==================== rca_add64_seq_flat
rca_add64_seq_flat/layer_met1.png
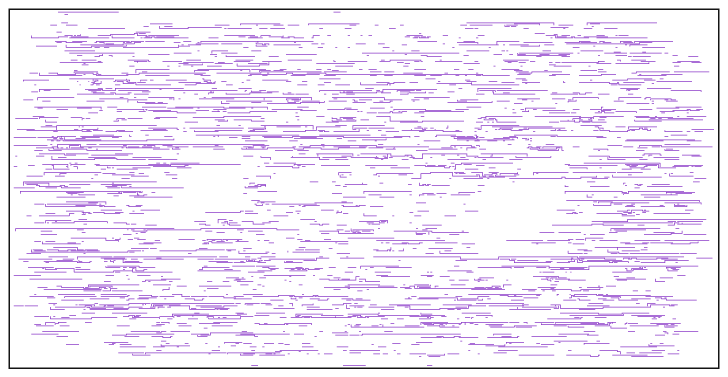

==> src/rtl/rca_add64_seq_if.sv <==
`default_nettype none
// ============================================================================
// Module      : rca_add64_seq_if
// Description : Operand/result handshake bundle for the sequential 64-bit
//               add/subtract unit. The master side supplies operands and
//               consumes results. The slave side is the arithmetic unit.
// Revision    : 1.0 - initial release
// ============================================================================
interface rca_add64_seq_if;
  logic        in_valid;
  logic        in_ready;
  logic [63:0] in_a;
  logic [63:0] in_b;
  logic        in_cin;
  logic        in_sub;
  logic        out_valid;
  logic        out_ready;
  logic [63:0] out_sum;
  logic        out_cout;
  logic        out_ovf;

  modport master (
    output in_valid, in_a, in_b, in_cin, in_sub, out_ready,
    input  in_ready, out_valid, out_sum, out_cout, out_ovf
  );

  modport slave (
    input  in_valid, in_a, in_b, in_cin, in_sub, out_ready,
    output in_ready, out_valid, out_sum, out_cout, out_ovf
  );
endinterface
`default_nettype wire

==> src/rtl/rca_add64_seq.sv <==
`default_nettype none
// ============================================================================
// Module      : rca_add64_seq (with leaf rca_32bit)
// Description : 64-bit add/subtract built from one 32-bit ripple-carry adder
//               that is used twice: low word first, then high word with the
//               registered mid carry. The result is held until it is accepted.
// Revision    : 1.0 - initial release
// ============================================================================

// 32-bit ripple-carry adder slice.
module rca_32bit (
  input  wire logic [31:0] a,
  input  wire logic [31:0] b,
  input  wire logic        cin,
  output logic      [31:0] sum,
  output logic             cout
);
  logic [32:0] w_carry;

  assign w_carry[0] = cin;

  for (genvar i = 0; i < 32; i++) begin : g_bit
    assign sum[i]       = a[i] ^ b[i] ^ w_carry[i];
    assign w_carry[i+1] = (a[i] & b[i]) | (w_carry[i] & (a[i] ^ b[i]));
  end

  assign cout = w_carry[32];
endmodule

module rca_add64_seq (
  input  wire logic         clk,
  input  wire logic         rst_n,
  rca_add64_seq_if.slave    bus
);
  typedef enum logic [1:0] {
    S_IDLE = 2'd0,
    S_LO   = 2'd1,
    S_HI   = 2'd2,
    S_DONE = 2'd3
  } state_t;

  state_t      r_state;
  logic [63:0] r_a;
  logic [63:0] r_b_eff;      // B already inverted for subtract
  logic        r_cin_eff;    // carry-in already inverted for subtract
  logic [31:0] r_sum_lo;
  logic        r_carry_mid;
  logic [63:0] r_sum;
  logic        r_cout;
  logic        r_ovf;
  logic        r_out_valid;

  logic [31:0] w_add_a;
  logic [31:0] w_add_b;
  logic        w_add_cin;
  logic [31:0] w_add_sum;
  logic        w_add_cout;

  // Adder operand select: low word in LO, high word otherwise. Only the LO
  // and HI results are ever captured, so IDLE/DONE values do not matter.
  always_comb begin
    w_add_a   = r_a[63:32];
    w_add_b   = r_b_eff[63:32];
    w_add_cin = r_carry_mid;
    if (r_state == S_LO) begin
      w_add_a   = r_a[31:0];
      w_add_b   = r_b_eff[31:0];
      w_add_cin = r_cin_eff;
    end
  end

  rca_32bit u_adder (
    .a    (w_add_a),
    .b    (w_add_b),
    .cin  (w_add_cin),
    .sum  (w_add_sum),
    .cout (w_add_cout)
  );

  // Sequencer: accept, low pass, high pass, hold result until consumed.
  always_ff @(posedge clk or negedge rst_n) begin
    if (!rst_n) begin
      r_state     <= S_IDLE;
      r_a         <= '0;
      r_b_eff     <= '0;
      r_cin_eff   <= 1'b0;
      r_sum_lo    <= '0;
      r_carry_mid <= 1'b0;
      r_sum       <= '0;
      r_cout      <= 1'b0;
      r_ovf       <= 1'b0;
      r_out_valid <= 1'b0;
    end else begin
      case (r_state)
        S_IDLE: begin
          if (bus.in_valid) begin
            r_a       <= bus.in_a;
            r_b_eff   <= bus.in_sub ? ~bus.in_b : bus.in_b;
            r_cin_eff <= bus.in_sub ? ~bus.in_cin : bus.in_cin;
            r_state   <= S_LO;
          end
        end
        S_LO: begin
          r_sum_lo    <= w_add_sum;
          r_carry_mid <= w_add_cout;
          r_state     <= S_HI;
        end
        S_HI: begin
          r_sum       <= {w_add_sum, r_sum_lo};
          r_cout      <= w_add_cout;
          r_ovf       <= (r_a[63] == r_b_eff[63]) && (w_add_sum[31] != r_a[63]);
          r_out_valid <= 1'b1;
          r_state     <= S_DONE;
        end
        S_DONE: begin
          if (bus.out_ready) begin
            r_out_valid <= 1'b0;
            r_state     <= S_IDLE;
          end
        end
        default: begin
          r_state <= S_IDLE;
        end
      endcase
    end
  end

  assign bus.in_ready  = (r_state == S_IDLE) && rst_n;
  assign bus.out_valid = r_out_valid;
  assign bus.out_sum   = r_sum;
  assign bus.out_cout  = r_cout;
  assign bus.out_ovf   = r_ovf;
endmodule
`default_nettype wire

==> src/flat_wrapper.sv <==
// flat-port wrapper written by rule: the top's interface ports become plain ports
module rca_add64_seq_flat 
  (clk, rst_n, bus_in_valid, bus_in_a, bus_in_b, bus_in_cin, bus_in_sub, bus_out_ready, bus_in_ready, bus_out_valid, bus_out_sum, bus_out_cout, bus_out_ovf);
  rca_add64_seq_if bus_i ();
  input  wire logic clk;
  input  wire logic rst_n;
  input wire logic [$bits(bus_i.in_valid)-1:0] bus_in_valid;
  input wire logic [$bits(bus_i.in_a)-1:0] bus_in_a;
  input wire logic [$bits(bus_i.in_b)-1:0] bus_in_b;
  input wire logic [$bits(bus_i.in_cin)-1:0] bus_in_cin;
  input wire logic [$bits(bus_i.in_sub)-1:0] bus_in_sub;
  input wire logic [$bits(bus_i.out_ready)-1:0] bus_out_ready;
  output wire logic [$bits(bus_i.in_ready)-1:0] bus_in_ready;
  output wire logic [$bits(bus_i.out_valid)-1:0] bus_out_valid;
  output wire logic [$bits(bus_i.out_sum)-1:0] bus_out_sum;
  output wire logic [$bits(bus_i.out_cout)-1:0] bus_out_cout;
  output wire logic [$bits(bus_i.out_ovf)-1:0] bus_out_ovf;
  assign bus_i.in_valid = bus_in_valid;
  assign bus_i.in_a = bus_in_a;
  assign bus_i.in_b = bus_in_b;
  assign bus_i.in_cin = bus_in_cin;
  assign bus_i.in_sub = bus_in_sub;
  assign bus_i.out_ready = bus_out_ready;
  assign bus_in_ready = bus_i.in_ready;
  assign bus_out_valid = bus_i.out_valid;
  assign bus_out_sum = bus_i.out_sum;
  assign bus_out_cout = bus_i.out_cout;
  assign bus_out_ovf = bus_i.out_ovf;
  rca_add64_seq u_core (.clk(clk), .rst_n(rst_n), .bus(bus_i));
endmodule
==> config.mk <==
export PLATFORM = sky130hd
export DESIGN_NAME = rca_add64_seq_flat
export DESIGN_NICKNAME = d
export VERILOG_FILES = /design/src/rtl/rca_add64_seq_if.sv /design/src/rtl/rca_add64_seq.sv /design/src/flat_wrapper.sv
export SDC_FILE = /design/constraint.sdc
export NUM_CORES = 1
export LEC_CHECK = 0
export CAP_MARGIN = 10
export CORE_ASPECT_RATIO = 0.5
export CORE_UTILIZATION = 53
export DETAILED_ROUTE_END_ITERATION = 6
export GPL_ROUTABILITY_DRIVEN = 0
export PLACE_DENSITY = 0.8
export SKIP_CTS_REPAIR_TIMING = 1
export SLEW_MARGIN = 10
export SYNTH_ARGS = -nofsm -noshare
export SYNTH_HDL_FRONTEND = slang
export SYNTH_HIERARCHICAL = 1
export SYNTH_SLANG_ARGS = --single-unit
==> constraint.sdc <==
create_clock -name clk -period 31.9 [get_ports clk]
set_input_delay 4.785 -clock clk [delete_from_list [all_inputs] [get_ports clk]]
set_output_delay 4.785 -clock clk [all_outputs]
set_load 0.1 [all_outputs]
==================== uart_frame_tx
**config.mk**
```make
export PLATFORM = sky130hd
export DESIGN_NAME = uart_frame_tx
export DESIGN_NICKNAME = d
export VERILOG_FILES = /design/src/rtl/uart_pkg.sv /design/src/rtl/uart_sync_fifo.sv /design/src/rtl/uart_frame_tx.sv
export SDC_FILE = /design/constraint.sdc
export NUM_CORES = 1
export LEC_CHECK = 0
export ABC_AREA = 1
export CORE_MARGIN = 1.5
export CORE_UTILIZATION = 45
export DETAILED_ROUTE_END_ITERATION = 7
export GPL_ROUTABILITY_DRIVEN = 1
export PLACE_DENSITY_LB_ADDON = 0.15
export SYNTH_ARGS = -nofsm -noshare
export SYNTH_HDL_FRONTEND = slang
export SYNTH_SLANG_ARGS = --single-unit
```
**constraint.sdc**
```tcl
create_clock -name clk -period 5.1 [get_ports clk]
set_input_delay 1.02 -clock clk [delete_from_list [all_inputs] [get_ports clk]]
set_output_delay 1.02 -clock clk [all_outputs]
set_load 0.05 [all_outputs]
```
**src/rtl/uart_pkg.sv**
```systemverilog
// rtl/uart_pkg.sv - shared types, baud table and divisor helper for uart_frame_tx (UART_TX_PARITY_EN adds the PARITY state)
package uart_pkg;

  // Frame sequencer states; PARITY exists only in parity-enabled builds.
  typedef enum logic [2:0] {
    ST_IDLE,
    ST_START,
    ST_DATA,
`ifdef UART_TX_PARITY_EN
    ST_PARITY,
`endif
    ST_STOP
  } tx_state_e;

  // Supported line rates indexed by baud_sel; any other selector falls back to entry 0.
  localparam int unsigned BAUD_TABLE [5] = '{9600, 19200, 38400, 57600, 115200};

  // Clock cycles per bit, rounded to the nearest integer.
  function automatic int unsigned calc_div(input int unsigned clk_hz, input int unsigned baud);
    return (clk_hz + baud / 2) / baud;
  endfunction

endpackage

```
**src/rtl/uart_sync_fifo.sv**
```systemverilog
// rtl/uart_sync_fifo.sv - single-clock show-ahead FIFO feeding the UART transmitter
module uart_sync_fifo #(
  parameter int WIDTH = 8,
  parameter int DEPTH = 16
) (
  input  logic                     clk,
  input  logic                     rst,
  input  logic                     push,
  input  logic [WIDTH-1:0]         push_data,
  input  logic                     pop,
  output logic [WIDTH-1:0]         pop_data,
  output logic                     full,
  output logic                     empty,
  output logic [$clog2(DEPTH):0]   level
);

  localparam int AW = $clog2(DEPTH);

  logic [WIDTH-1:0] mem_q [DEPTH];
  logic [AW-1:0]    wr_ptr_q, wr_ptr_d;
  logic [AW-1:0]    rd_ptr_q, rd_ptr_d;
  logic [AW:0]      level_q, level_d;
  logic             do_push, do_pop;

  assign full     = (level_q == (AW+1)'(DEPTH));
  assign empty    = (level_q == '0);
  assign level    = level_q;
  assign pop_data = mem_q[rd_ptr_q];
  assign do_push  = push && !full;
  assign do_pop   = pop && !empty;

  // Pointer and occupancy update; pointers wrap naturally since DEPTH is a power of two.
  always_comb begin
    wr_ptr_d = wr_ptr_q;
    rd_ptr_d = rd_ptr_q;
    level_d  = level_q;
    if (do_push) wr_ptr_d = wr_ptr_q + 1'b1;
    if (do_pop)  rd_ptr_d = rd_ptr_q + 1'b1;
    case ({do_push, do_pop})
      2'b10:   level_d = level_q + 1'b1;
      2'b01:   level_d = level_q - 1'b1;
      default: level_d = level_q;
    endcase
  end

  // Storage array; contents need no reset because level gates visibility.
  always_ff @(posedge clk) begin
    if (do_push) mem_q[wr_ptr_q] <= push_data;
  end

  // Pointer and level registers.
  always_ff @(posedge clk) begin
    if (rst) begin
      wr_ptr_q <= '0;
      rd_ptr_q <= '0;
      level_q  <= '0;
    end else begin
      wr_ptr_q <= wr_ptr_d;
      rd_ptr_q <= rd_ptr_d;
      level_q  <= level_d;
    end
  end

endmodule

```
**src/rtl/uart_frame_tx.sv**
```systemverilog
// rtl/uart_frame_tx.sv - FIFO-fed UART frame transmitter with repeat mode; define UART_TX_PARITY_EN for a parity bit
module uart_frame_tx
  import uart_pkg::*;
#(
  parameter int CLK_HZ     = 50_000_000,
  parameter int DATA_W     = 8,
  parameter int FIFO_DEPTH = 16,
  parameter int STOP_BITS  = 1
) (
  input  logic                          clk,
  input  logic                          rst,
  input  logic [2:0]                    baud_sel,
  input  logic                          s_valid,
  input  logic [DATA_W-1:0]             s_data,
  output logic                          s_ready,
  input  logic                          repeat_en,
  input  logic                          parity_odd,
  output logic                          tx,
  output logic                          busy,
  output logic                          tx_done,
  output logic [$clog2(FIFO_DEPTH):0]   fifo_level
);

  localparam int DIV_W = $clog2(calc_div(CLK_HZ, BAUD_TABLE[0]) + 1);
  localparam int BIT_W = $clog2(DATA_W);
  localparam logic [DIV_W-1:0] DIV_0 = DIV_W'(calc_div(CLK_HZ, BAUD_TABLE[0]));
  localparam logic [DIV_W-1:0] DIV_1 = DIV_W'(calc_div(CLK_HZ, BAUD_TABLE[1]));
  localparam logic [DIV_W-1:0] DIV_2 = DIV_W'(calc_div(CLK_HZ, BAUD_TABLE[2]));
  localparam logic [DIV_W-1:0] DIV_3 = DIV_W'(calc_div(CLK_HZ, BAUD_TABLE[3]));
  localparam logic [DIV_W-1:0] DIV_4 = DIV_W'(calc_div(CLK_HZ, BAUD_TABLE[4]));

  tx_state_e          state_q, state_d;
  logic [DIV_W-1:0]   div_q, div_d;
  logic [DIV_W-1:0]   cnt_q, cnt_d;
  logic [BIT_W-1:0]   bit_idx_q, bit_idx_d;
  logic [DATA_W-1:0]  word_q, word_d;
  logic               rep_valid_q, rep_valid_d;
  logic [DIV_W-1:0]   sel_div;
  logic               bit_end, launch, tx_int, tx_done_int;
  logic               fifo_push, fifo_pop, fifo_full, fifo_empty;
  logic [DATA_W-1:0]  fifo_rdata;
  logic [$clog2(FIFO_DEPTH):0] fifo_level_int;

`ifdef UART_TX_PARITY_EN
  logic odd_q, odd_d;
`else
  logic unused_parity_odd;
  assign unused_parity_odd = parity_odd;
`endif

  assign s_ready    = !rst && !fifo_full;
  assign fifo_push  = s_valid && s_ready;
  assign bit_end    = (cnt_q == div_q - 1'b1);
  assign tx         = rst | tx_int;
  assign busy       = !rst && (state_q != ST_IDLE);
  assign tx_done    = !rst && tx_done_int;
  assign fifo_level = rst ? '0 : fifo_level_int;

  uart_sync_fifo #(.WIDTH(DATA_W), .DEPTH(FIFO_DEPTH)) u_fifo (
    .clk       (clk),
    .rst       (rst),
    .push      (fifo_push),
    .push_data (s_data),
    .pop       (fifo_pop),
    .pop_data  (fifo_rdata),
    .full      (fifo_full),
    .empty     (fifo_empty),
    .level     (fifo_level_int)
  );

  // Rate lookup; reserved selector codes fall back to the slowest rate.
  always_comb begin
    case (baud_sel)
      3'd1:    sel_div = DIV_1;
      3'd2:    sel_div = DIV_2;
      3'd3:    sel_div = DIV_3;
      3'd4:    sel_div = DIV_4;
      default: sel_div = DIV_0;
    endcase
  end

  // Frame sequencer: fresh FIFO data wins over repeating the previous word.
  always_comb begin
    state_d     = state_q;
    div_d       = div_q;
    cnt_d       = cnt_q;
    bit_idx_d   = bit_idx_q;
    word_d      = word_q;
    rep_valid_d = rep_valid_q;
    fifo_pop    = 1'b0;
    launch      = 1'b0;
    tx_int      = 1'b1;
    tx_done_int = 1'b0;
`ifdef UART_TX_PARITY_EN
    odd_d       = odd_q;
`endif
    if (state_q != ST_IDLE) cnt_d = bit_end ? '0 : cnt_q + 1'b1;
    case (state_q)
      ST_IDLE: begin
        if (!fifo_empty) begin
          fifo_pop    = 1'b1;
          word_d      = fifo_rdata;
          rep_valid_d = 1'b1;
          launch      = 1'b1;
        end else if (repeat_en && rep_valid_q) begin
          launch = 1'b1;
        end
        if (launch) begin
          state_d   = ST_START;
          div_d     = sel_div;
          cnt_d     = '0;
          bit_idx_d = '0;
`ifdef UART_TX_PARITY_EN
          odd_d     = parity_odd;
`endif
        end
      end
      ST_START: begin
        tx_int = 1'b0;
        if (bit_end) state_d = ST_DATA;
      end
      ST_DATA: begin
        tx_int = word_q[bit_idx_q];
        if (bit_end) begin
          if (bit_idx_q == BIT_W'(DATA_W - 1)) begin
            bit_idx_d = '0;
`ifdef UART_TX_PARITY_EN
            state_d   = ST_PARITY;
`else
            state_d   = ST_STOP;
`endif
          end else begin
            bit_idx_d = bit_idx_q + 1'b1;
          end
        end
      end
`ifdef UART_TX_PARITY_EN
      ST_PARITY: begin
        tx_int = (^word_q) ^ odd_q;
        if (bit_end) state_d = ST_STOP;
      end
`endif
      ST_STOP: begin
        tx_int = 1'b1;
        if (bit_end) begin
          if (bit_idx_q == BIT_W'(STOP_BITS - 1)) begin
            tx_done_int = 1'b1;
            bit_idx_d   = '0;
            state_d     = ST_IDLE;
          end else begin
            bit_idx_d = bit_idx_q + 1'b1;
          end
        end
      end
      default: state_d = ST_IDLE;
    endcase
  end

  // Sequencer registers; reset aborts any frame and forgets the repeat word.
  always_ff @(posedge clk) begin
    if (rst) begin
      state_q     <= ST_IDLE;
      div_q       <= '0;
      cnt_q       <= '0;
      bit_idx_q   <= '0;
      word_q      <= '0;
      rep_valid_q <= 1'b0;
    end else begin
      state_q     <= state_d;
      div_q       <= div_d;
      cnt_q       <= cnt_d;
      bit_idx_q   <= bit_idx_d;
      word_q      <= word_d;
      rep_valid_q <= rep_valid_d;
    end
  end

`ifdef UART_TX_PARITY_EN
  // Parity sense captured at frame launch so mid-frame changes wait for the next frame.
  always_ff @(posedge clk) begin
    if (rst) odd_q <= 1'b0;
    else     odd_q <= odd_d;
  end
`endif

endmodule

```
==================== req_ack_responder
### config.mk
export PLATFORM = sky130hd
export DESIGN_NAME = req_ack_responder
export DESIGN_NICKNAME = d
export VERILOG_FILES = /design/src/rtl/req_ack_pkg.sv /design/src/rtl/req_ack_responder.sv
export SDC_FILE = /design/constraint.sdc
export NUM_CORES = 1
export LEC_CHECK = 0
export CAP_MARGIN = 10
export CORE_ASPECT_RATIO = 1.5
export CORE_UTILIZATION = 45
export CTS_BUF_LIST = sky130_fd_sc_hd__clkbuf_8
export DETAILED_ROUTE_END_ITERATION = 8
export GPL_TIMING_DRIVEN = 0
export PLACE_DENSITY = 0.71
export SYNTH_ARGS = -nofsm -noshare
export SYNTH_HDL_FRONTEND = slang
export SYNTH_SLANG_ARGS = --single-unit
### constraint.sdc
create_clock -name clk_i -period 2.38 [get_ports clk_i]
set_clock_uncertainty 0.05 [all_clocks]
set_input_delay 0.714 -clock clk_i [delete_from_list [all_inputs] [get_ports clk_i]]
set_output_delay 0.714 -clock clk_i [all_outputs]
set_load 0.01 [all_outputs]
### src/rtl/req_ack_pkg.sv
// -----------------------------------------------------------------------------
// req_ack_pkg
// Shared types and default widths for the four-phase req/ack responder.
//   state_e   : responder FSM states (IDLE, WAIT, ACK)
//   LAT_W_DEF : default width of the latency setting
//   CNT_W_DEF : default width of the completed-handshake counter
// -----------------------------------------------------------------------------
package req_ack_pkg;

   localparam int LAT_W_DEF = 8;
   localparam int CNT_W_DEF = 16;

   typedef enum logic [1:0] {
      IDLE = 2'd0,
      WAIT = 2'd1,
      ACK  = 2'd2
   } state_e;

endpackage : req_ack_pkg

### src/rtl/req_ack_responder.sv
// -----------------------------------------------------------------------------
// req_ack_responder
// Responder end of a four-phase req/ack handshake. A request seen in IDLE
// captures the latency setting; ack rises after that many cycles and is held
// until req is withdrawn. Dropping req before ack rises is a violation.
// Ports:
//   clk_i        : clock, all state on posedge
//   rst_i        : asynchronous active-high reset
//   req_i        : level-held request from the initiator
//   lat_i        : response latency in cycles, captured at request start
//   clr_err_i    : synchronous clear of err_sticky_o (a new error wins)
//   ack_o        : registered acknowledge
//   busy_o       : high while waiting or acknowledging
//   err_o        : one-cycle pulse on an early req drop
//   err_sticky_o : latched violation flag
//   done_cnt_o   : completed handshakes, wraps
// -----------------------------------------------------------------------------
module req_ack_responder
   import req_ack_pkg::*;
#(
   parameter int LAT_W = LAT_W_DEF,
   parameter int CNT_W = CNT_W_DEF
) (
   input  logic             clk_i,
   input  logic             rst_i,
   input  logic             req_i,
   input  logic [LAT_W-1:0] lat_i,
   input  logic             clr_err_i,
   output logic             ack_o,
   output logic             busy_o,
   output logic             err_o,
   output logic             err_sticky_o,
   output logic [CNT_W-1:0] done_cnt_o
);

   localparam logic [LAT_W-1:0] LAT_ONE = {{(LAT_W-1){1'b0}}, 1'b1};
   localparam logic [CNT_W-1:0] CNT_ONE = {{(CNT_W-1){1'b0}}, 1'b1};

   state_e           state_q, state_d;
   logic [LAT_W-1:0] cnt_q, cnt_d;
   logic             ack_q, ack_d;
   logic             busy_q, busy_d;
   logic             err_q, err_d;
   logic             sticky_q, sticky_d;
   logic [CNT_W-1:0] done_q, done_d;

   // Next-state, latency countdown and output decode
   always_comb begin
      state_d = state_q;
      cnt_d   = cnt_q;
      ack_d   = ack_q;
      err_d   = 1'b0;
      done_d  = done_q;

      case (state_q)
         IDLE: begin
            if (req_i) begin
               if (lat_i == '0) begin
                  state_d = ACK;
                  ack_d   = 1'b1;
               end else begin
                  // lat-1 because the edge entering WAIT already counts
                  state_d = WAIT;
                  cnt_d   = lat_i - LAT_ONE;
               end
            end else begin
               state_d = IDLE;
            end
         end
         WAIT: begin
            // a drop during WAIT takes priority over an expiring count
            if (!req_i) begin
               state_d = IDLE;
               err_d   = 1'b1;
               cnt_d   = '0;
            end else if (cnt_q == '0) begin
               state_d = ACK;
               ack_d   = 1'b1;
            end else begin
               cnt_d = cnt_q - LAT_ONE;
            end
         end
         ACK: begin
            if (!req_i) begin
               state_d = IDLE;
               ack_d   = 1'b0;
               done_d  = done_q + CNT_ONE;
            end else begin
               ack_d = 1'b1;
            end
         end
         default: begin
            state_d = IDLE;
            ack_d   = 1'b0;
            cnt_d   = '0;
         end
      endcase

      busy_d   = (state_d != IDLE);
      // set wins over a simultaneous clear
      sticky_d = err_d | (sticky_q & ~clr_err_i);
   end

   // State and output registers
   always_ff @(posedge clk_i or posedge rst_i) begin
      if (rst_i) begin
         state_q  <= IDLE;
         cnt_q    <= '0;
         ack_q    <= 1'b0;
         busy_q   <= 1'b0;
         err_q    <= 1'b0;
         sticky_q <= 1'b0;
         done_q   <= '0;
      end else begin
         state_q  <= state_d;
         cnt_q    <= cnt_d;
         ack_q    <= ack_d;
         busy_q   <= busy_d;
         err_q    <= err_d;
         sticky_q <= sticky_d;
         done_q   <= done_d;
      end
   end

   assign ack_o        = ack_q;
   assign busy_o       = busy_q;
   assign err_o        = err_q;
   assign err_sticky_o = sticky_q;
   assign done_cnt_o   = done_q;

endmodule : req_ack_responder
==================== led_pattern_gen
### src/rtl/led_pattern_gen.sv
// LED pattern generator: a programmable-rate terminal counter drives OFF, BLINK,
// CHASE and BOUNCE patterns on NUM_LEDS outputs, with pause and a tick pulse.
module led_pattern_gen #(
  parameter int CNT_W    = 28,
  parameter int NUM_LEDS = 4
) (
  input  logic                clk,
  input  logic                rst,
  input  logic [7:0]          key,
  output logic [NUM_LEDS-1:0] led,
  output logic                tick
);

  typedef enum logic [1:0] {
    M_OFF    = 2'b00,
    M_BLINK  = 2'b01,
    M_CHASE  = 2'b10,
    M_BOUNCE = 2'b11
  } mode_e;

  typedef enum logic {
    DIR_LEFT  = 1'b0,
    DIR_RIGHT = 1'b1
  } dir_e;

  localparam logic [CNT_W-1:0] CNT_MAX = '1;

  logic [CNT_W-1:0]    cnt_q, cnt_d;
  logic                on_q, on_d;
  logic [NUM_LEDS-1:0] onehot_q, onehot_d;
  dir_e                dir_q, dir_d;
  mode_e               mode_q, mode_d;
  logic [NUM_LEDS-1:0] led_q, led_d;
  logic                tick_q, tick_d;

  logic [CNT_W-1:0]    tc;
  logic                mode_chg;
  logic                term;
  logic                unused_key;

  assign unused_key = ^key[6:5];
  assign tc         = CNT_MAX >> key[4:2];
  assign mode_chg   = (key[1:0] != mode_q);

  always_comb begin
    cnt_d    = cnt_q;
    on_d     = on_q;
    onehot_d = onehot_q;
    dir_d    = dir_q;
    mode_d   = mode_q;
    tick_d   = 1'b0;
    term     = 1'b0;
    led_d    = led_q;

    if (mode_chg) begin
      cnt_d    = '0;
      on_d     = 1'b0;
      onehot_d = NUM_LEDS'(1);
      dir_d    = DIR_LEFT;
      mode_d   = mode_e'(key[1:0]);
    end else if (!key[7]) begin
      // ">=" lets a speed-up below the current count terminate at once
      if (cnt_q >= tc) begin
        cnt_d = '0;
        term  = 1'b1;
      end else begin
        cnt_d = cnt_q + CNT_W'(1);
      end
      tick_d = term;

      if (term) begin
        case (mode_q)
          M_BLINK: on_d = ~on_q;
          M_CHASE: onehot_d = {onehot_q[NUM_LEDS-2:0], onehot_q[NUM_LEDS-1]};
          M_BOUNCE: begin
            if (dir_q == DIR_LEFT) begin
              onehot_d = {onehot_q[NUM_LEDS-2:0], 1'b0};
              if (onehot_d[NUM_LEDS-1]) dir_d = DIR_RIGHT;
            end else begin
              onehot_d = {1'b0, onehot_q[NUM_LEDS-1:1]};
              if (onehot_d[0]) dir_d = DIR_LEFT;
            end
          end
          default: ;
        endcase
      end
    end

    // LED image follows the next pattern state so it lands together with tick
    case (mode_d)
      M_OFF:   led_d = '0;
      M_BLINK: led_d = {NUM_LEDS{on_d}};
      default: led_d = onehot_d;
    endcase
  end

  always_ff @(posedge clk) begin
    if (!rst) begin
      cnt_q    <= '0;
      on_q     <= 1'b0;
      onehot_q <= NUM_LEDS'(1);
      dir_q    <= DIR_LEFT;
      mode_q   <= M_OFF;
      led_q    <= '0;
      tick_q   <= 1'b0;
    end else begin
      cnt_q    <= cnt_d;
      on_q     <= on_d;
      onehot_q <= onehot_d;
      dir_q    <= dir_d;
      mode_q   <= mode_d;
      led_q    <= led_d;
      tick_q   <= tick_d;
    end
  end

  assign led  = led_q;
  assign tick = tick_q;

endmodule

### config.mk
export PLATFORM = sky130hd
export DESIGN_NAME = led_pattern_gen
export DESIGN_NICKNAME = d
export VERILOG_FILES = /design/src/rtl/led_pattern_gen.sv
export SDC_FILE = /design/constraint.sdc
export NUM_CORES = 1
export LEC_CHECK = 0
export CORE_AREA = 2 2 76 78
export CTS_BUF_LIST = sky130_fd_sc_hd__clkbuf_2 sky130_fd_sc_hd__clkbuf_4 sky130_fd_sc_hd__clkbuf_8
export DETAILED_ROUTE_END_ITERATION = 7
export DIE_AREA = 0 0 78 80
export PLACE_DENSITY = 0.57
export SETUP_SLACK_MARGIN = 0.4
export SLEW_MARGIN = 20
export SYNTH_ARGS = -nofsm -noshare
export SYNTH_HDL_FRONTEND = slang
export SYNTH_SLANG_ARGS = --single-unit
### constraint.sdc
create_clock -name clk -period 2.86 [get_ports clk]
set_input_delay 0.572 -clock clk [delete_from_list [all_inputs] [get_ports clk]]
set_output_delay 0.572 -clock clk [all_outputs]
set_load 0.05 [all_outputs]
==================== data_sync
[config.mk]
export PLATFORM = sky130hd
export DESIGN_NAME = data_sync
export DESIGN_NICKNAME = d
export VERILOG_FILES = /design/src/rtl/data_sync.sv
export SDC_FILE = /design/constraint.sdc
export NUM_CORES = 1
export LEC_CHECK = 0
export ABC_AREA = 1
export CORE_AREA = 2 2 39 41
export DETAILED_ROUTE_END_ITERATION = 10
export DIE_AREA = 0 0 41 43
export PLACE_DENSITY = 0.79
export SYNTH_ARGS = -nofsm -noshare
export SYNTH_HDL_FRONTEND = slang
export SYNTH_SLANG_ARGS = --single-unit
[constraint.sdc]
create_clock -name clk -period 1.04 [get_ports clk]
set_input_delay 0.208 -clock clk [delete_from_list [all_inputs] [get_ports clk]]
set_output_delay 0.208 -clock clk [all_outputs]
set_load 0.01 [all_outputs]
[src/rtl/data_sync.sv]
// Multi-bit CDC stage: the enable level crosses through a flop chain; its
// synchronized rising edge strobes a one-cycle pulse and captures the bus.
module data_sync #(
  parameter int unsigned BUS_WIDTH  = 8,
  parameter int unsigned NUM_STAGES = 2
) (
  input  logic                 clk,
  input  logic                 rst,
  input  logic [BUS_WIDTH-1:0] unsync_bus,
  input  logic                 bus_enable,
  output logic [BUS_WIDTH-1:0] sync_bus,
  output logic                 enable_pulse
);

  logic [NUM_STAGES-1:0] sync_en;
  logic                  en_q;
  logic                  pulse_gen;

  // Enable synchronizer chain; sync_en[0] is the metastability-exposed flop.
  always_ff @(posedge clk or negedge rst) begin
    if (!rst) begin
      sync_en <= '0;
    end else begin
      sync_en <= {sync_en[NUM_STAGES-2:0], bus_enable};
    end
  end

  // Delayed copy of the chain output for rising-edge detection.
  always_ff @(posedge clk or negedge rst) begin
    if (!rst) begin
      en_q <= 1'b0;
    end else begin
      en_q <= sync_en[NUM_STAGES-1];
    end
  end

  always_comb begin
    pulse_gen = sync_en[NUM_STAGES-1] & ~en_q;
  end

  // Pulse and bus capture share the same edge so the consumer sees both together.
  always_ff @(posedge clk or negedge rst) begin
    if (!rst) begin
      enable_pulse <= 1'b0;
      sync_bus     <= '0;
    end else begin
      enable_pulse <= pulse_gen;
      if (pulse_gen) begin
        sync_bus <= unsync_bus;
      end
    end
  end

endmodule

uart_frame_tx/layer_met2.png
Cells faint in the background.
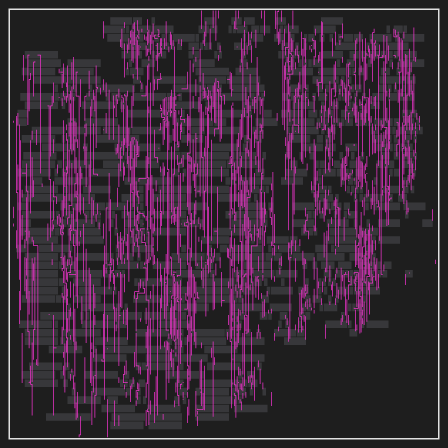
The layer carries 9040 µm of wire. The layer holds 48% of the routed length. The wires run mostly vertical.
grt met2 use: 32.5%
final WL: 18900 µm

==> impl_metrics.ini, uart_frame_tx <==
; synthesis and place-and-route metrics
[die]
coreArea_um2 = 18000
die_h_um = 138

[placed_design]
numPortBuffers = 23
dp_slack_ns = 1.18

[yosys]
async_reset_ff_share_pct = 0
synthesis.area_um2 = 8220
yosysMostFrequentCell = nor2_1
netlist.area_leader.share_pct = 46.7
xor_area_share_pct = 2.02

[clock_network]
clock_path_buffers = 2
cts_sinks = 180
clk_latency_ns = 0.44

[layout]
lay_top_count = nor2_1
layout.nets = 871
largest_reg_flops = 128
antennaDiodeCount = 0
buffers = 27

[final_timing]
hold_ws_ns = 0.475
fin_skew_ns = 0.0163
final-setup-viol-count = 0
timing.final.ws_setup_ns = 1.42

[detailed_routing]
viasPerCell = 5.48
top_layer = met4
route.met3.wl_um = 863

[outcome]
status = finished, final reports clean

[setup_path]
required_ns = 4.08

[global_route]
gr-total-overflow = 0
data_sync/placement.png
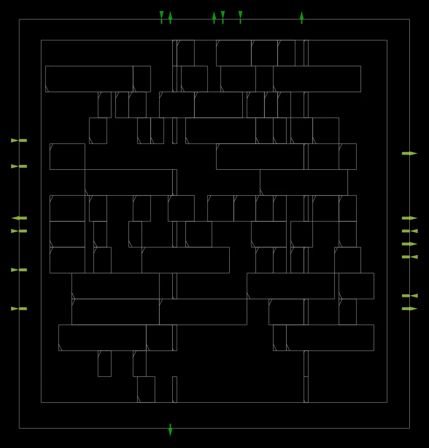
utilization after layout: 49.3%
row cnt: 14

data_sync/layer_met1.png
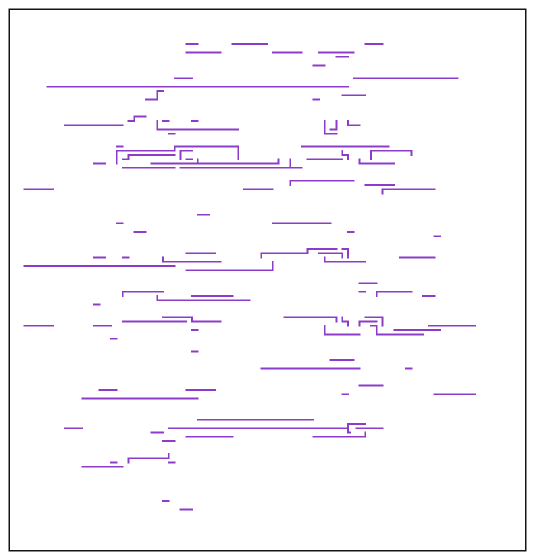
The layer carries 342 µm of wire. The layer holds 40% of the routed length.
vias: 366
final WL: 853 µm

==> impl_metrics.ini, data_sync <==
; synthesis and place-and-route metrics
[setup_path]
slowest_delay_ns = 0.38
reg2reg_from = sync_en[1]
r2r_end = sync_bus[2]
path_depth = 1
worst_setup_path_end_kind = output port
startpoint_type = flip-flop
rr_worst_depth = 4
critPathSlowestCell = dfrtp_1

[global_route]
track_usage_pct = 12.7
grt_util_met3_pct = 4.19
use_met1_pct = 15.1
top_usage_layer = met2

[final_timing]
fin_crit_sh_pct = 96.0
rsz0062_at_grt = true
slew_headroom_pct = 89.7

[yosys]
ys_types = 8
syn-mean-instance-area_um2 = 11.2
synthAoiAreaFrac_pct = 0
synth_seq_share_pct = 67.2
ys_cells = 40
synthTopLogicFamily = simple AND/OR/NAND/NOR gates
area_leaders = dfrtp_1 (67%), nand2_1 (12%), nand3_1 (9.0%)

[die]
die-area_um2 = 1760
num_tap_cells = 16
die_h_um = 43
initial_utilization_pct = 32.3

[layout]
n_clock_buffer = 4
largest_reg_flops = 8
bufAreaShareNonClock_pct = 27.9
comb-cell-share_pct = 18.3
regArea_um2 = 300

[clock_network]
cts_tree = built
cts_setup_buffers = 0

[outcome]
status = finished, final reports clean

[flow_run]
drv_cap = 0

[detailed_routing]
drc = 0
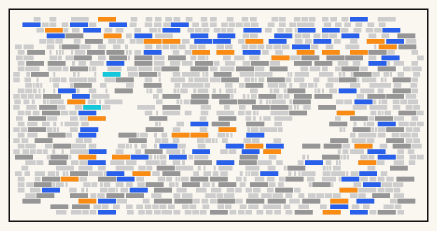
rca_add64_seq_flat/flops_by_reg.png
Cyan marks u_core/r_state, flops 2. Orange marks u_core/r_sum_lo, flops 32, where spread over the die. Blue marks u_core/bus.out_sum, flops 64, where spread over the die.
Flop area: 5780 µm²
utilization after layout: 68.8%

rca_add64_seq_flat/placement.png
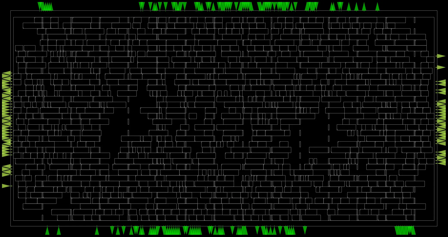
tap cells: 266
seq_cells: 231
fin cells: 1227

## Picture notes: rca_add64_seq_flat/layer_met1.png
The layer carries 10000 µm of wire. 994 nets have wire on it. The wires run mostly horizontal. The layer holds 45% of the routed length. The longest straight run is 47.8 µm.
final WL: 22300 µm
GR Util met1: 30.0%
vias: 6332

==> impl_metrics.ini, rca_add64_seq_flat <==
; synthesis and place-and-route metrics
[outcome]
status = finished, final reports clean

[layout]
comb_cells = 473
n_fill_cell = 1366

[clock_network]
cts_root_buffer = clkbuf_16

[detailed_routing]
wire_per_inst_um = 18.1
viasPerCell = 5.16
top_layer = met4

[yosys]
synth-edff-count = 0
top_cells_by_count = dfrtp_1 (231), mux2_2 (164), nand2_1 (66)
synthAoiAreaFrac_pct = 3.13
ys_area_um2 = 11000

[min_path]
min_to = u_core/r_b_eff[19]

[setup_path]
path_class = reg -> reg
crit_top_cell = fa_1
worst_setup_path_end_kind = flip-flop

[global_route]
grt_max_degree = 109

[die]
die_w_um = 206

[final_timing]
fin_skew_ns = 0.0123
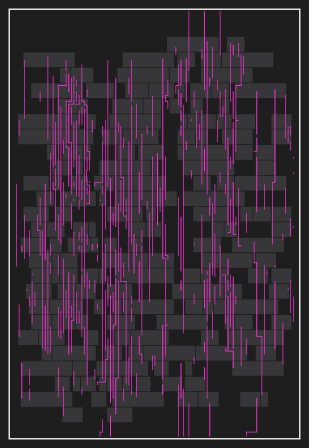
req_ack_responder/layer_met2.png
Cells faint in the background.
The wires run mostly vertical. The layer holds 56% of the routed length. The longest straight run is 40.1 µm.
vias: 1270
grt met2 use: 36.8%
final WL: 3260 µm

==> impl_metrics.ini, req_ack_responder <==
; synthesis and place-and-route metrics
[setup_path]
slowest_delay_ns = 0.49
startpoint = lat_i[1]
required_ns = 2.48

[yosys]
yosysMostFrequentCell = dfrtp_1
mux_share_pct = 0.697
top_cells_by_count = dfrtp_1 (30), xnor2_1 (13), o21ai_0 (10)

[min_path]
min_to = done_cnt_o[15]

[layout]
mostFrequentLayoutCells = dfrtp_1 (30), clkdlybuf4s50_1 (26), xnor2_1 (13)
largest_reg_flops = 16
layout.nets = 215

[global_route]
gr-total-overflow = 0
grt_pass1_vias = 1252

[outcome]
status = finished, final reports clean

[clock_network]
cts_tree = built
led_pattern_gen/flops_by_reg.png
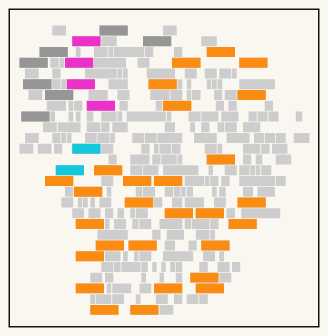
Orange marks cnt_q, flops 28. Cyan marks mode_q, flops 2. Magenta marks onehot_q, flops 4, where upper left.
sequential share of cell area: 31.1%

==> impl_metrics.ini, led_pattern_gen <==
; synthesis and place-and-route metrics
[outcome]
status = finished, final reports clean

[layout]
ff_count = 41
n_clock_buffer = 7
drive_gt1_share_pct = 25.2
top_register = cnt_q

[yosys]
syn-mean-instance-area_um2 = 9.24
synth.largest_area_cell = dfxtp_1
synthCells = 220
synth_seq_share_pct = 40.4

[final_timing]
slew_headroom_pct = 64.4

[clock_network]
path_clk_slew_ns = 0.08
clk_latency_ns = 0.30
cts_root_buffer = clkbuf_8

[global_route]
track_usage_pct = 13.2
grt_max_degree = 29

[flow_run]
drv_cap = 0

[die]
io_pins = 15
coreArea_um2 = 5410
num_tap_cells = 72

==> screenshots <==
Cell density map.
picture 1
The die is cut into 8 by 8 equal tiles; white is low, dark blue is high, 0 to 100% covered.
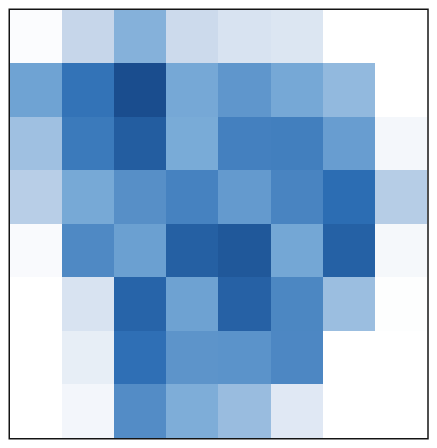
picture 2
The die is cut into 8 by 9 equal tiles; white is low, dark blue is high, 0 to 100% covered.
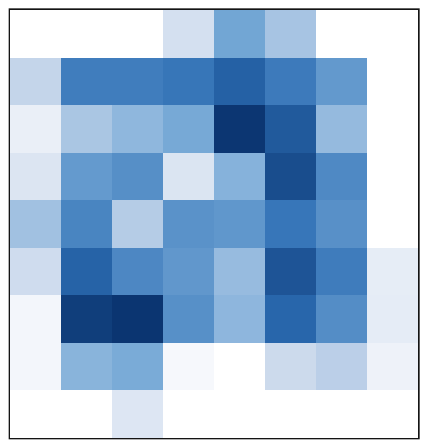
picture 3
The die is cut into 5 by 8 equal tiles; white is low, dark blue is high, 0 to 100% covered.
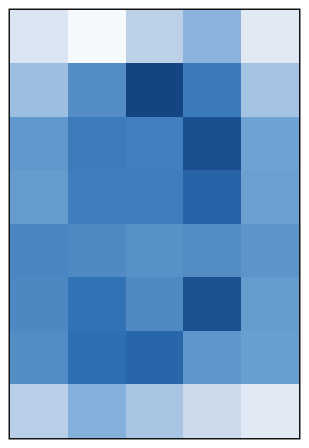
picture 4
The die is cut into 14 by 14 equal tiles; white is low, dark blue is high, 0 to 100% covered.
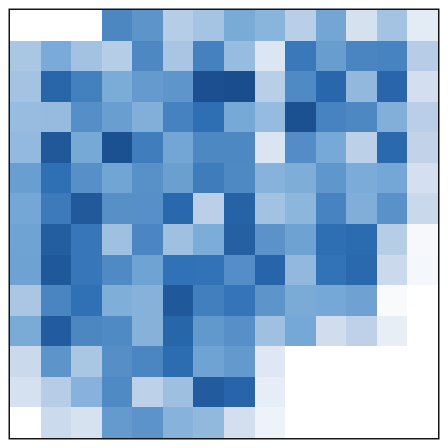
picture 5
The die is cut into 21 by 10 equal tiles; white is low, dark blue is high, 0 to 100% covered.
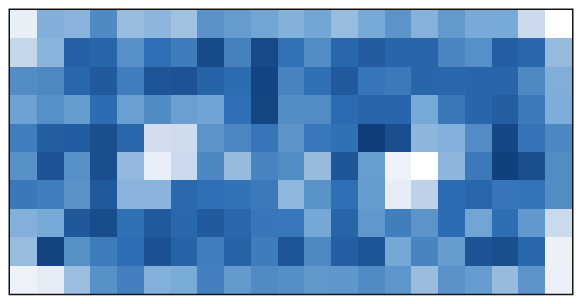
picture 4: uart_frame_tx
picture 5: rca_add64_seq_flat
picture 3: req_ack_responder
picture 1: led_pattern_gen
picture 2: data_sync


==================== rs_int
rs_int/flops_by_reg.png
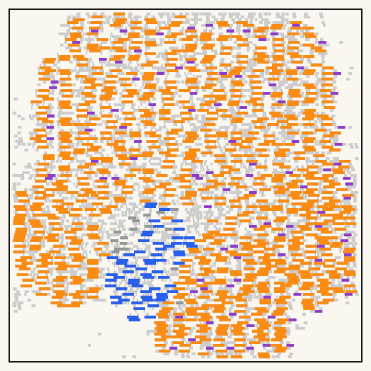

**src/rtl/rs_int_pkg.sv**
```systemverilog
// Shared types and sizing for the integer reservation station.
package rs_int_pkg;

    localparam int unsigned RS_NUM_ENTRIES = 8;
    localparam int unsigned XLEN           = 32;
    localparam int unsigned PRF_IDX_W      = 7;
    localparam int unsigned ROB_IDX_W      = 6;

    typedef enum logic [1:0] {
        OP_REG  = 2'd0,
        OP_IMM  = 2'd1,
        OP_ZERO = 2'd2,
        OP_PC   = 2'd3
    } t_optype;

    typedef struct packed {
        logic [7:0]  opcode;
        t_optype     src1_optype;
        t_optype     src2_optype;
        logic [15:0] imm;
    } t_uinstr;

    typedef struct packed {
        logic                 valid;
        logic [ROB_IDX_W-1:0] robid;
    } t_nuke_pkt;

    typedef struct packed {
        logic [PRF_IDX_W-1:0] pdst;
        logic [XLEN-1:0]      data;
    } t_prf_wr_pkt;

    typedef struct packed {
        t_uinstr              uinstr;
        logic [ROB_IDX_W-1:0] robid;
        logic [PRF_IDX_W-1:0] pdst;
        logic [XLEN-1:0]      src1_val;
        logic [XLEN-1:0]      src2_val;
    } t_iss_pkt;

    typedef struct packed {
        t_uinstr              uinstr;
        logic [ROB_IDX_W-1:0] robid;
        logic [PRF_IDX_W-1:0] pdst;
        logic [PRF_IDX_W-1:0] psrc1;
        logic [PRF_IDX_W-1:0] psrc2;
        logic                 src1_rdy;
        logic                 src2_rdy;
        logic [XLEN-1:0]      src1_val;
        logic [XLEN-1:0]      src2_val;
    } t_rs_disp_pkt;

    // A not-yet-ready source is satisfied by this cycle's PRF writeback.
    function automatic logic wb_hit(input logic                 rdy,
                                    input logic [PRF_IDX_W-1:0] psrc,
                                    input logic                 wr_en,
                                    input t_prf_wr_pkt          wr);
        return wr_en && !rdy && (psrc == wr.pdst);
    endfunction

endpackage

```
**src/rtl/rs_int_age.sv**
```systemverilog
// Age matrix: tracks relative allocation order and grants the oldest requester.
module rs_age_matrix #(
    parameter int unsigned NUM_ENTRIES = 8
) (
    input  logic                   clk,
    input  logic                   reset,
    input  logic [NUM_ENTRIES-1:0] alloc,
    input  logic [NUM_ENTRIES-1:0] free,
    input  logic [NUM_ENTRIES-1:0] req,
    output logic [NUM_ENTRIES-1:0] grant
);

    logic [NUM_ENTRIES-1:0] older [NUM_ENTRIES];
    logic [NUM_ENTRIES-1:0] live;
    logic [NUM_ENTRIES-1:0] keep;
    logic [NUM_ENTRIES-1:0] blocked;

    assign keep = live & ~free;

    always_ff @(posedge clk) begin
        if (reset) begin
            live <= '0;
            for (int unsigned i = 0; i < NUM_ENTRIES; i++) begin
                older[i] <= '0;
            end
        end else begin
            live <= keep | alloc;
            for (int unsigned i = 0; i < NUM_ENTRIES; i++) begin
                if (alloc[i]) begin
                    older[i] <= '0;
                end else if (keep[i]) begin
                    older[i] <= older[i] | alloc;
                end
            end
        end
    end

    // An entry is blocked when any older entry is also requesting.
    always_comb begin
        blocked = '0;
        for (int unsigned i = 0; i < NUM_ENTRIES; i++) begin
            for (int unsigned j = 0; j < NUM_ENTRIES; j++) begin
                if (req[j] && older[j][i]) begin
                    blocked[i] = 1'b1;
                end
            end
        end
    end

    assign grant = req & ~blocked;

endmodule

```
**src/rtl/rs_int.sv**
```systemverilog
// Integer reservation station: data-capture wakeup, oldest-ready single issue.
module rs_int
    import rs_int_pkg::*;
#(
    parameter int unsigned NUM_ENTRIES = RS_NUM_ENTRIES
) (
    input  logic         clk,
    input  logic         reset,
    input  t_nuke_pkt    nuke_rb1,
    input  logic         disp_valid_rs0,
    input  t_rs_disp_pkt disp_pkt_rs0,
    output logic         rs_full_rs0,
    input  logic         iprf_wr_en_ex1,
    input  t_prf_wr_pkt  iprf_wr_pkt_ex1,
    output logic         iss_ex0,
    output t_iss_pkt     iss_pkt_ex0
);

    localparam int unsigned RS_IDX_W = $clog2(NUM_ENTRIES);

    t_rs_disp_pkt           ent [NUM_ENTRIES];
    logic [NUM_ENTRIES-1:0] valid;
    logic [NUM_ENTRIES-1:0] free_vec;
    logic [NUM_ENTRIES-1:0] low_free;
    logic [NUM_ENTRIES-1:0] alloc_oh;
    logic [NUM_ENTRIES-1:0] rdy_vec;
    logic [NUM_ENTRIES-1:0] req;
    logic [NUM_ENTRIES-1:0] grant;
    logic [NUM_ENTRIES-1:0] release_vec;
    logic [RS_IDX_W-1:0]    sel_idx;
    logic                   nuke;
    logic                   nuke_robid_unused;
    t_rs_disp_pkt           disp_wr;

    assign nuke              = nuke_rb1.valid;
    assign nuke_robid_unused = ^nuke_rb1.robid;
    assign rs_full_rs0       = &valid;

    // Lowest-index free entry via x & -x.
    assign free_vec = ~valid;
    assign low_free = free_vec & (~free_vec + NUM_ENTRIES'(1));
    assign alloc_oh = (disp_valid_rs0 && !nuke) ? low_free : '0;

    // Dispatch payload with immediate-source readiness and writeback bypass.
    always_comb begin
        disp_wr = disp_pkt_rs0;
        disp_wr.src1_rdy = disp_pkt_rs0.src1_rdy || (disp_pkt_rs0.uinstr.src1_optype != OP_REG);
        disp_wr.src2_rdy = disp_pkt_rs0.src2_rdy || (disp_pkt_rs0.uinstr.src2_optype != OP_REG);
        if (wb_hit(disp_wr.src1_rdy, disp_pkt_rs0.psrc1, iprf_wr_en_ex1, iprf_wr_pkt_ex1)) begin
            disp_wr.src1_rdy = 1'b1;
            disp_wr.src1_val = iprf_wr_pkt_ex1.data;
        end
        if (wb_hit(disp_wr.src2_rdy, disp_pkt_rs0.psrc2, iprf_wr_en_ex1, iprf_wr_pkt_ex1)) begin
            disp_wr.src2_rdy = 1'b1;
            disp_wr.src2_val = iprf_wr_pkt_ex1.data;
        end
    end

    always_comb begin
        for (int unsigned i = 0; i < NUM_ENTRIES; i++) begin
            rdy_vec[i] = ent[i].src1_rdy && ent[i].src2_rdy;
        end
    end

    assign req         = valid & rdy_vec & {NUM_ENTRIES{!nuke}};
    assign release_vec = nuke ? '1 : grant;

    rs_age_matrix #(.NUM_ENTRIES(NUM_ENTRIES)) u_age (
        .clk   (clk),
        .reset (reset),
        .alloc (alloc_oh),
        .free  (release_vec),
        .req   (req),
        .grant (grant)
    );

    always_comb begin
        sel_idx = '0;
        for (int unsigned i = 0; i < NUM_ENTRIES; i++) begin
            if (grant[i]) begin
                sel_idx = RS_IDX_W'(i);
            end
        end
    end

    always_ff @(posedge clk) begin
        if (reset) begin
            valid <= '0;
        end else begin
            valid <= nuke ? '0 : ((valid & ~grant) | alloc_oh);
        end
    end

    // Entry payload: allocation write or in-place operand capture.
    always_ff @(posedge clk) begin
        for (int unsigned i = 0; i < NUM_ENTRIES; i++) begin
            if (alloc_oh[i]) begin
                ent[i] <= disp_wr;
            end else if (valid[i]) begin
                if (wb_hit(ent[i].src1_rdy, ent[i].psrc1, iprf_wr_en_ex1, iprf_wr_pkt_ex1)) begin
                    ent[i].src1_rdy <= 1'b1;
                    ent[i].src1_val <= iprf_wr_pkt_ex1.data;
                end
                if (wb_hit(ent[i].src2_rdy, ent[i].psrc2, iprf_wr_en_ex1, iprf_wr_pkt_ex1)) begin
                    ent[i].src2_rdy <= 1'b1;
                    ent[i].src2_val <= iprf_wr_pkt_ex1.data;
                end
            end
        end
    end

    always_ff @(posedge clk) begin
        if (reset) begin
            iss_ex0     <= 1'b0;
            iss_pkt_ex0 <= '0;
        end else begin
            iss_ex0 <= |grant;
            if (|grant) begin
                iss_pkt_ex0.uinstr   <= ent[sel_idx].uinstr;
                iss_pkt_ex0.robid    <= ent[sel_idx].robid;
                iss_pkt_ex0.pdst     <= ent[sel_idx].pdst;
                iss_pkt_ex0.src1_val <= ent[sel_idx].src1_val;
                iss_pkt_ex0.src2_val <= ent[sel_idx].src2_val;
            end
        end
    end

    a_one_grant: assert property (@(posedge clk) disable iff (reset) $onehot0(grant));
    a_grant_rdy: assert property (@(posedge clk) disable iff (reset) ((grant & ~rdy_vec) == '0));
    a_no_full_disp: assert property (@(posedge clk) disable iff (reset) !(disp_valid_rs0 && rs_full_rs0));

endmodule

```
**config.mk**
```make
export PLATFORM = sky130hd
export DESIGN_NAME = rs_int
export DESIGN_NICKNAME = d
export VERILOG_FILES = /design/src/rtl/rs_int_pkg.sv /design/src/rtl/rs_int_age.sv /design/src/rtl/rs_int.sv
export SDC_FILE = /design/constraint.sdc
export NUM_CORES = 2
export LEC_CHECK = 0
export CELL_PAD_IN_SITES_DETAIL_PLACEMENT = 0
export CELL_PAD_IN_SITES_GLOBAL_PLACEMENT = 1
export CORE_MARGIN = 2
export CORE_UTILIZATION = 45
export DETAILED_ROUTE_END_ITERATION = 7
export PLACE_DENSITY = 0.72
export SLEW_MARGIN = 30
export SYNTH_ARGS = -nofsm -noshare
export SYNTH_HDL_FRONTEND = slang
export SYNTH_SLANG_ARGS = --single-unit
```
**constraint.sdc**
```tcl
create_clock -name clk -period 6.05 [get_ports clk]
set_input_delay 0.605 -clock clk [delete_from_list [all_inputs] [get_ports clk]]
set_output_delay 0.605 -clock clk [all_outputs]
set_load 0.005 [all_outputs]
```
==================== seg7_scan_ctrl
File: config.mk
export PLATFORM = sky130hd
export DESIGN_NAME = seg7_scan_ctrl
export DESIGN_NICKNAME = d
export VERILOG_FILES = /design/src/rtl/seg7_scan_ctrl.sv
export SDC_FILE = /design/constraint.sdc
export NUM_CORES = 1
export LEC_CHECK = 0
export CORE_UTILIZATION = 50
export CTS_BUF_LIST = sky130_fd_sc_hd__clkbuf_16
export DETAILED_ROUTE_END_ITERATION = 7
export HOLD_SLACK_MARGIN = 0.06
export PLACE_DENSITY = 0.73
export SLEW_MARGIN = 25
export SYNTH_ARGS = -nofsm -noshare
export SYNTH_HDL_FRONTEND = slang
export SYNTH_SLANG_ARGS = --single-unit
File: constraint.sdc
create_clock -name clock -period 2.85 [get_ports clock]
set_clock_uncertainty 0.15 [all_clocks]
set_input_delay 0.57 -clock clock [delete_from_list [all_inputs] [get_ports clock]]
set_output_delay 0.57 -clock clock [all_outputs]
set_load 0.02 [all_outputs]
File: src/rtl/seg7_scan_ctrl.sv
// seg7_scan_ctrl: memory-mapped 8-digit hex display controller.
// The CPU writes a 32-bit value in two 16-bit halves. A prescaler steps
// a 4-phase scan in which each phase lights digit p on seg and digit p+4
// on seg1. The scanned copy (disp) reloads only at frame boundaries, so a
// half-written value is never shown.
module seg7_scan_ctrl #(
  parameter int SCAN_DIV = 100000, // clock cycles per scan phase (>=2)
  parameter bit LZ_BLANK = 1'b1    // 1 = suppress leading zero digits
) (
  input  logic        clock,
  input  logic        rst,
  input  logic        io_write,
  input  logic        seg_cs,
  input  logic [1:0]  addr,
  input  logic [15:0] wdata,
  output logic [7:0]  seg,
  output logic [7:0]  seg1,
  output logic [7:0]  an
);

  localparam int CNT_W = (SCAN_DIV > 2) ? $clog2(SCAN_DIV) : 1;
  localparam logic [CNT_W-1:0] CNT_MAX = CNT_W'(SCAN_DIV - 1);
  localparam logic [1:0] PHASE_LAST = 2'd3;

  logic [31:0]      value;   // CPU-visible register
  logic [31:0]      disp;    // frame-stable copy being scanned
  logic [CNT_W-1:0] cnt;     // prescaler
  logic [1:0]       phase;   // current scan phase 0..3
  logic             tick;    // last cycle of a scan phase
  logic             frame_load;
  logic             bus_write;

  // addr[0] selects nothing: both byte addresses of a half map to it.
  logic unused_addr0;
  assign unused_addr0 = addr[0];

  assign bus_write  = io_write && seg_cs;
  assign tick       = (cnt == CNT_MAX);
  assign frame_load = tick && (phase == PHASE_LAST);

  // Hex digit to segment pattern, bit0=a ... bit6=g, active-high.
  function automatic logic [6:0] enc(input logic [3:0] nib);
    logic [6:0] code;
    case (nib)
      4'h0: code = 7'h3F;
      4'h1: code = 7'h06;
      4'h2: code = 7'h5B;
      4'h3: code = 7'h4F;
      4'h4: code = 7'h66;
      4'h5: code = 7'h6D;
      4'h6: code = 7'h7D;
      4'h7: code = 7'h07;
      4'h8: code = 7'h7F;
      4'h9: code = 7'h6F;
      4'hA: code = 7'h77;
      4'hB: code = 7'h7C;
      4'hC: code = 7'h39;
      4'hD: code = 7'h5E;
      4'hE: code = 7'h79;
      default: code = 7'h71;
    endcase
    return code;
  endfunction

  // CPU writes land in the selected half of value.
  // NOTE: state registers use non-blocking assignments so every flop samples
  // pre-edge values, independent of the order the always blocks run in.
  always_ff @(posedge clock) begin
    if (rst) begin
      value <= 32'd0;
    end else if (bus_write) begin
      if (addr[1]) value[31:16] <= wdata;
      else         value[15:0]  <= wdata;
    end
  end

  // Prescaler: one tick every SCAN_DIV cycles.
  always_ff @(posedge clock) begin
    if (rst)       cnt <= '0;
    else if (tick) cnt <= '0;
    else           cnt <= cnt + CNT_W'(1);
  end

  // Scan phase advances on each tick and wraps 3 -> 0.
  always_ff @(posedge clock) begin
    if (rst)       phase <= 2'd0;
    else if (tick) phase <= phase + 2'd1;
  end

  // Frame boundary: snapshot value into disp. A write on the same edge is
  // not seen here (value still holds its old contents) and shows a frame later.
  // NOTE: disp is explicitly reset so a reset mid-frame never lets stale
  // digits reappear before the next frame boundary.
  always_ff @(posedge clock) begin
    if (rst)             disp <= 32'd0;
    else if (frame_load) disp <= value;
  end

  // Leading-zero mask: digit k is blank when every nibble from k upward is 0.
  // Digit 0 always shows so a zero value reads as a single "0".
  logic [7:0] blank;
  always_comb begin
    // NOTE: every bit gets a value on every pass, so no latch is inferred.
    blank = 8'd0;
    for (int k = 1; k < 8; k++) begin
      blank[k] = LZ_BLANK && ((disp >> (4 * k)) == 32'd0);
    end
  end

  // Next-cycle outputs for the current phase: digit p on seg, digit p+4 on seg1.
  logic [3:0] nib_lo;
  logic [3:0] nib_hi;
  logic [7:0] an_nxt;
  logic [7:0] seg_nxt;
  logic [7:0] seg1_nxt;
  always_comb begin
    nib_lo = disp[{1'b0, phase, 2'b00} +: 4];
    nib_hi = disp[{1'b1, phase, 2'b00} +: 4];

    an_nxt = 8'd0;
    an_nxt[{1'b0, phase}] = 1'b1;
    an_nxt[{1'b1, phase}] = 1'b1;

    seg_nxt  = blank[{1'b0, phase}] ? 8'h00 : {1'b0, enc(nib_lo)};
    seg1_nxt = blank[{1'b1, phase}] ? 8'h00 : {1'b0, enc(nib_hi)};
  end

  // Registered drivers: glitch-free outputs, one cycle behind phase/disp.
  always_ff @(posedge clock) begin
    if (rst) begin
      an   <= 8'h00;
      seg  <= 8'h00;
      seg1 <= 8'h00;
    end else begin
      an   <= an_nxt;
      seg  <= seg_nxt;
      seg1 <= seg1_nxt;
    end
  end

endmodule

==================== phase_sweep_ctrl
==> src/rtl/qpsk_ctrl_pkg.sv <==
// -----------------------------------------------------------------------------
// qpsk_ctrl_pkg
//   Shared definitions for the QPSK receive-phase controller:
//     - sweep_state_e : encoding of the phase-sweep state machine
//     - DEF_*         : default values for the controller parameters
//     - SETTLE_CNT_W  : width of the settle counter (large enough for 255)
//     - LAST_PHASE    : highest trial phase of a sweep
// -----------------------------------------------------------------------------
package qpsk_ctrl_pkg;

  typedef enum logic [2:0] {
    ST_IDLE    = 3'd0,
    ST_SETTLE  = 3'd1,
    ST_MEASURE = 3'd2,
    ST_COMPARE = 3'd3,
    ST_LOCKED  = 3'd4
  } sweep_state_e;

  localparam int DEF_WIN_LOG2 = 8;
  localparam int DEF_LATENCY  = 12;
  localparam int DEF_SETTLE   = 16;
  localparam int DEF_THRESH   = 4;

  localparam int SETTLE_CNT_W = 8;

  localparam logic [1:0] LAST_PHASE = 2'd3;

endpackage

==> src/rtl/ber_compare.sv <==
// -----------------------------------------------------------------------------
// ber_compare
//   Aligns the transmitted reference bit with the demodulated bit and flags a
//   bit error. The reference is shifted into a LATENCY-deep delay line on each
//   symbol strobe; err is the XOR of rx_bit and the oldest delay-line entry, to
//   be sampled by the caller on the same strobe that shifts the line.
//
// Ports
//   clk     : system clock
//   rst     : synchronous active-high reset, clears the delay line
//   sym_en  : one-clk symbol strobe
//   ref_bit : transmitted PRBS bit
//   rx_bit  : demodulated bit
//   err     : rx_bit XOR reference delayed by LATENCY symbols
// -----------------------------------------------------------------------------
module ber_compare
  import qpsk_ctrl_pkg::*;
#(
  parameter int LATENCY = DEF_LATENCY
) (
  input  logic clk,
  input  logic rst,
  input  logic sym_en,
  input  logic ref_bit,
  input  logic rx_bit,
  output logic err
);

  logic [LATENCY-1:0] dly_q;

  // A one-deep line has no lower slice to shift, so it is handled separately.
  if (LATENCY == 1) begin : g_one
    always_ff @(posedge clk) begin
      if (rst) begin
        dly_q <= '0;
      end else if (sym_en) begin
        dly_q <= ref_bit;
      end
    end
  end else begin : g_multi
    always_ff @(posedge clk) begin
      if (rst) begin
        dly_q <= '0;
      end else if (sym_en) begin
        dly_q <= {dly_q[LATENCY-2:0], ref_bit};
      end
    end
  end

  // dly_q[LATENCY-1] still holds the reference from LATENCY strobes ago at
  // the strobe edge, before the shift takes effect.
  assign err = rx_bit ^ dly_q[LATENCY-1];

endmodule

==> src/rtl/phase_sweep_ctrl.sv <==
// -----------------------------------------------------------------------------
// phase_sweep_ctrl
//   Sweeps the four receiver sampling phases, measures the bit-error count of
//   each over a window of 2^WIN_LOG2 symbols, then locks onto the phase with
//   the fewest errors (lowest phase wins ties). While locked it keeps measuring
//   back-to-back windows and restarts the sweep when a window exceeds THRESH.
//
// Ports
//   clk       : system clock, 4x the symbol rate
//   rst       : synchronous active-high reset
//   enable    : run the sweep / lock loop; low returns to idle
//   ref_bit   : transmitted PRBS bit
//   rx_bit    : demodulated bit
//   sym_en    : one-clk symbol strobe, period 4 clk, always running
//   phase_out : receiver sampling phase
//   locked    : high while the lock has been confirmed
//   err_count : error count of the last completed window
//   win_done  : one-clk pulse when err_count is updated
// -----------------------------------------------------------------------------
module phase_sweep_ctrl
  import qpsk_ctrl_pkg::*;
#(
  parameter int WIN_LOG2 = DEF_WIN_LOG2,
  parameter int LATENCY  = DEF_LATENCY,
  parameter int SETTLE   = DEF_SETTLE,
  parameter int THRESH   = DEF_THRESH
) (
  input  logic                clk,
  input  logic                rst,
  input  logic                enable,
  input  logic                ref_bit,
  input  logic                rx_bit,
  output logic                sym_en,
  output logic [1:0]          phase_out,
  output logic                locked,
  output logic [WIN_LOG2:0]   err_count,
  output logic                win_done
);

  // One extra bit so a window with every symbol in error still fits.
  localparam int CNT_W = WIN_LOG2 + 1;

  // Symbol strobe generator
  logic [1:0] sym_cnt_q;
  logic       sym_en_q;

  // Sweep state
  sweep_state_e             state_q;
  logic [1:0]               phase_out_q;
  logic                     locked_q;
  logic [CNT_W-1:0]         err_count_q;
  logic                     win_done_q;
  logic [CNT_W-1:0]         best_err_q;
  logic [1:0]               best_phase_q;
  logic                     lock_pend_q;
  logic [SETTLE_CNT_W-1:0]  settle_cnt_q;
  logic [WIN_LOG2-1:0]      win_cnt_q;
  logic [CNT_W-1:0]         err_acc_q;

  // Next-value helpers
  logic                     err_bit;
  logic [CNT_W-1:0]         err_acc_d;
  logic                     better_d;
  logic [CNT_W-1:0]         best_err_d;
  logic [1:0]               best_phase_d;
  logic                     settle_last;
  logic                     win_last;
  logic                     over_thresh;

  // Strobe fires in the clk after the counter reads 1, so the first pulse
  // after reset appears two clks after release.
  always_ff @(posedge clk) begin
    if (rst) begin
      sym_cnt_q <= 2'd0;
      sym_en_q  <= 1'b0;
    end else begin
      sym_cnt_q <= sym_cnt_q + 2'd1;
      sym_en_q  <= (sym_cnt_q == 2'd1);
    end
  end

  ber_compare #(
    .LATENCY (LATENCY)
  ) u_ber_compare (
    .clk     (clk),
    .rst     (rst),
    .sym_en  (sym_en_q),
    .ref_bit (ref_bit),
    .rx_bit  (rx_bit),
    .err     (err_bit)
  );

  assign err_acc_d   = err_acc_q + CNT_W'(err_bit);
  assign settle_last = (settle_cnt_q == SETTLE_CNT_W'(SETTLE - 1));
  assign win_last    = &win_cnt_q;
  assign over_thresh = (err_count_q > CNT_W'(THRESH));

  // Strict less-than keeps the earlier (lower) phase on a tie.
  assign better_d     = (err_count_q < best_err_q);
  assign best_err_d   = better_d ? err_count_q : best_err_q;
  assign best_phase_d = better_d ? phase_out_q : best_phase_q;

  always_ff @(posedge clk) begin
    if (rst) begin
      state_q      <= ST_IDLE;
      phase_out_q  <= 2'd0;
      locked_q     <= 1'b0;
      err_count_q  <= '0;
      win_done_q   <= 1'b0;
      best_err_q   <= '1;
      best_phase_q <= 2'd0;
      lock_pend_q  <= 1'b0;
      settle_cnt_q <= '0;
      win_cnt_q    <= '0;
      err_acc_q    <= '0;
    end else if (!enable) begin
      // Abort whatever is in flight; the last reported count stays visible.
      state_q      <= ST_IDLE;
      phase_out_q  <= 2'd0;
      locked_q     <= 1'b0;
      win_done_q   <= 1'b0;
      best_err_q   <= '1;
      best_phase_q <= 2'd0;
      lock_pend_q  <= 1'b0;
      settle_cnt_q <= '0;
      win_cnt_q    <= '0;
      err_acc_q    <= '0;
    end else begin
      win_done_q <= 1'b0;
      case (state_q)
        ST_IDLE: begin
          state_q      <= ST_SETTLE;
          phase_out_q  <= 2'd0;
          best_err_q   <= '1;
          best_phase_q <= 2'd0;
          lock_pend_q  <= 1'b0;
          settle_cnt_q <= '0;
        end

        ST_SETTLE: begin
          if (sym_en_q) begin
            if (settle_last) begin
              settle_cnt_q <= '0;
              win_cnt_q    <= '0;
              err_acc_q    <= '0;
              // The final settle of a sweep leads into lock, not a trial.
              state_q      <= lock_pend_q ? ST_LOCKED : ST_MEASURE;
              locked_q     <= lock_pend_q;
              lock_pend_q  <= 1'b0;
            end else begin
              settle_cnt_q <= settle_cnt_q + 1'b1;
            end
          end
        end

        ST_MEASURE: begin
          if (sym_en_q) begin
            if (win_last) begin
              err_count_q <= err_acc_d;
              win_done_q  <= 1'b1;
              err_acc_q   <= '0;
              win_cnt_q   <= '0;
              state_q     <= ST_COMPARE;
            end else begin
              err_acc_q   <= err_acc_d;
              win_cnt_q   <= win_cnt_q + 1'b1;
            end
          end
        end

        ST_COMPARE: begin
          best_err_q   <= best_err_d;
          best_phase_q <= best_phase_d;
          settle_cnt_q <= '0;
          state_q      <= ST_SETTLE;
          if (phase_out_q != LAST_PHASE) begin
            phase_out_q <= phase_out_q + 2'd1;
          end else begin
            phase_out_q <= best_phase_d;
            lock_pend_q <= 1'b1;
          end
        end

        ST_LOCKED: begin
          if (sym_en_q) begin
            if (win_last) begin
              err_count_q <= err_acc_d;
              win_done_q  <= 1'b1;
              err_acc_q   <= '0;
              win_cnt_q   <= '0;
            end else begin
              err_acc_q   <= err_acc_d;
              win_cnt_q   <= win_cnt_q + 1'b1;
            end
          end else if (win_done_q && over_thresh) begin
            // Judged one clk after the window closes, from the latched count;
            // a strobe can never coincide with win_done_q.
            state_q      <= ST_SETTLE;
            locked_q     <= 1'b0;
            phase_out_q  <= 2'd0;
            best_err_q   <= '1;
            best_phase_q <= 2'd0;
            lock_pend_q  <= 1'b0;
            settle_cnt_q <= '0;
          end
        end

        default: begin
          state_q <= ST_IDLE;
        end
      endcase
    end
  end

  assign sym_en    = sym_en_q;
  assign phase_out = phase_out_q;
  assign locked    = locked_q;
  assign err_count = err_count_q;
  assign win_done  = win_done_q;

endmodule

==> config.mk <==
export PLATFORM = sky130hd
export DESIGN_NAME = phase_sweep_ctrl
export DESIGN_NICKNAME = d
export VERILOG_FILES = /design/src/rtl/qpsk_ctrl_pkg.sv /design/src/rtl/ber_compare.sv /design/src/rtl/phase_sweep_ctrl.sv
export SDC_FILE = /design/constraint.sdc
export NUM_CORES = 1
export LEC_CHECK = 0
export CORE_MARGIN = 8
export CORE_UTILIZATION = 30
export CTS_CLUSTER_SIZE = 24
export DETAILED_ROUTE_END_ITERATION = 8
export MAX_ROUTING_LAYER = met4
export SLEW_MARGIN = 20
export SYNTH_ARGS = -nofsm -noshare
export SYNTH_HDL_FRONTEND = slang
export SYNTH_SLANG_ARGS = --single-unit
==> constraint.sdc <==
create_clock -name clk -period 2.1 [get_ports clk]
set_input_delay 0.42 -clock clk [delete_from_list [all_inputs] [get_ports clk]]
set_output_delay 0.42 -clock clk [all_outputs]
set_load 0.05 [all_outputs]
==================== wbuf_alloc_ctrl
===== src/rtl/wbuf_alloc_ctrl.sv =====
// rtl/wbuf_alloc_ctrl.sv - write-buffer slot allocator with round-robin requester arbitration

package mpc_pkg;
    typedef struct packed {
        logic [15:0] wbufSize;
    } mpc_u_t;

    typedef struct packed {
        mpc_u_t u;
    } mpc_cfg_t;
endpackage

module wbuf_alloc_ctrl #(
    parameter mpc_pkg::mpc_cfg_t Cfg         = '0,
    parameter type               wbufWidth_t = logic,
    parameter int                NumReq      = 4,
    // An unset configuration (wbufSize below 2) falls back to a two-entry buffer.
    localparam int N    = (int'(Cfg.u.wbufSize) < 2) ? 2 : int'(Cfg.u.wbufSize),
    localparam int CntW = $clog2(N + 1),
    localparam int PtrW = (NumReq > 1) ? $clog2(NumReq) : 1
) (
    input  logic              clk,
    input  logic              rst,
    input  logic [NumReq-1:0] alloc_req_valid,
    output logic [NumReq-1:0] alloc_gnt,
    output wbufWidth_t        alloc_gnt_id,
    input  logic              free_valid,
    input  wbufWidth_t        free_id,
    output logic [CntW-1:0]   free_cnt,
    output logic              wbuf_full,
    output logic              err_double_free
);

    logic [N-1:0]      free_map_q, free_map_d;
    logic [PtrW-1:0]   rr_ptr_q, rr_ptr_d;
    logic [CntW-1:0]   free_cnt_q, free_cnt_d;
    logic              err_q, err_d;

    logic              ent_found;
    wbufWidth_t        ent_id;
    logic [N-1:0]      ent_onehot;

    logic              win_found;
    logic [PtrW-1:0]   win_idx;
    logic [NumReq-1:0] win_onehot;

    logic              grant;
    logic [N-1:0]      free_onehot;
    logic              free_hit;
    logic              legal_free;
    logic              bad_free;

    // Pick the lowest-index free entry from the registered map.
    always_comb begin
        ent_found  = 1'b0;
        ent_id     = '0;
        ent_onehot = '0;
        for (int i = 0; i < N; i++) begin
            if (!ent_found && free_map_q[i]) begin
                ent_found     = 1'b1;
                ent_id        = wbufWidth_t'(i);
                ent_onehot[i] = 1'b1;
            end
        end
    end

    // Round-robin winner: first asserted requester at or above rr_ptr, else wrap to the bottom.
    always_comb begin
        win_found  = 1'b0;
        win_idx    = '0;
        win_onehot = '0;
        for (int i = 0; i < NumReq; i++) begin
            if (!win_found && alloc_req_valid[i] && (i >= int'(rr_ptr_q))) begin
                win_found     = 1'b1;
                win_idx       = PtrW'(i);
                win_onehot[i] = 1'b1;
            end
        end
        for (int i = 0; i < NumReq; i++) begin
            if (!win_found && alloc_req_valid[i]) begin
                win_found     = 1'b1;
                win_idx       = PtrW'(i);
                win_onehot[i] = 1'b1;
            end
        end
    end

    // Decode the release: only an in-range entry that is currently allocated is legal.
    always_comb begin
        free_onehot = '0;
        free_hit    = 1'b0;
        for (int i = 0; i < N; i++) begin
            if (free_id == wbufWidth_t'(i)) begin
                free_onehot[i] = 1'b1;
                free_hit       = !free_map_q[i];
            end
        end
    end

    assign grant      = !rst && win_found && ent_found && (free_cnt_q != '0);
    assign legal_free = free_valid && free_hit;
    assign bad_free   = free_valid && !free_hit;

    assign alloc_gnt       = grant ? win_onehot : '0;
    assign alloc_gnt_id    = grant ? ent_id : '0;
    assign free_cnt        = free_cnt_q;
    assign wbuf_full       = (free_cnt_q == '0);
    assign err_double_free = err_q;

    // Next-state: grant clears, a legal release sets; the two never touch the same entry.
    always_comb begin
        free_map_d = free_map_q;
        if (grant) begin
            free_map_d = free_map_d & ~ent_onehot;
        end
        if (legal_free) begin
            free_map_d = free_map_d | free_onehot;
        end

        rr_ptr_d = rr_ptr_q;
        if (grant) begin
            rr_ptr_d = (win_idx == PtrW'(NumReq - 1)) ? '0 : win_idx + PtrW'(1);
        end

        free_cnt_d = free_cnt_q;
        if (grant && !legal_free) begin
            free_cnt_d = free_cnt_q - CntW'(1);
        end else if (!grant && legal_free) begin
            free_cnt_d = free_cnt_q + CntW'(1);
        end

        err_d = err_q | bad_free;
    end

    // State registers; reset frees every entry and forgets all outstanding IDs.
    always_ff @(posedge clk) begin
        if (rst) begin
            free_map_q <= '1;
            free_cnt_q <= CntW'(N);
            rr_ptr_q   <= '0;
            err_q      <= 1'b0;
        end else begin
            free_map_q <= free_map_d;
            free_cnt_q <= free_cnt_d;
            rr_ptr_q   <= rr_ptr_d;
            err_q      <= err_d;
        end
    end

endmodule


===== config.mk =====
export PLATFORM = sky130hd
export DESIGN_NAME = wbuf_alloc_ctrl
export DESIGN_NICKNAME = d
export VERILOG_FILES = /design/src/rtl/wbuf_alloc_ctrl.sv
export SDC_FILE = /design/constraint.sdc
export NUM_CORES = 1
export LEC_CHECK = 0
export CORE_AREA = 2 2 39 41
export CTS_CLUSTER_DIAMETER = 120
export DETAILED_ROUTE_END_ITERATION = 16
export DIE_AREA = 0 0 41 43
export HOLD_SLACK_MARGIN = 0.1
export MAX_ROUTING_LAYER = met4
export PLACE_DENSITY_LB_ADDON = 0.25
export SLEW_MARGIN = 20
export SYNTH_ARGS = -nofsm -noshare
export SYNTH_HDL_FRONTEND = slang
export SYNTH_SLANG_ARGS = --single-unit

===== constraint.sdc =====
create_clock -name clk -period 5.83 [get_ports clk]
set_clock_uncertainty 0.15 [all_clocks]
set_input_delay 1.4575 -clock clk [delete_from_list [all_inputs] [get_ports clk]]
set_output_delay 1.4575 -clock clk [all_outputs]
set_load 0.03 [all_outputs]


==> gallery <==
Cell placement.
image #1
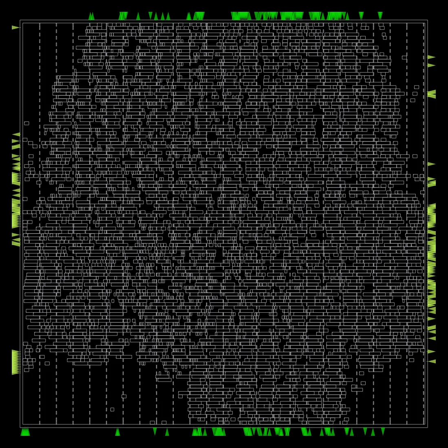
image #2
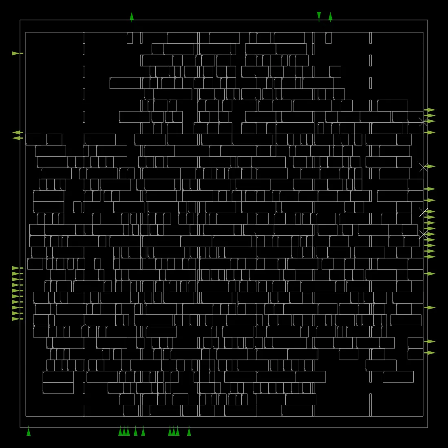
image #3
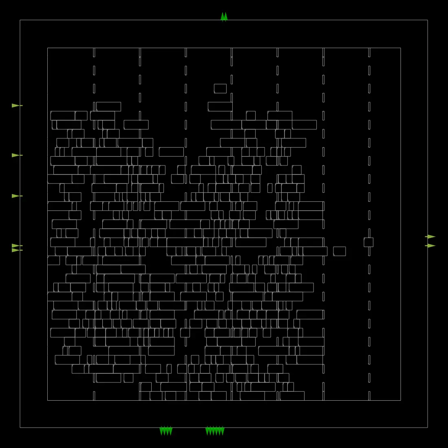
image #4
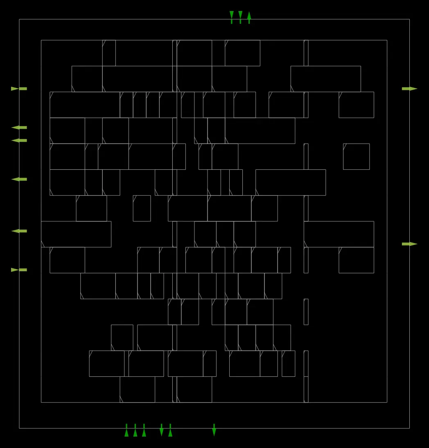
- most sequential cells: image #1
- fewest sequential cells: image #4
seg7_scan_ctrl is image #2.
phase_sweep_ctrl is image #3.
wbuf_alloc_ctrl is image #4.
rs_int is image #1.

rs_int/layer_met1.png
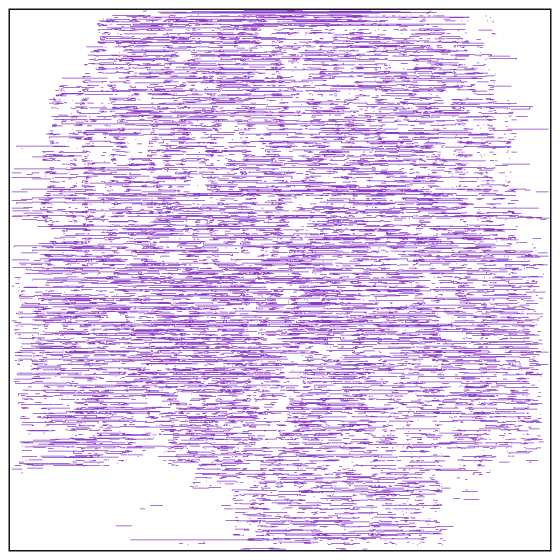
3848 nets have wire on it. The longest straight run is 163 µm. The layer carries 62.6 mm of wire. The wires run mostly horizontal.
final WL: 149000 µm
vias: 31900

Notes on rs_int/flops_by_reg.png above:
Orange marks ent, flops 968, where spread over the die. Purple marks iss_pkt_ex0, flops 105, where spread over the die. Blue marks u_age.older, flops 64, where bottom centre.
sequential share of cell area: 57.0%
Flop area: 33400 µm²
flip-flop and latch power: 8.76 mW
utilization after layout: 53.1%

==> impl_metrics.ini, rs_int <==
; synthesis and place-and-route metrics
[min_path]
min_to = iss_pkt_ex0[41]
hold_path_startpoint = iss_pkt_ex0[41]

[yosys]
ys_cells = 3604
synth-edff-count = 1030
syn-mean-instance-area_um2 = 13.9
xor_area_share_pct = 2.21
ys.flop_type = edfxtp_1
syn_nets = 3775
area_leaders = edfxtp_1 (62%), mux2_2 (7.0%), mux2i_1 (6.5%)
yosysMostFrequentCell = edfxtp_1
ys_types = 53

[setup_path]
crit_arrival_ns = 5.17
r2r_end = iss_pkt_ex0[34]
required_ns = 6.64
crit_top_cell = buf_4
reg2reg_from = valid[6]

[power]
pwr-share-clk_pct = 44.6
power.internal_mw = 13.4
switching_share_pct = 21.1
ir_drop_mv = 0.270
power_leader = sequential cells
powerComb_uw = 633

[outcome]
status = finished, final reports clean

[clock_network]
hold_buffers = 0

[final_timing]
finalSetupTns_ns = 0
worst_slew_pin_slew_ns = 0.988
slew_headroom_pct = 34.1
rsz0062_at_grt = false
fin_crit_sh_pct = 75.6
timing.final.ws_setup_ns = 1.47

[detailed_routing]
drt_iter0_drc = 3304
route.met3.wl_um = 12600
viasPerCell = 5.84

[die]
initial_utilization_pct = 45.2
die-area_um2 = 114000
coreArea_um2 = 110000
io_pins = 278
floorplan.rows = 122

[global_route]
grt_max_degree = 83
use_met1_pct = 35.8
antenna_found_initial = 10

[layout]
comb_cells = 2150
ff_count = 1154
fin_cells = 5451
top_register = ent
seg7_scan_ctrl/layer_met2.png
Cells faint in the background.
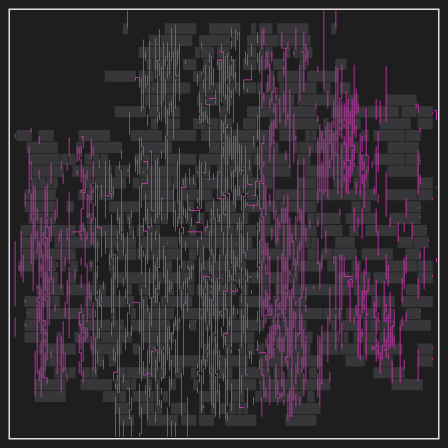
The wires run mostly vertical. The layer holds 47% of the routed length. 456 nets have wire on it.
vias: 3829
grt met2 use: 35.8%
final WL: 10100 µm

==> impl_metrics.ini, seg7_scan_ctrl <==
; synthesis and place-and-route metrics
[power]
p_per_area_nw_per_um2 = 512

[yosys]
ys_sh_simple_pct = 19.1
mux_share_pct = 6.47
synth-edff-count = 0
ys.flops = 101
xor_area_share_pct = 3.79
synthTopLogicFamily = simple AND/OR/NAND/NOR gates

[global_route]
grt_max_degree = 40
gr-total-overflow = 0

[detailed_routing]
first_pass_iters = 8
drc = 4
wl_met1_um = 4720
drt_iter0_drc = 309

[layout]
clock_area_share_pct = 5.18
largest_class = multi-input combinational cells
layout.nets = 586
comb-cell-share_pct = 44.2
final_util_pct = 59.8
antennaDiodeCount = 0

[setup_path]
critPathSlowestCell = dfxtp_1
r2r_end = seg[1]
required_ns = 2.95
worstPathMaxFanout = 14
startpoint = phase[1]
crit_arrival_ns = 2.42
worst_setup_path_end_kind = flip-flop

[final_timing]
slew_viol_final = 0
worst_slew_pin_slew_ns = 0.867
hold_viol = 0

[min_path]
hold_class = reg -> reg
min_to = value[15]
hold_depth = 2
hold_path_startpoint = value[15]

[outcome]
status = finished, violations left
violations = design-rule violations

[clock_network]
cts-resized-gates = 0
hold_buffers = 0

[die]
initial_utilization_pct = 52.2

[placed_design]
dpl_cell_area_um2 = 5020
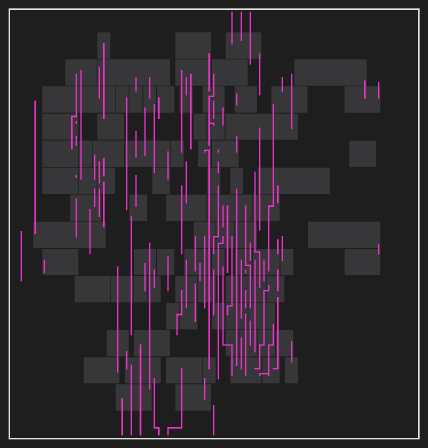
wbuf_alloc_ctrl/layer_met2.png
Cells faint in the background.
The layer carries 505 µm of wire. The layer holds 44% of the routed length. The wires run mostly vertical. The longest straight run is 21.9 µm.
grt met2 use: 21.6%
final WL: 1140 µm
vias: 522

==> impl_metrics.ini, wbuf_alloc_ctrl <==
; synthesis and place-and-route metrics
[outcome]
status = finished, final reports clean

[yosys]
synth-edff-count = 0
area_leaders = dfxtp_1 (27%), nor2_1 (7.9%), a21oi_1 (7.6%)
synth_seq_share_pct = 26.7
top_cells_by_count = nor2_1 (11), a21oi_1 (8), dfxtp_1 (7)
async_reset_ff_share_pct = 0
synth.largest_area_cell = dfxtp_1
ys_warn_count = 0
yosysMostFrequentCell = nor2_1
ys_cells = 73
netlist.area_leader.share_pct = 26.7
synthTopLogicFamily = simple AND/OR/NAND/NOR gates

[global_route]
grt_util_met3_pct = 9.42
gr-total-overflow = 0
grt_max_degree = 11

[die]
die_w_um = 41
coreArea_um2 = 1380

[final_timing]
hold_ws_ns = 0.330

[power]
switching_share_pct = 40.5
clock_power_uw = 45.0

[clock_network]
path_clk_slew_ns = 0.06
phase_sweep_ctrl/layer_met1.png
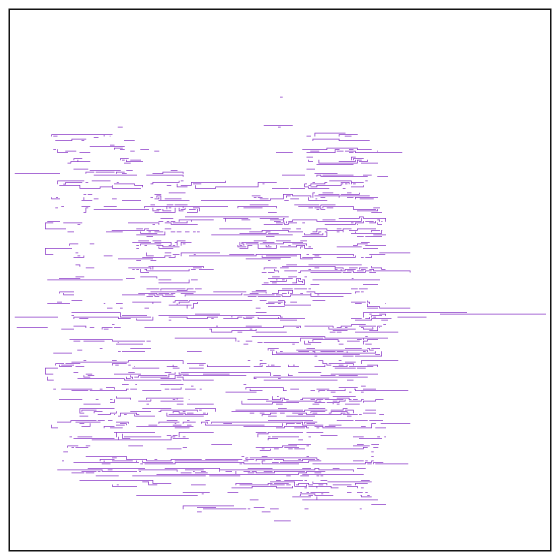
430 nets have wire on it. The layer carries 3930 µm of wire. The wires run mostly horizontal. The layer holds 48% of the routed length.
vias: 2961
GR Util met1: 14.8%
final WL: 8120 µm

==> impl_metrics.ini, phase_sweep_ctrl <==
; synthesis and place-and-route metrics
[layout]
comb_cells = 279
ff_count = 68
largest_class = multi-input combinational cells
clock_area_share_pct = 7.38
bufAreaShareNonClock_pct = 9.99

[placed_design]
dpl_cell_area_um2 = 3930

[final_timing]
period_needed_ns = 2.06
slew_headroom_pct = 65.8
fin_skew_ns = 0.00777

[die]
num_tap_cells = 143

[outcome]
status = finished, final reports clean

[clock_network]
cts_root_buffer = clkbuf_16

[setup_path]
endpoint = err_count[0]

[detailed_routing]
top_layer = met4

[flow_run]
drv_cap = 0

[yosys]
syn_nets = 403
synthTopLogicFamily = simple AND/OR/NAND/NOR gates


==> notes/layouts.md <==
Pictures saved along the way, in no particular order.

Cell placement.
(a)
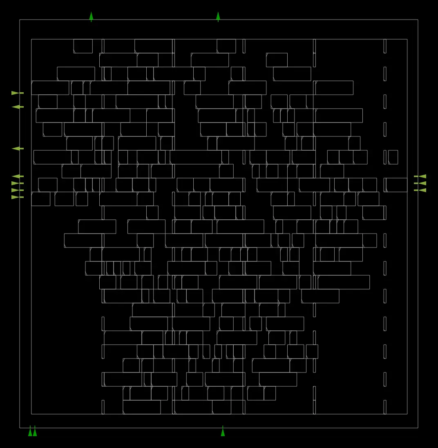
(b)
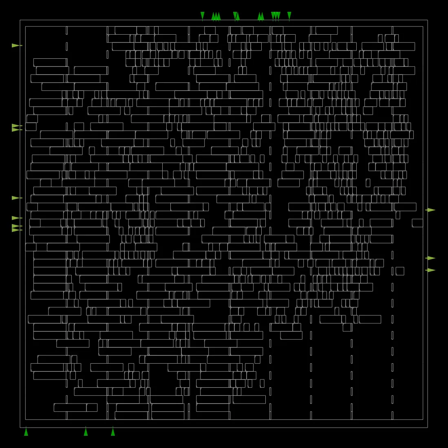
(c)
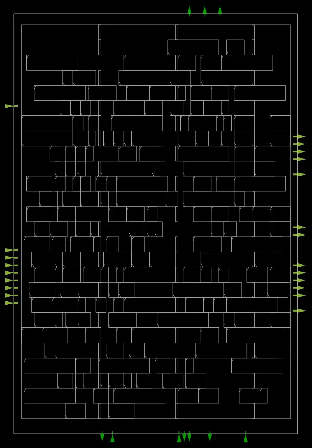
- most cells: (b)
- most sequential cells: (b)
(c) is req_ack_responder.
(b) is uart_frame_tx.
(a) is led_pattern_gen.


==> screenshots <==
Register map, names as in the netlist.
Plate I
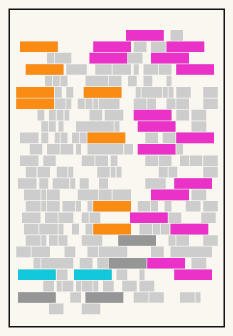
Plate II
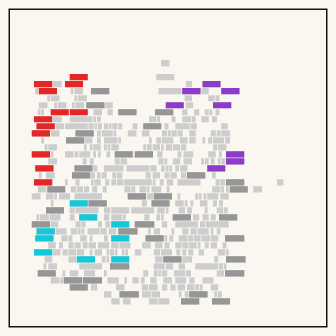
Plate III
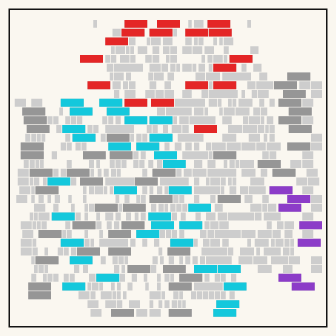
Plate IV
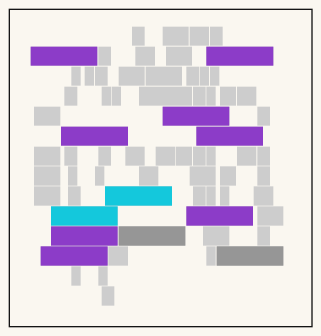
Plate V
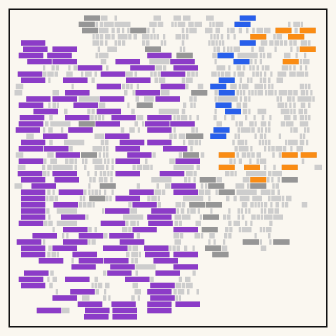
Plate V -> uart_frame_tx
Plate II -> phase_sweep_ctrl
Plate I -> req_ack_responder
Plate III -> seg7_scan_ctrl
Plate IV -> data_sync
- fewest sequential cells: Plate IV
- fewest cells: Plate IV

Power and IR drop assume default switching activity.
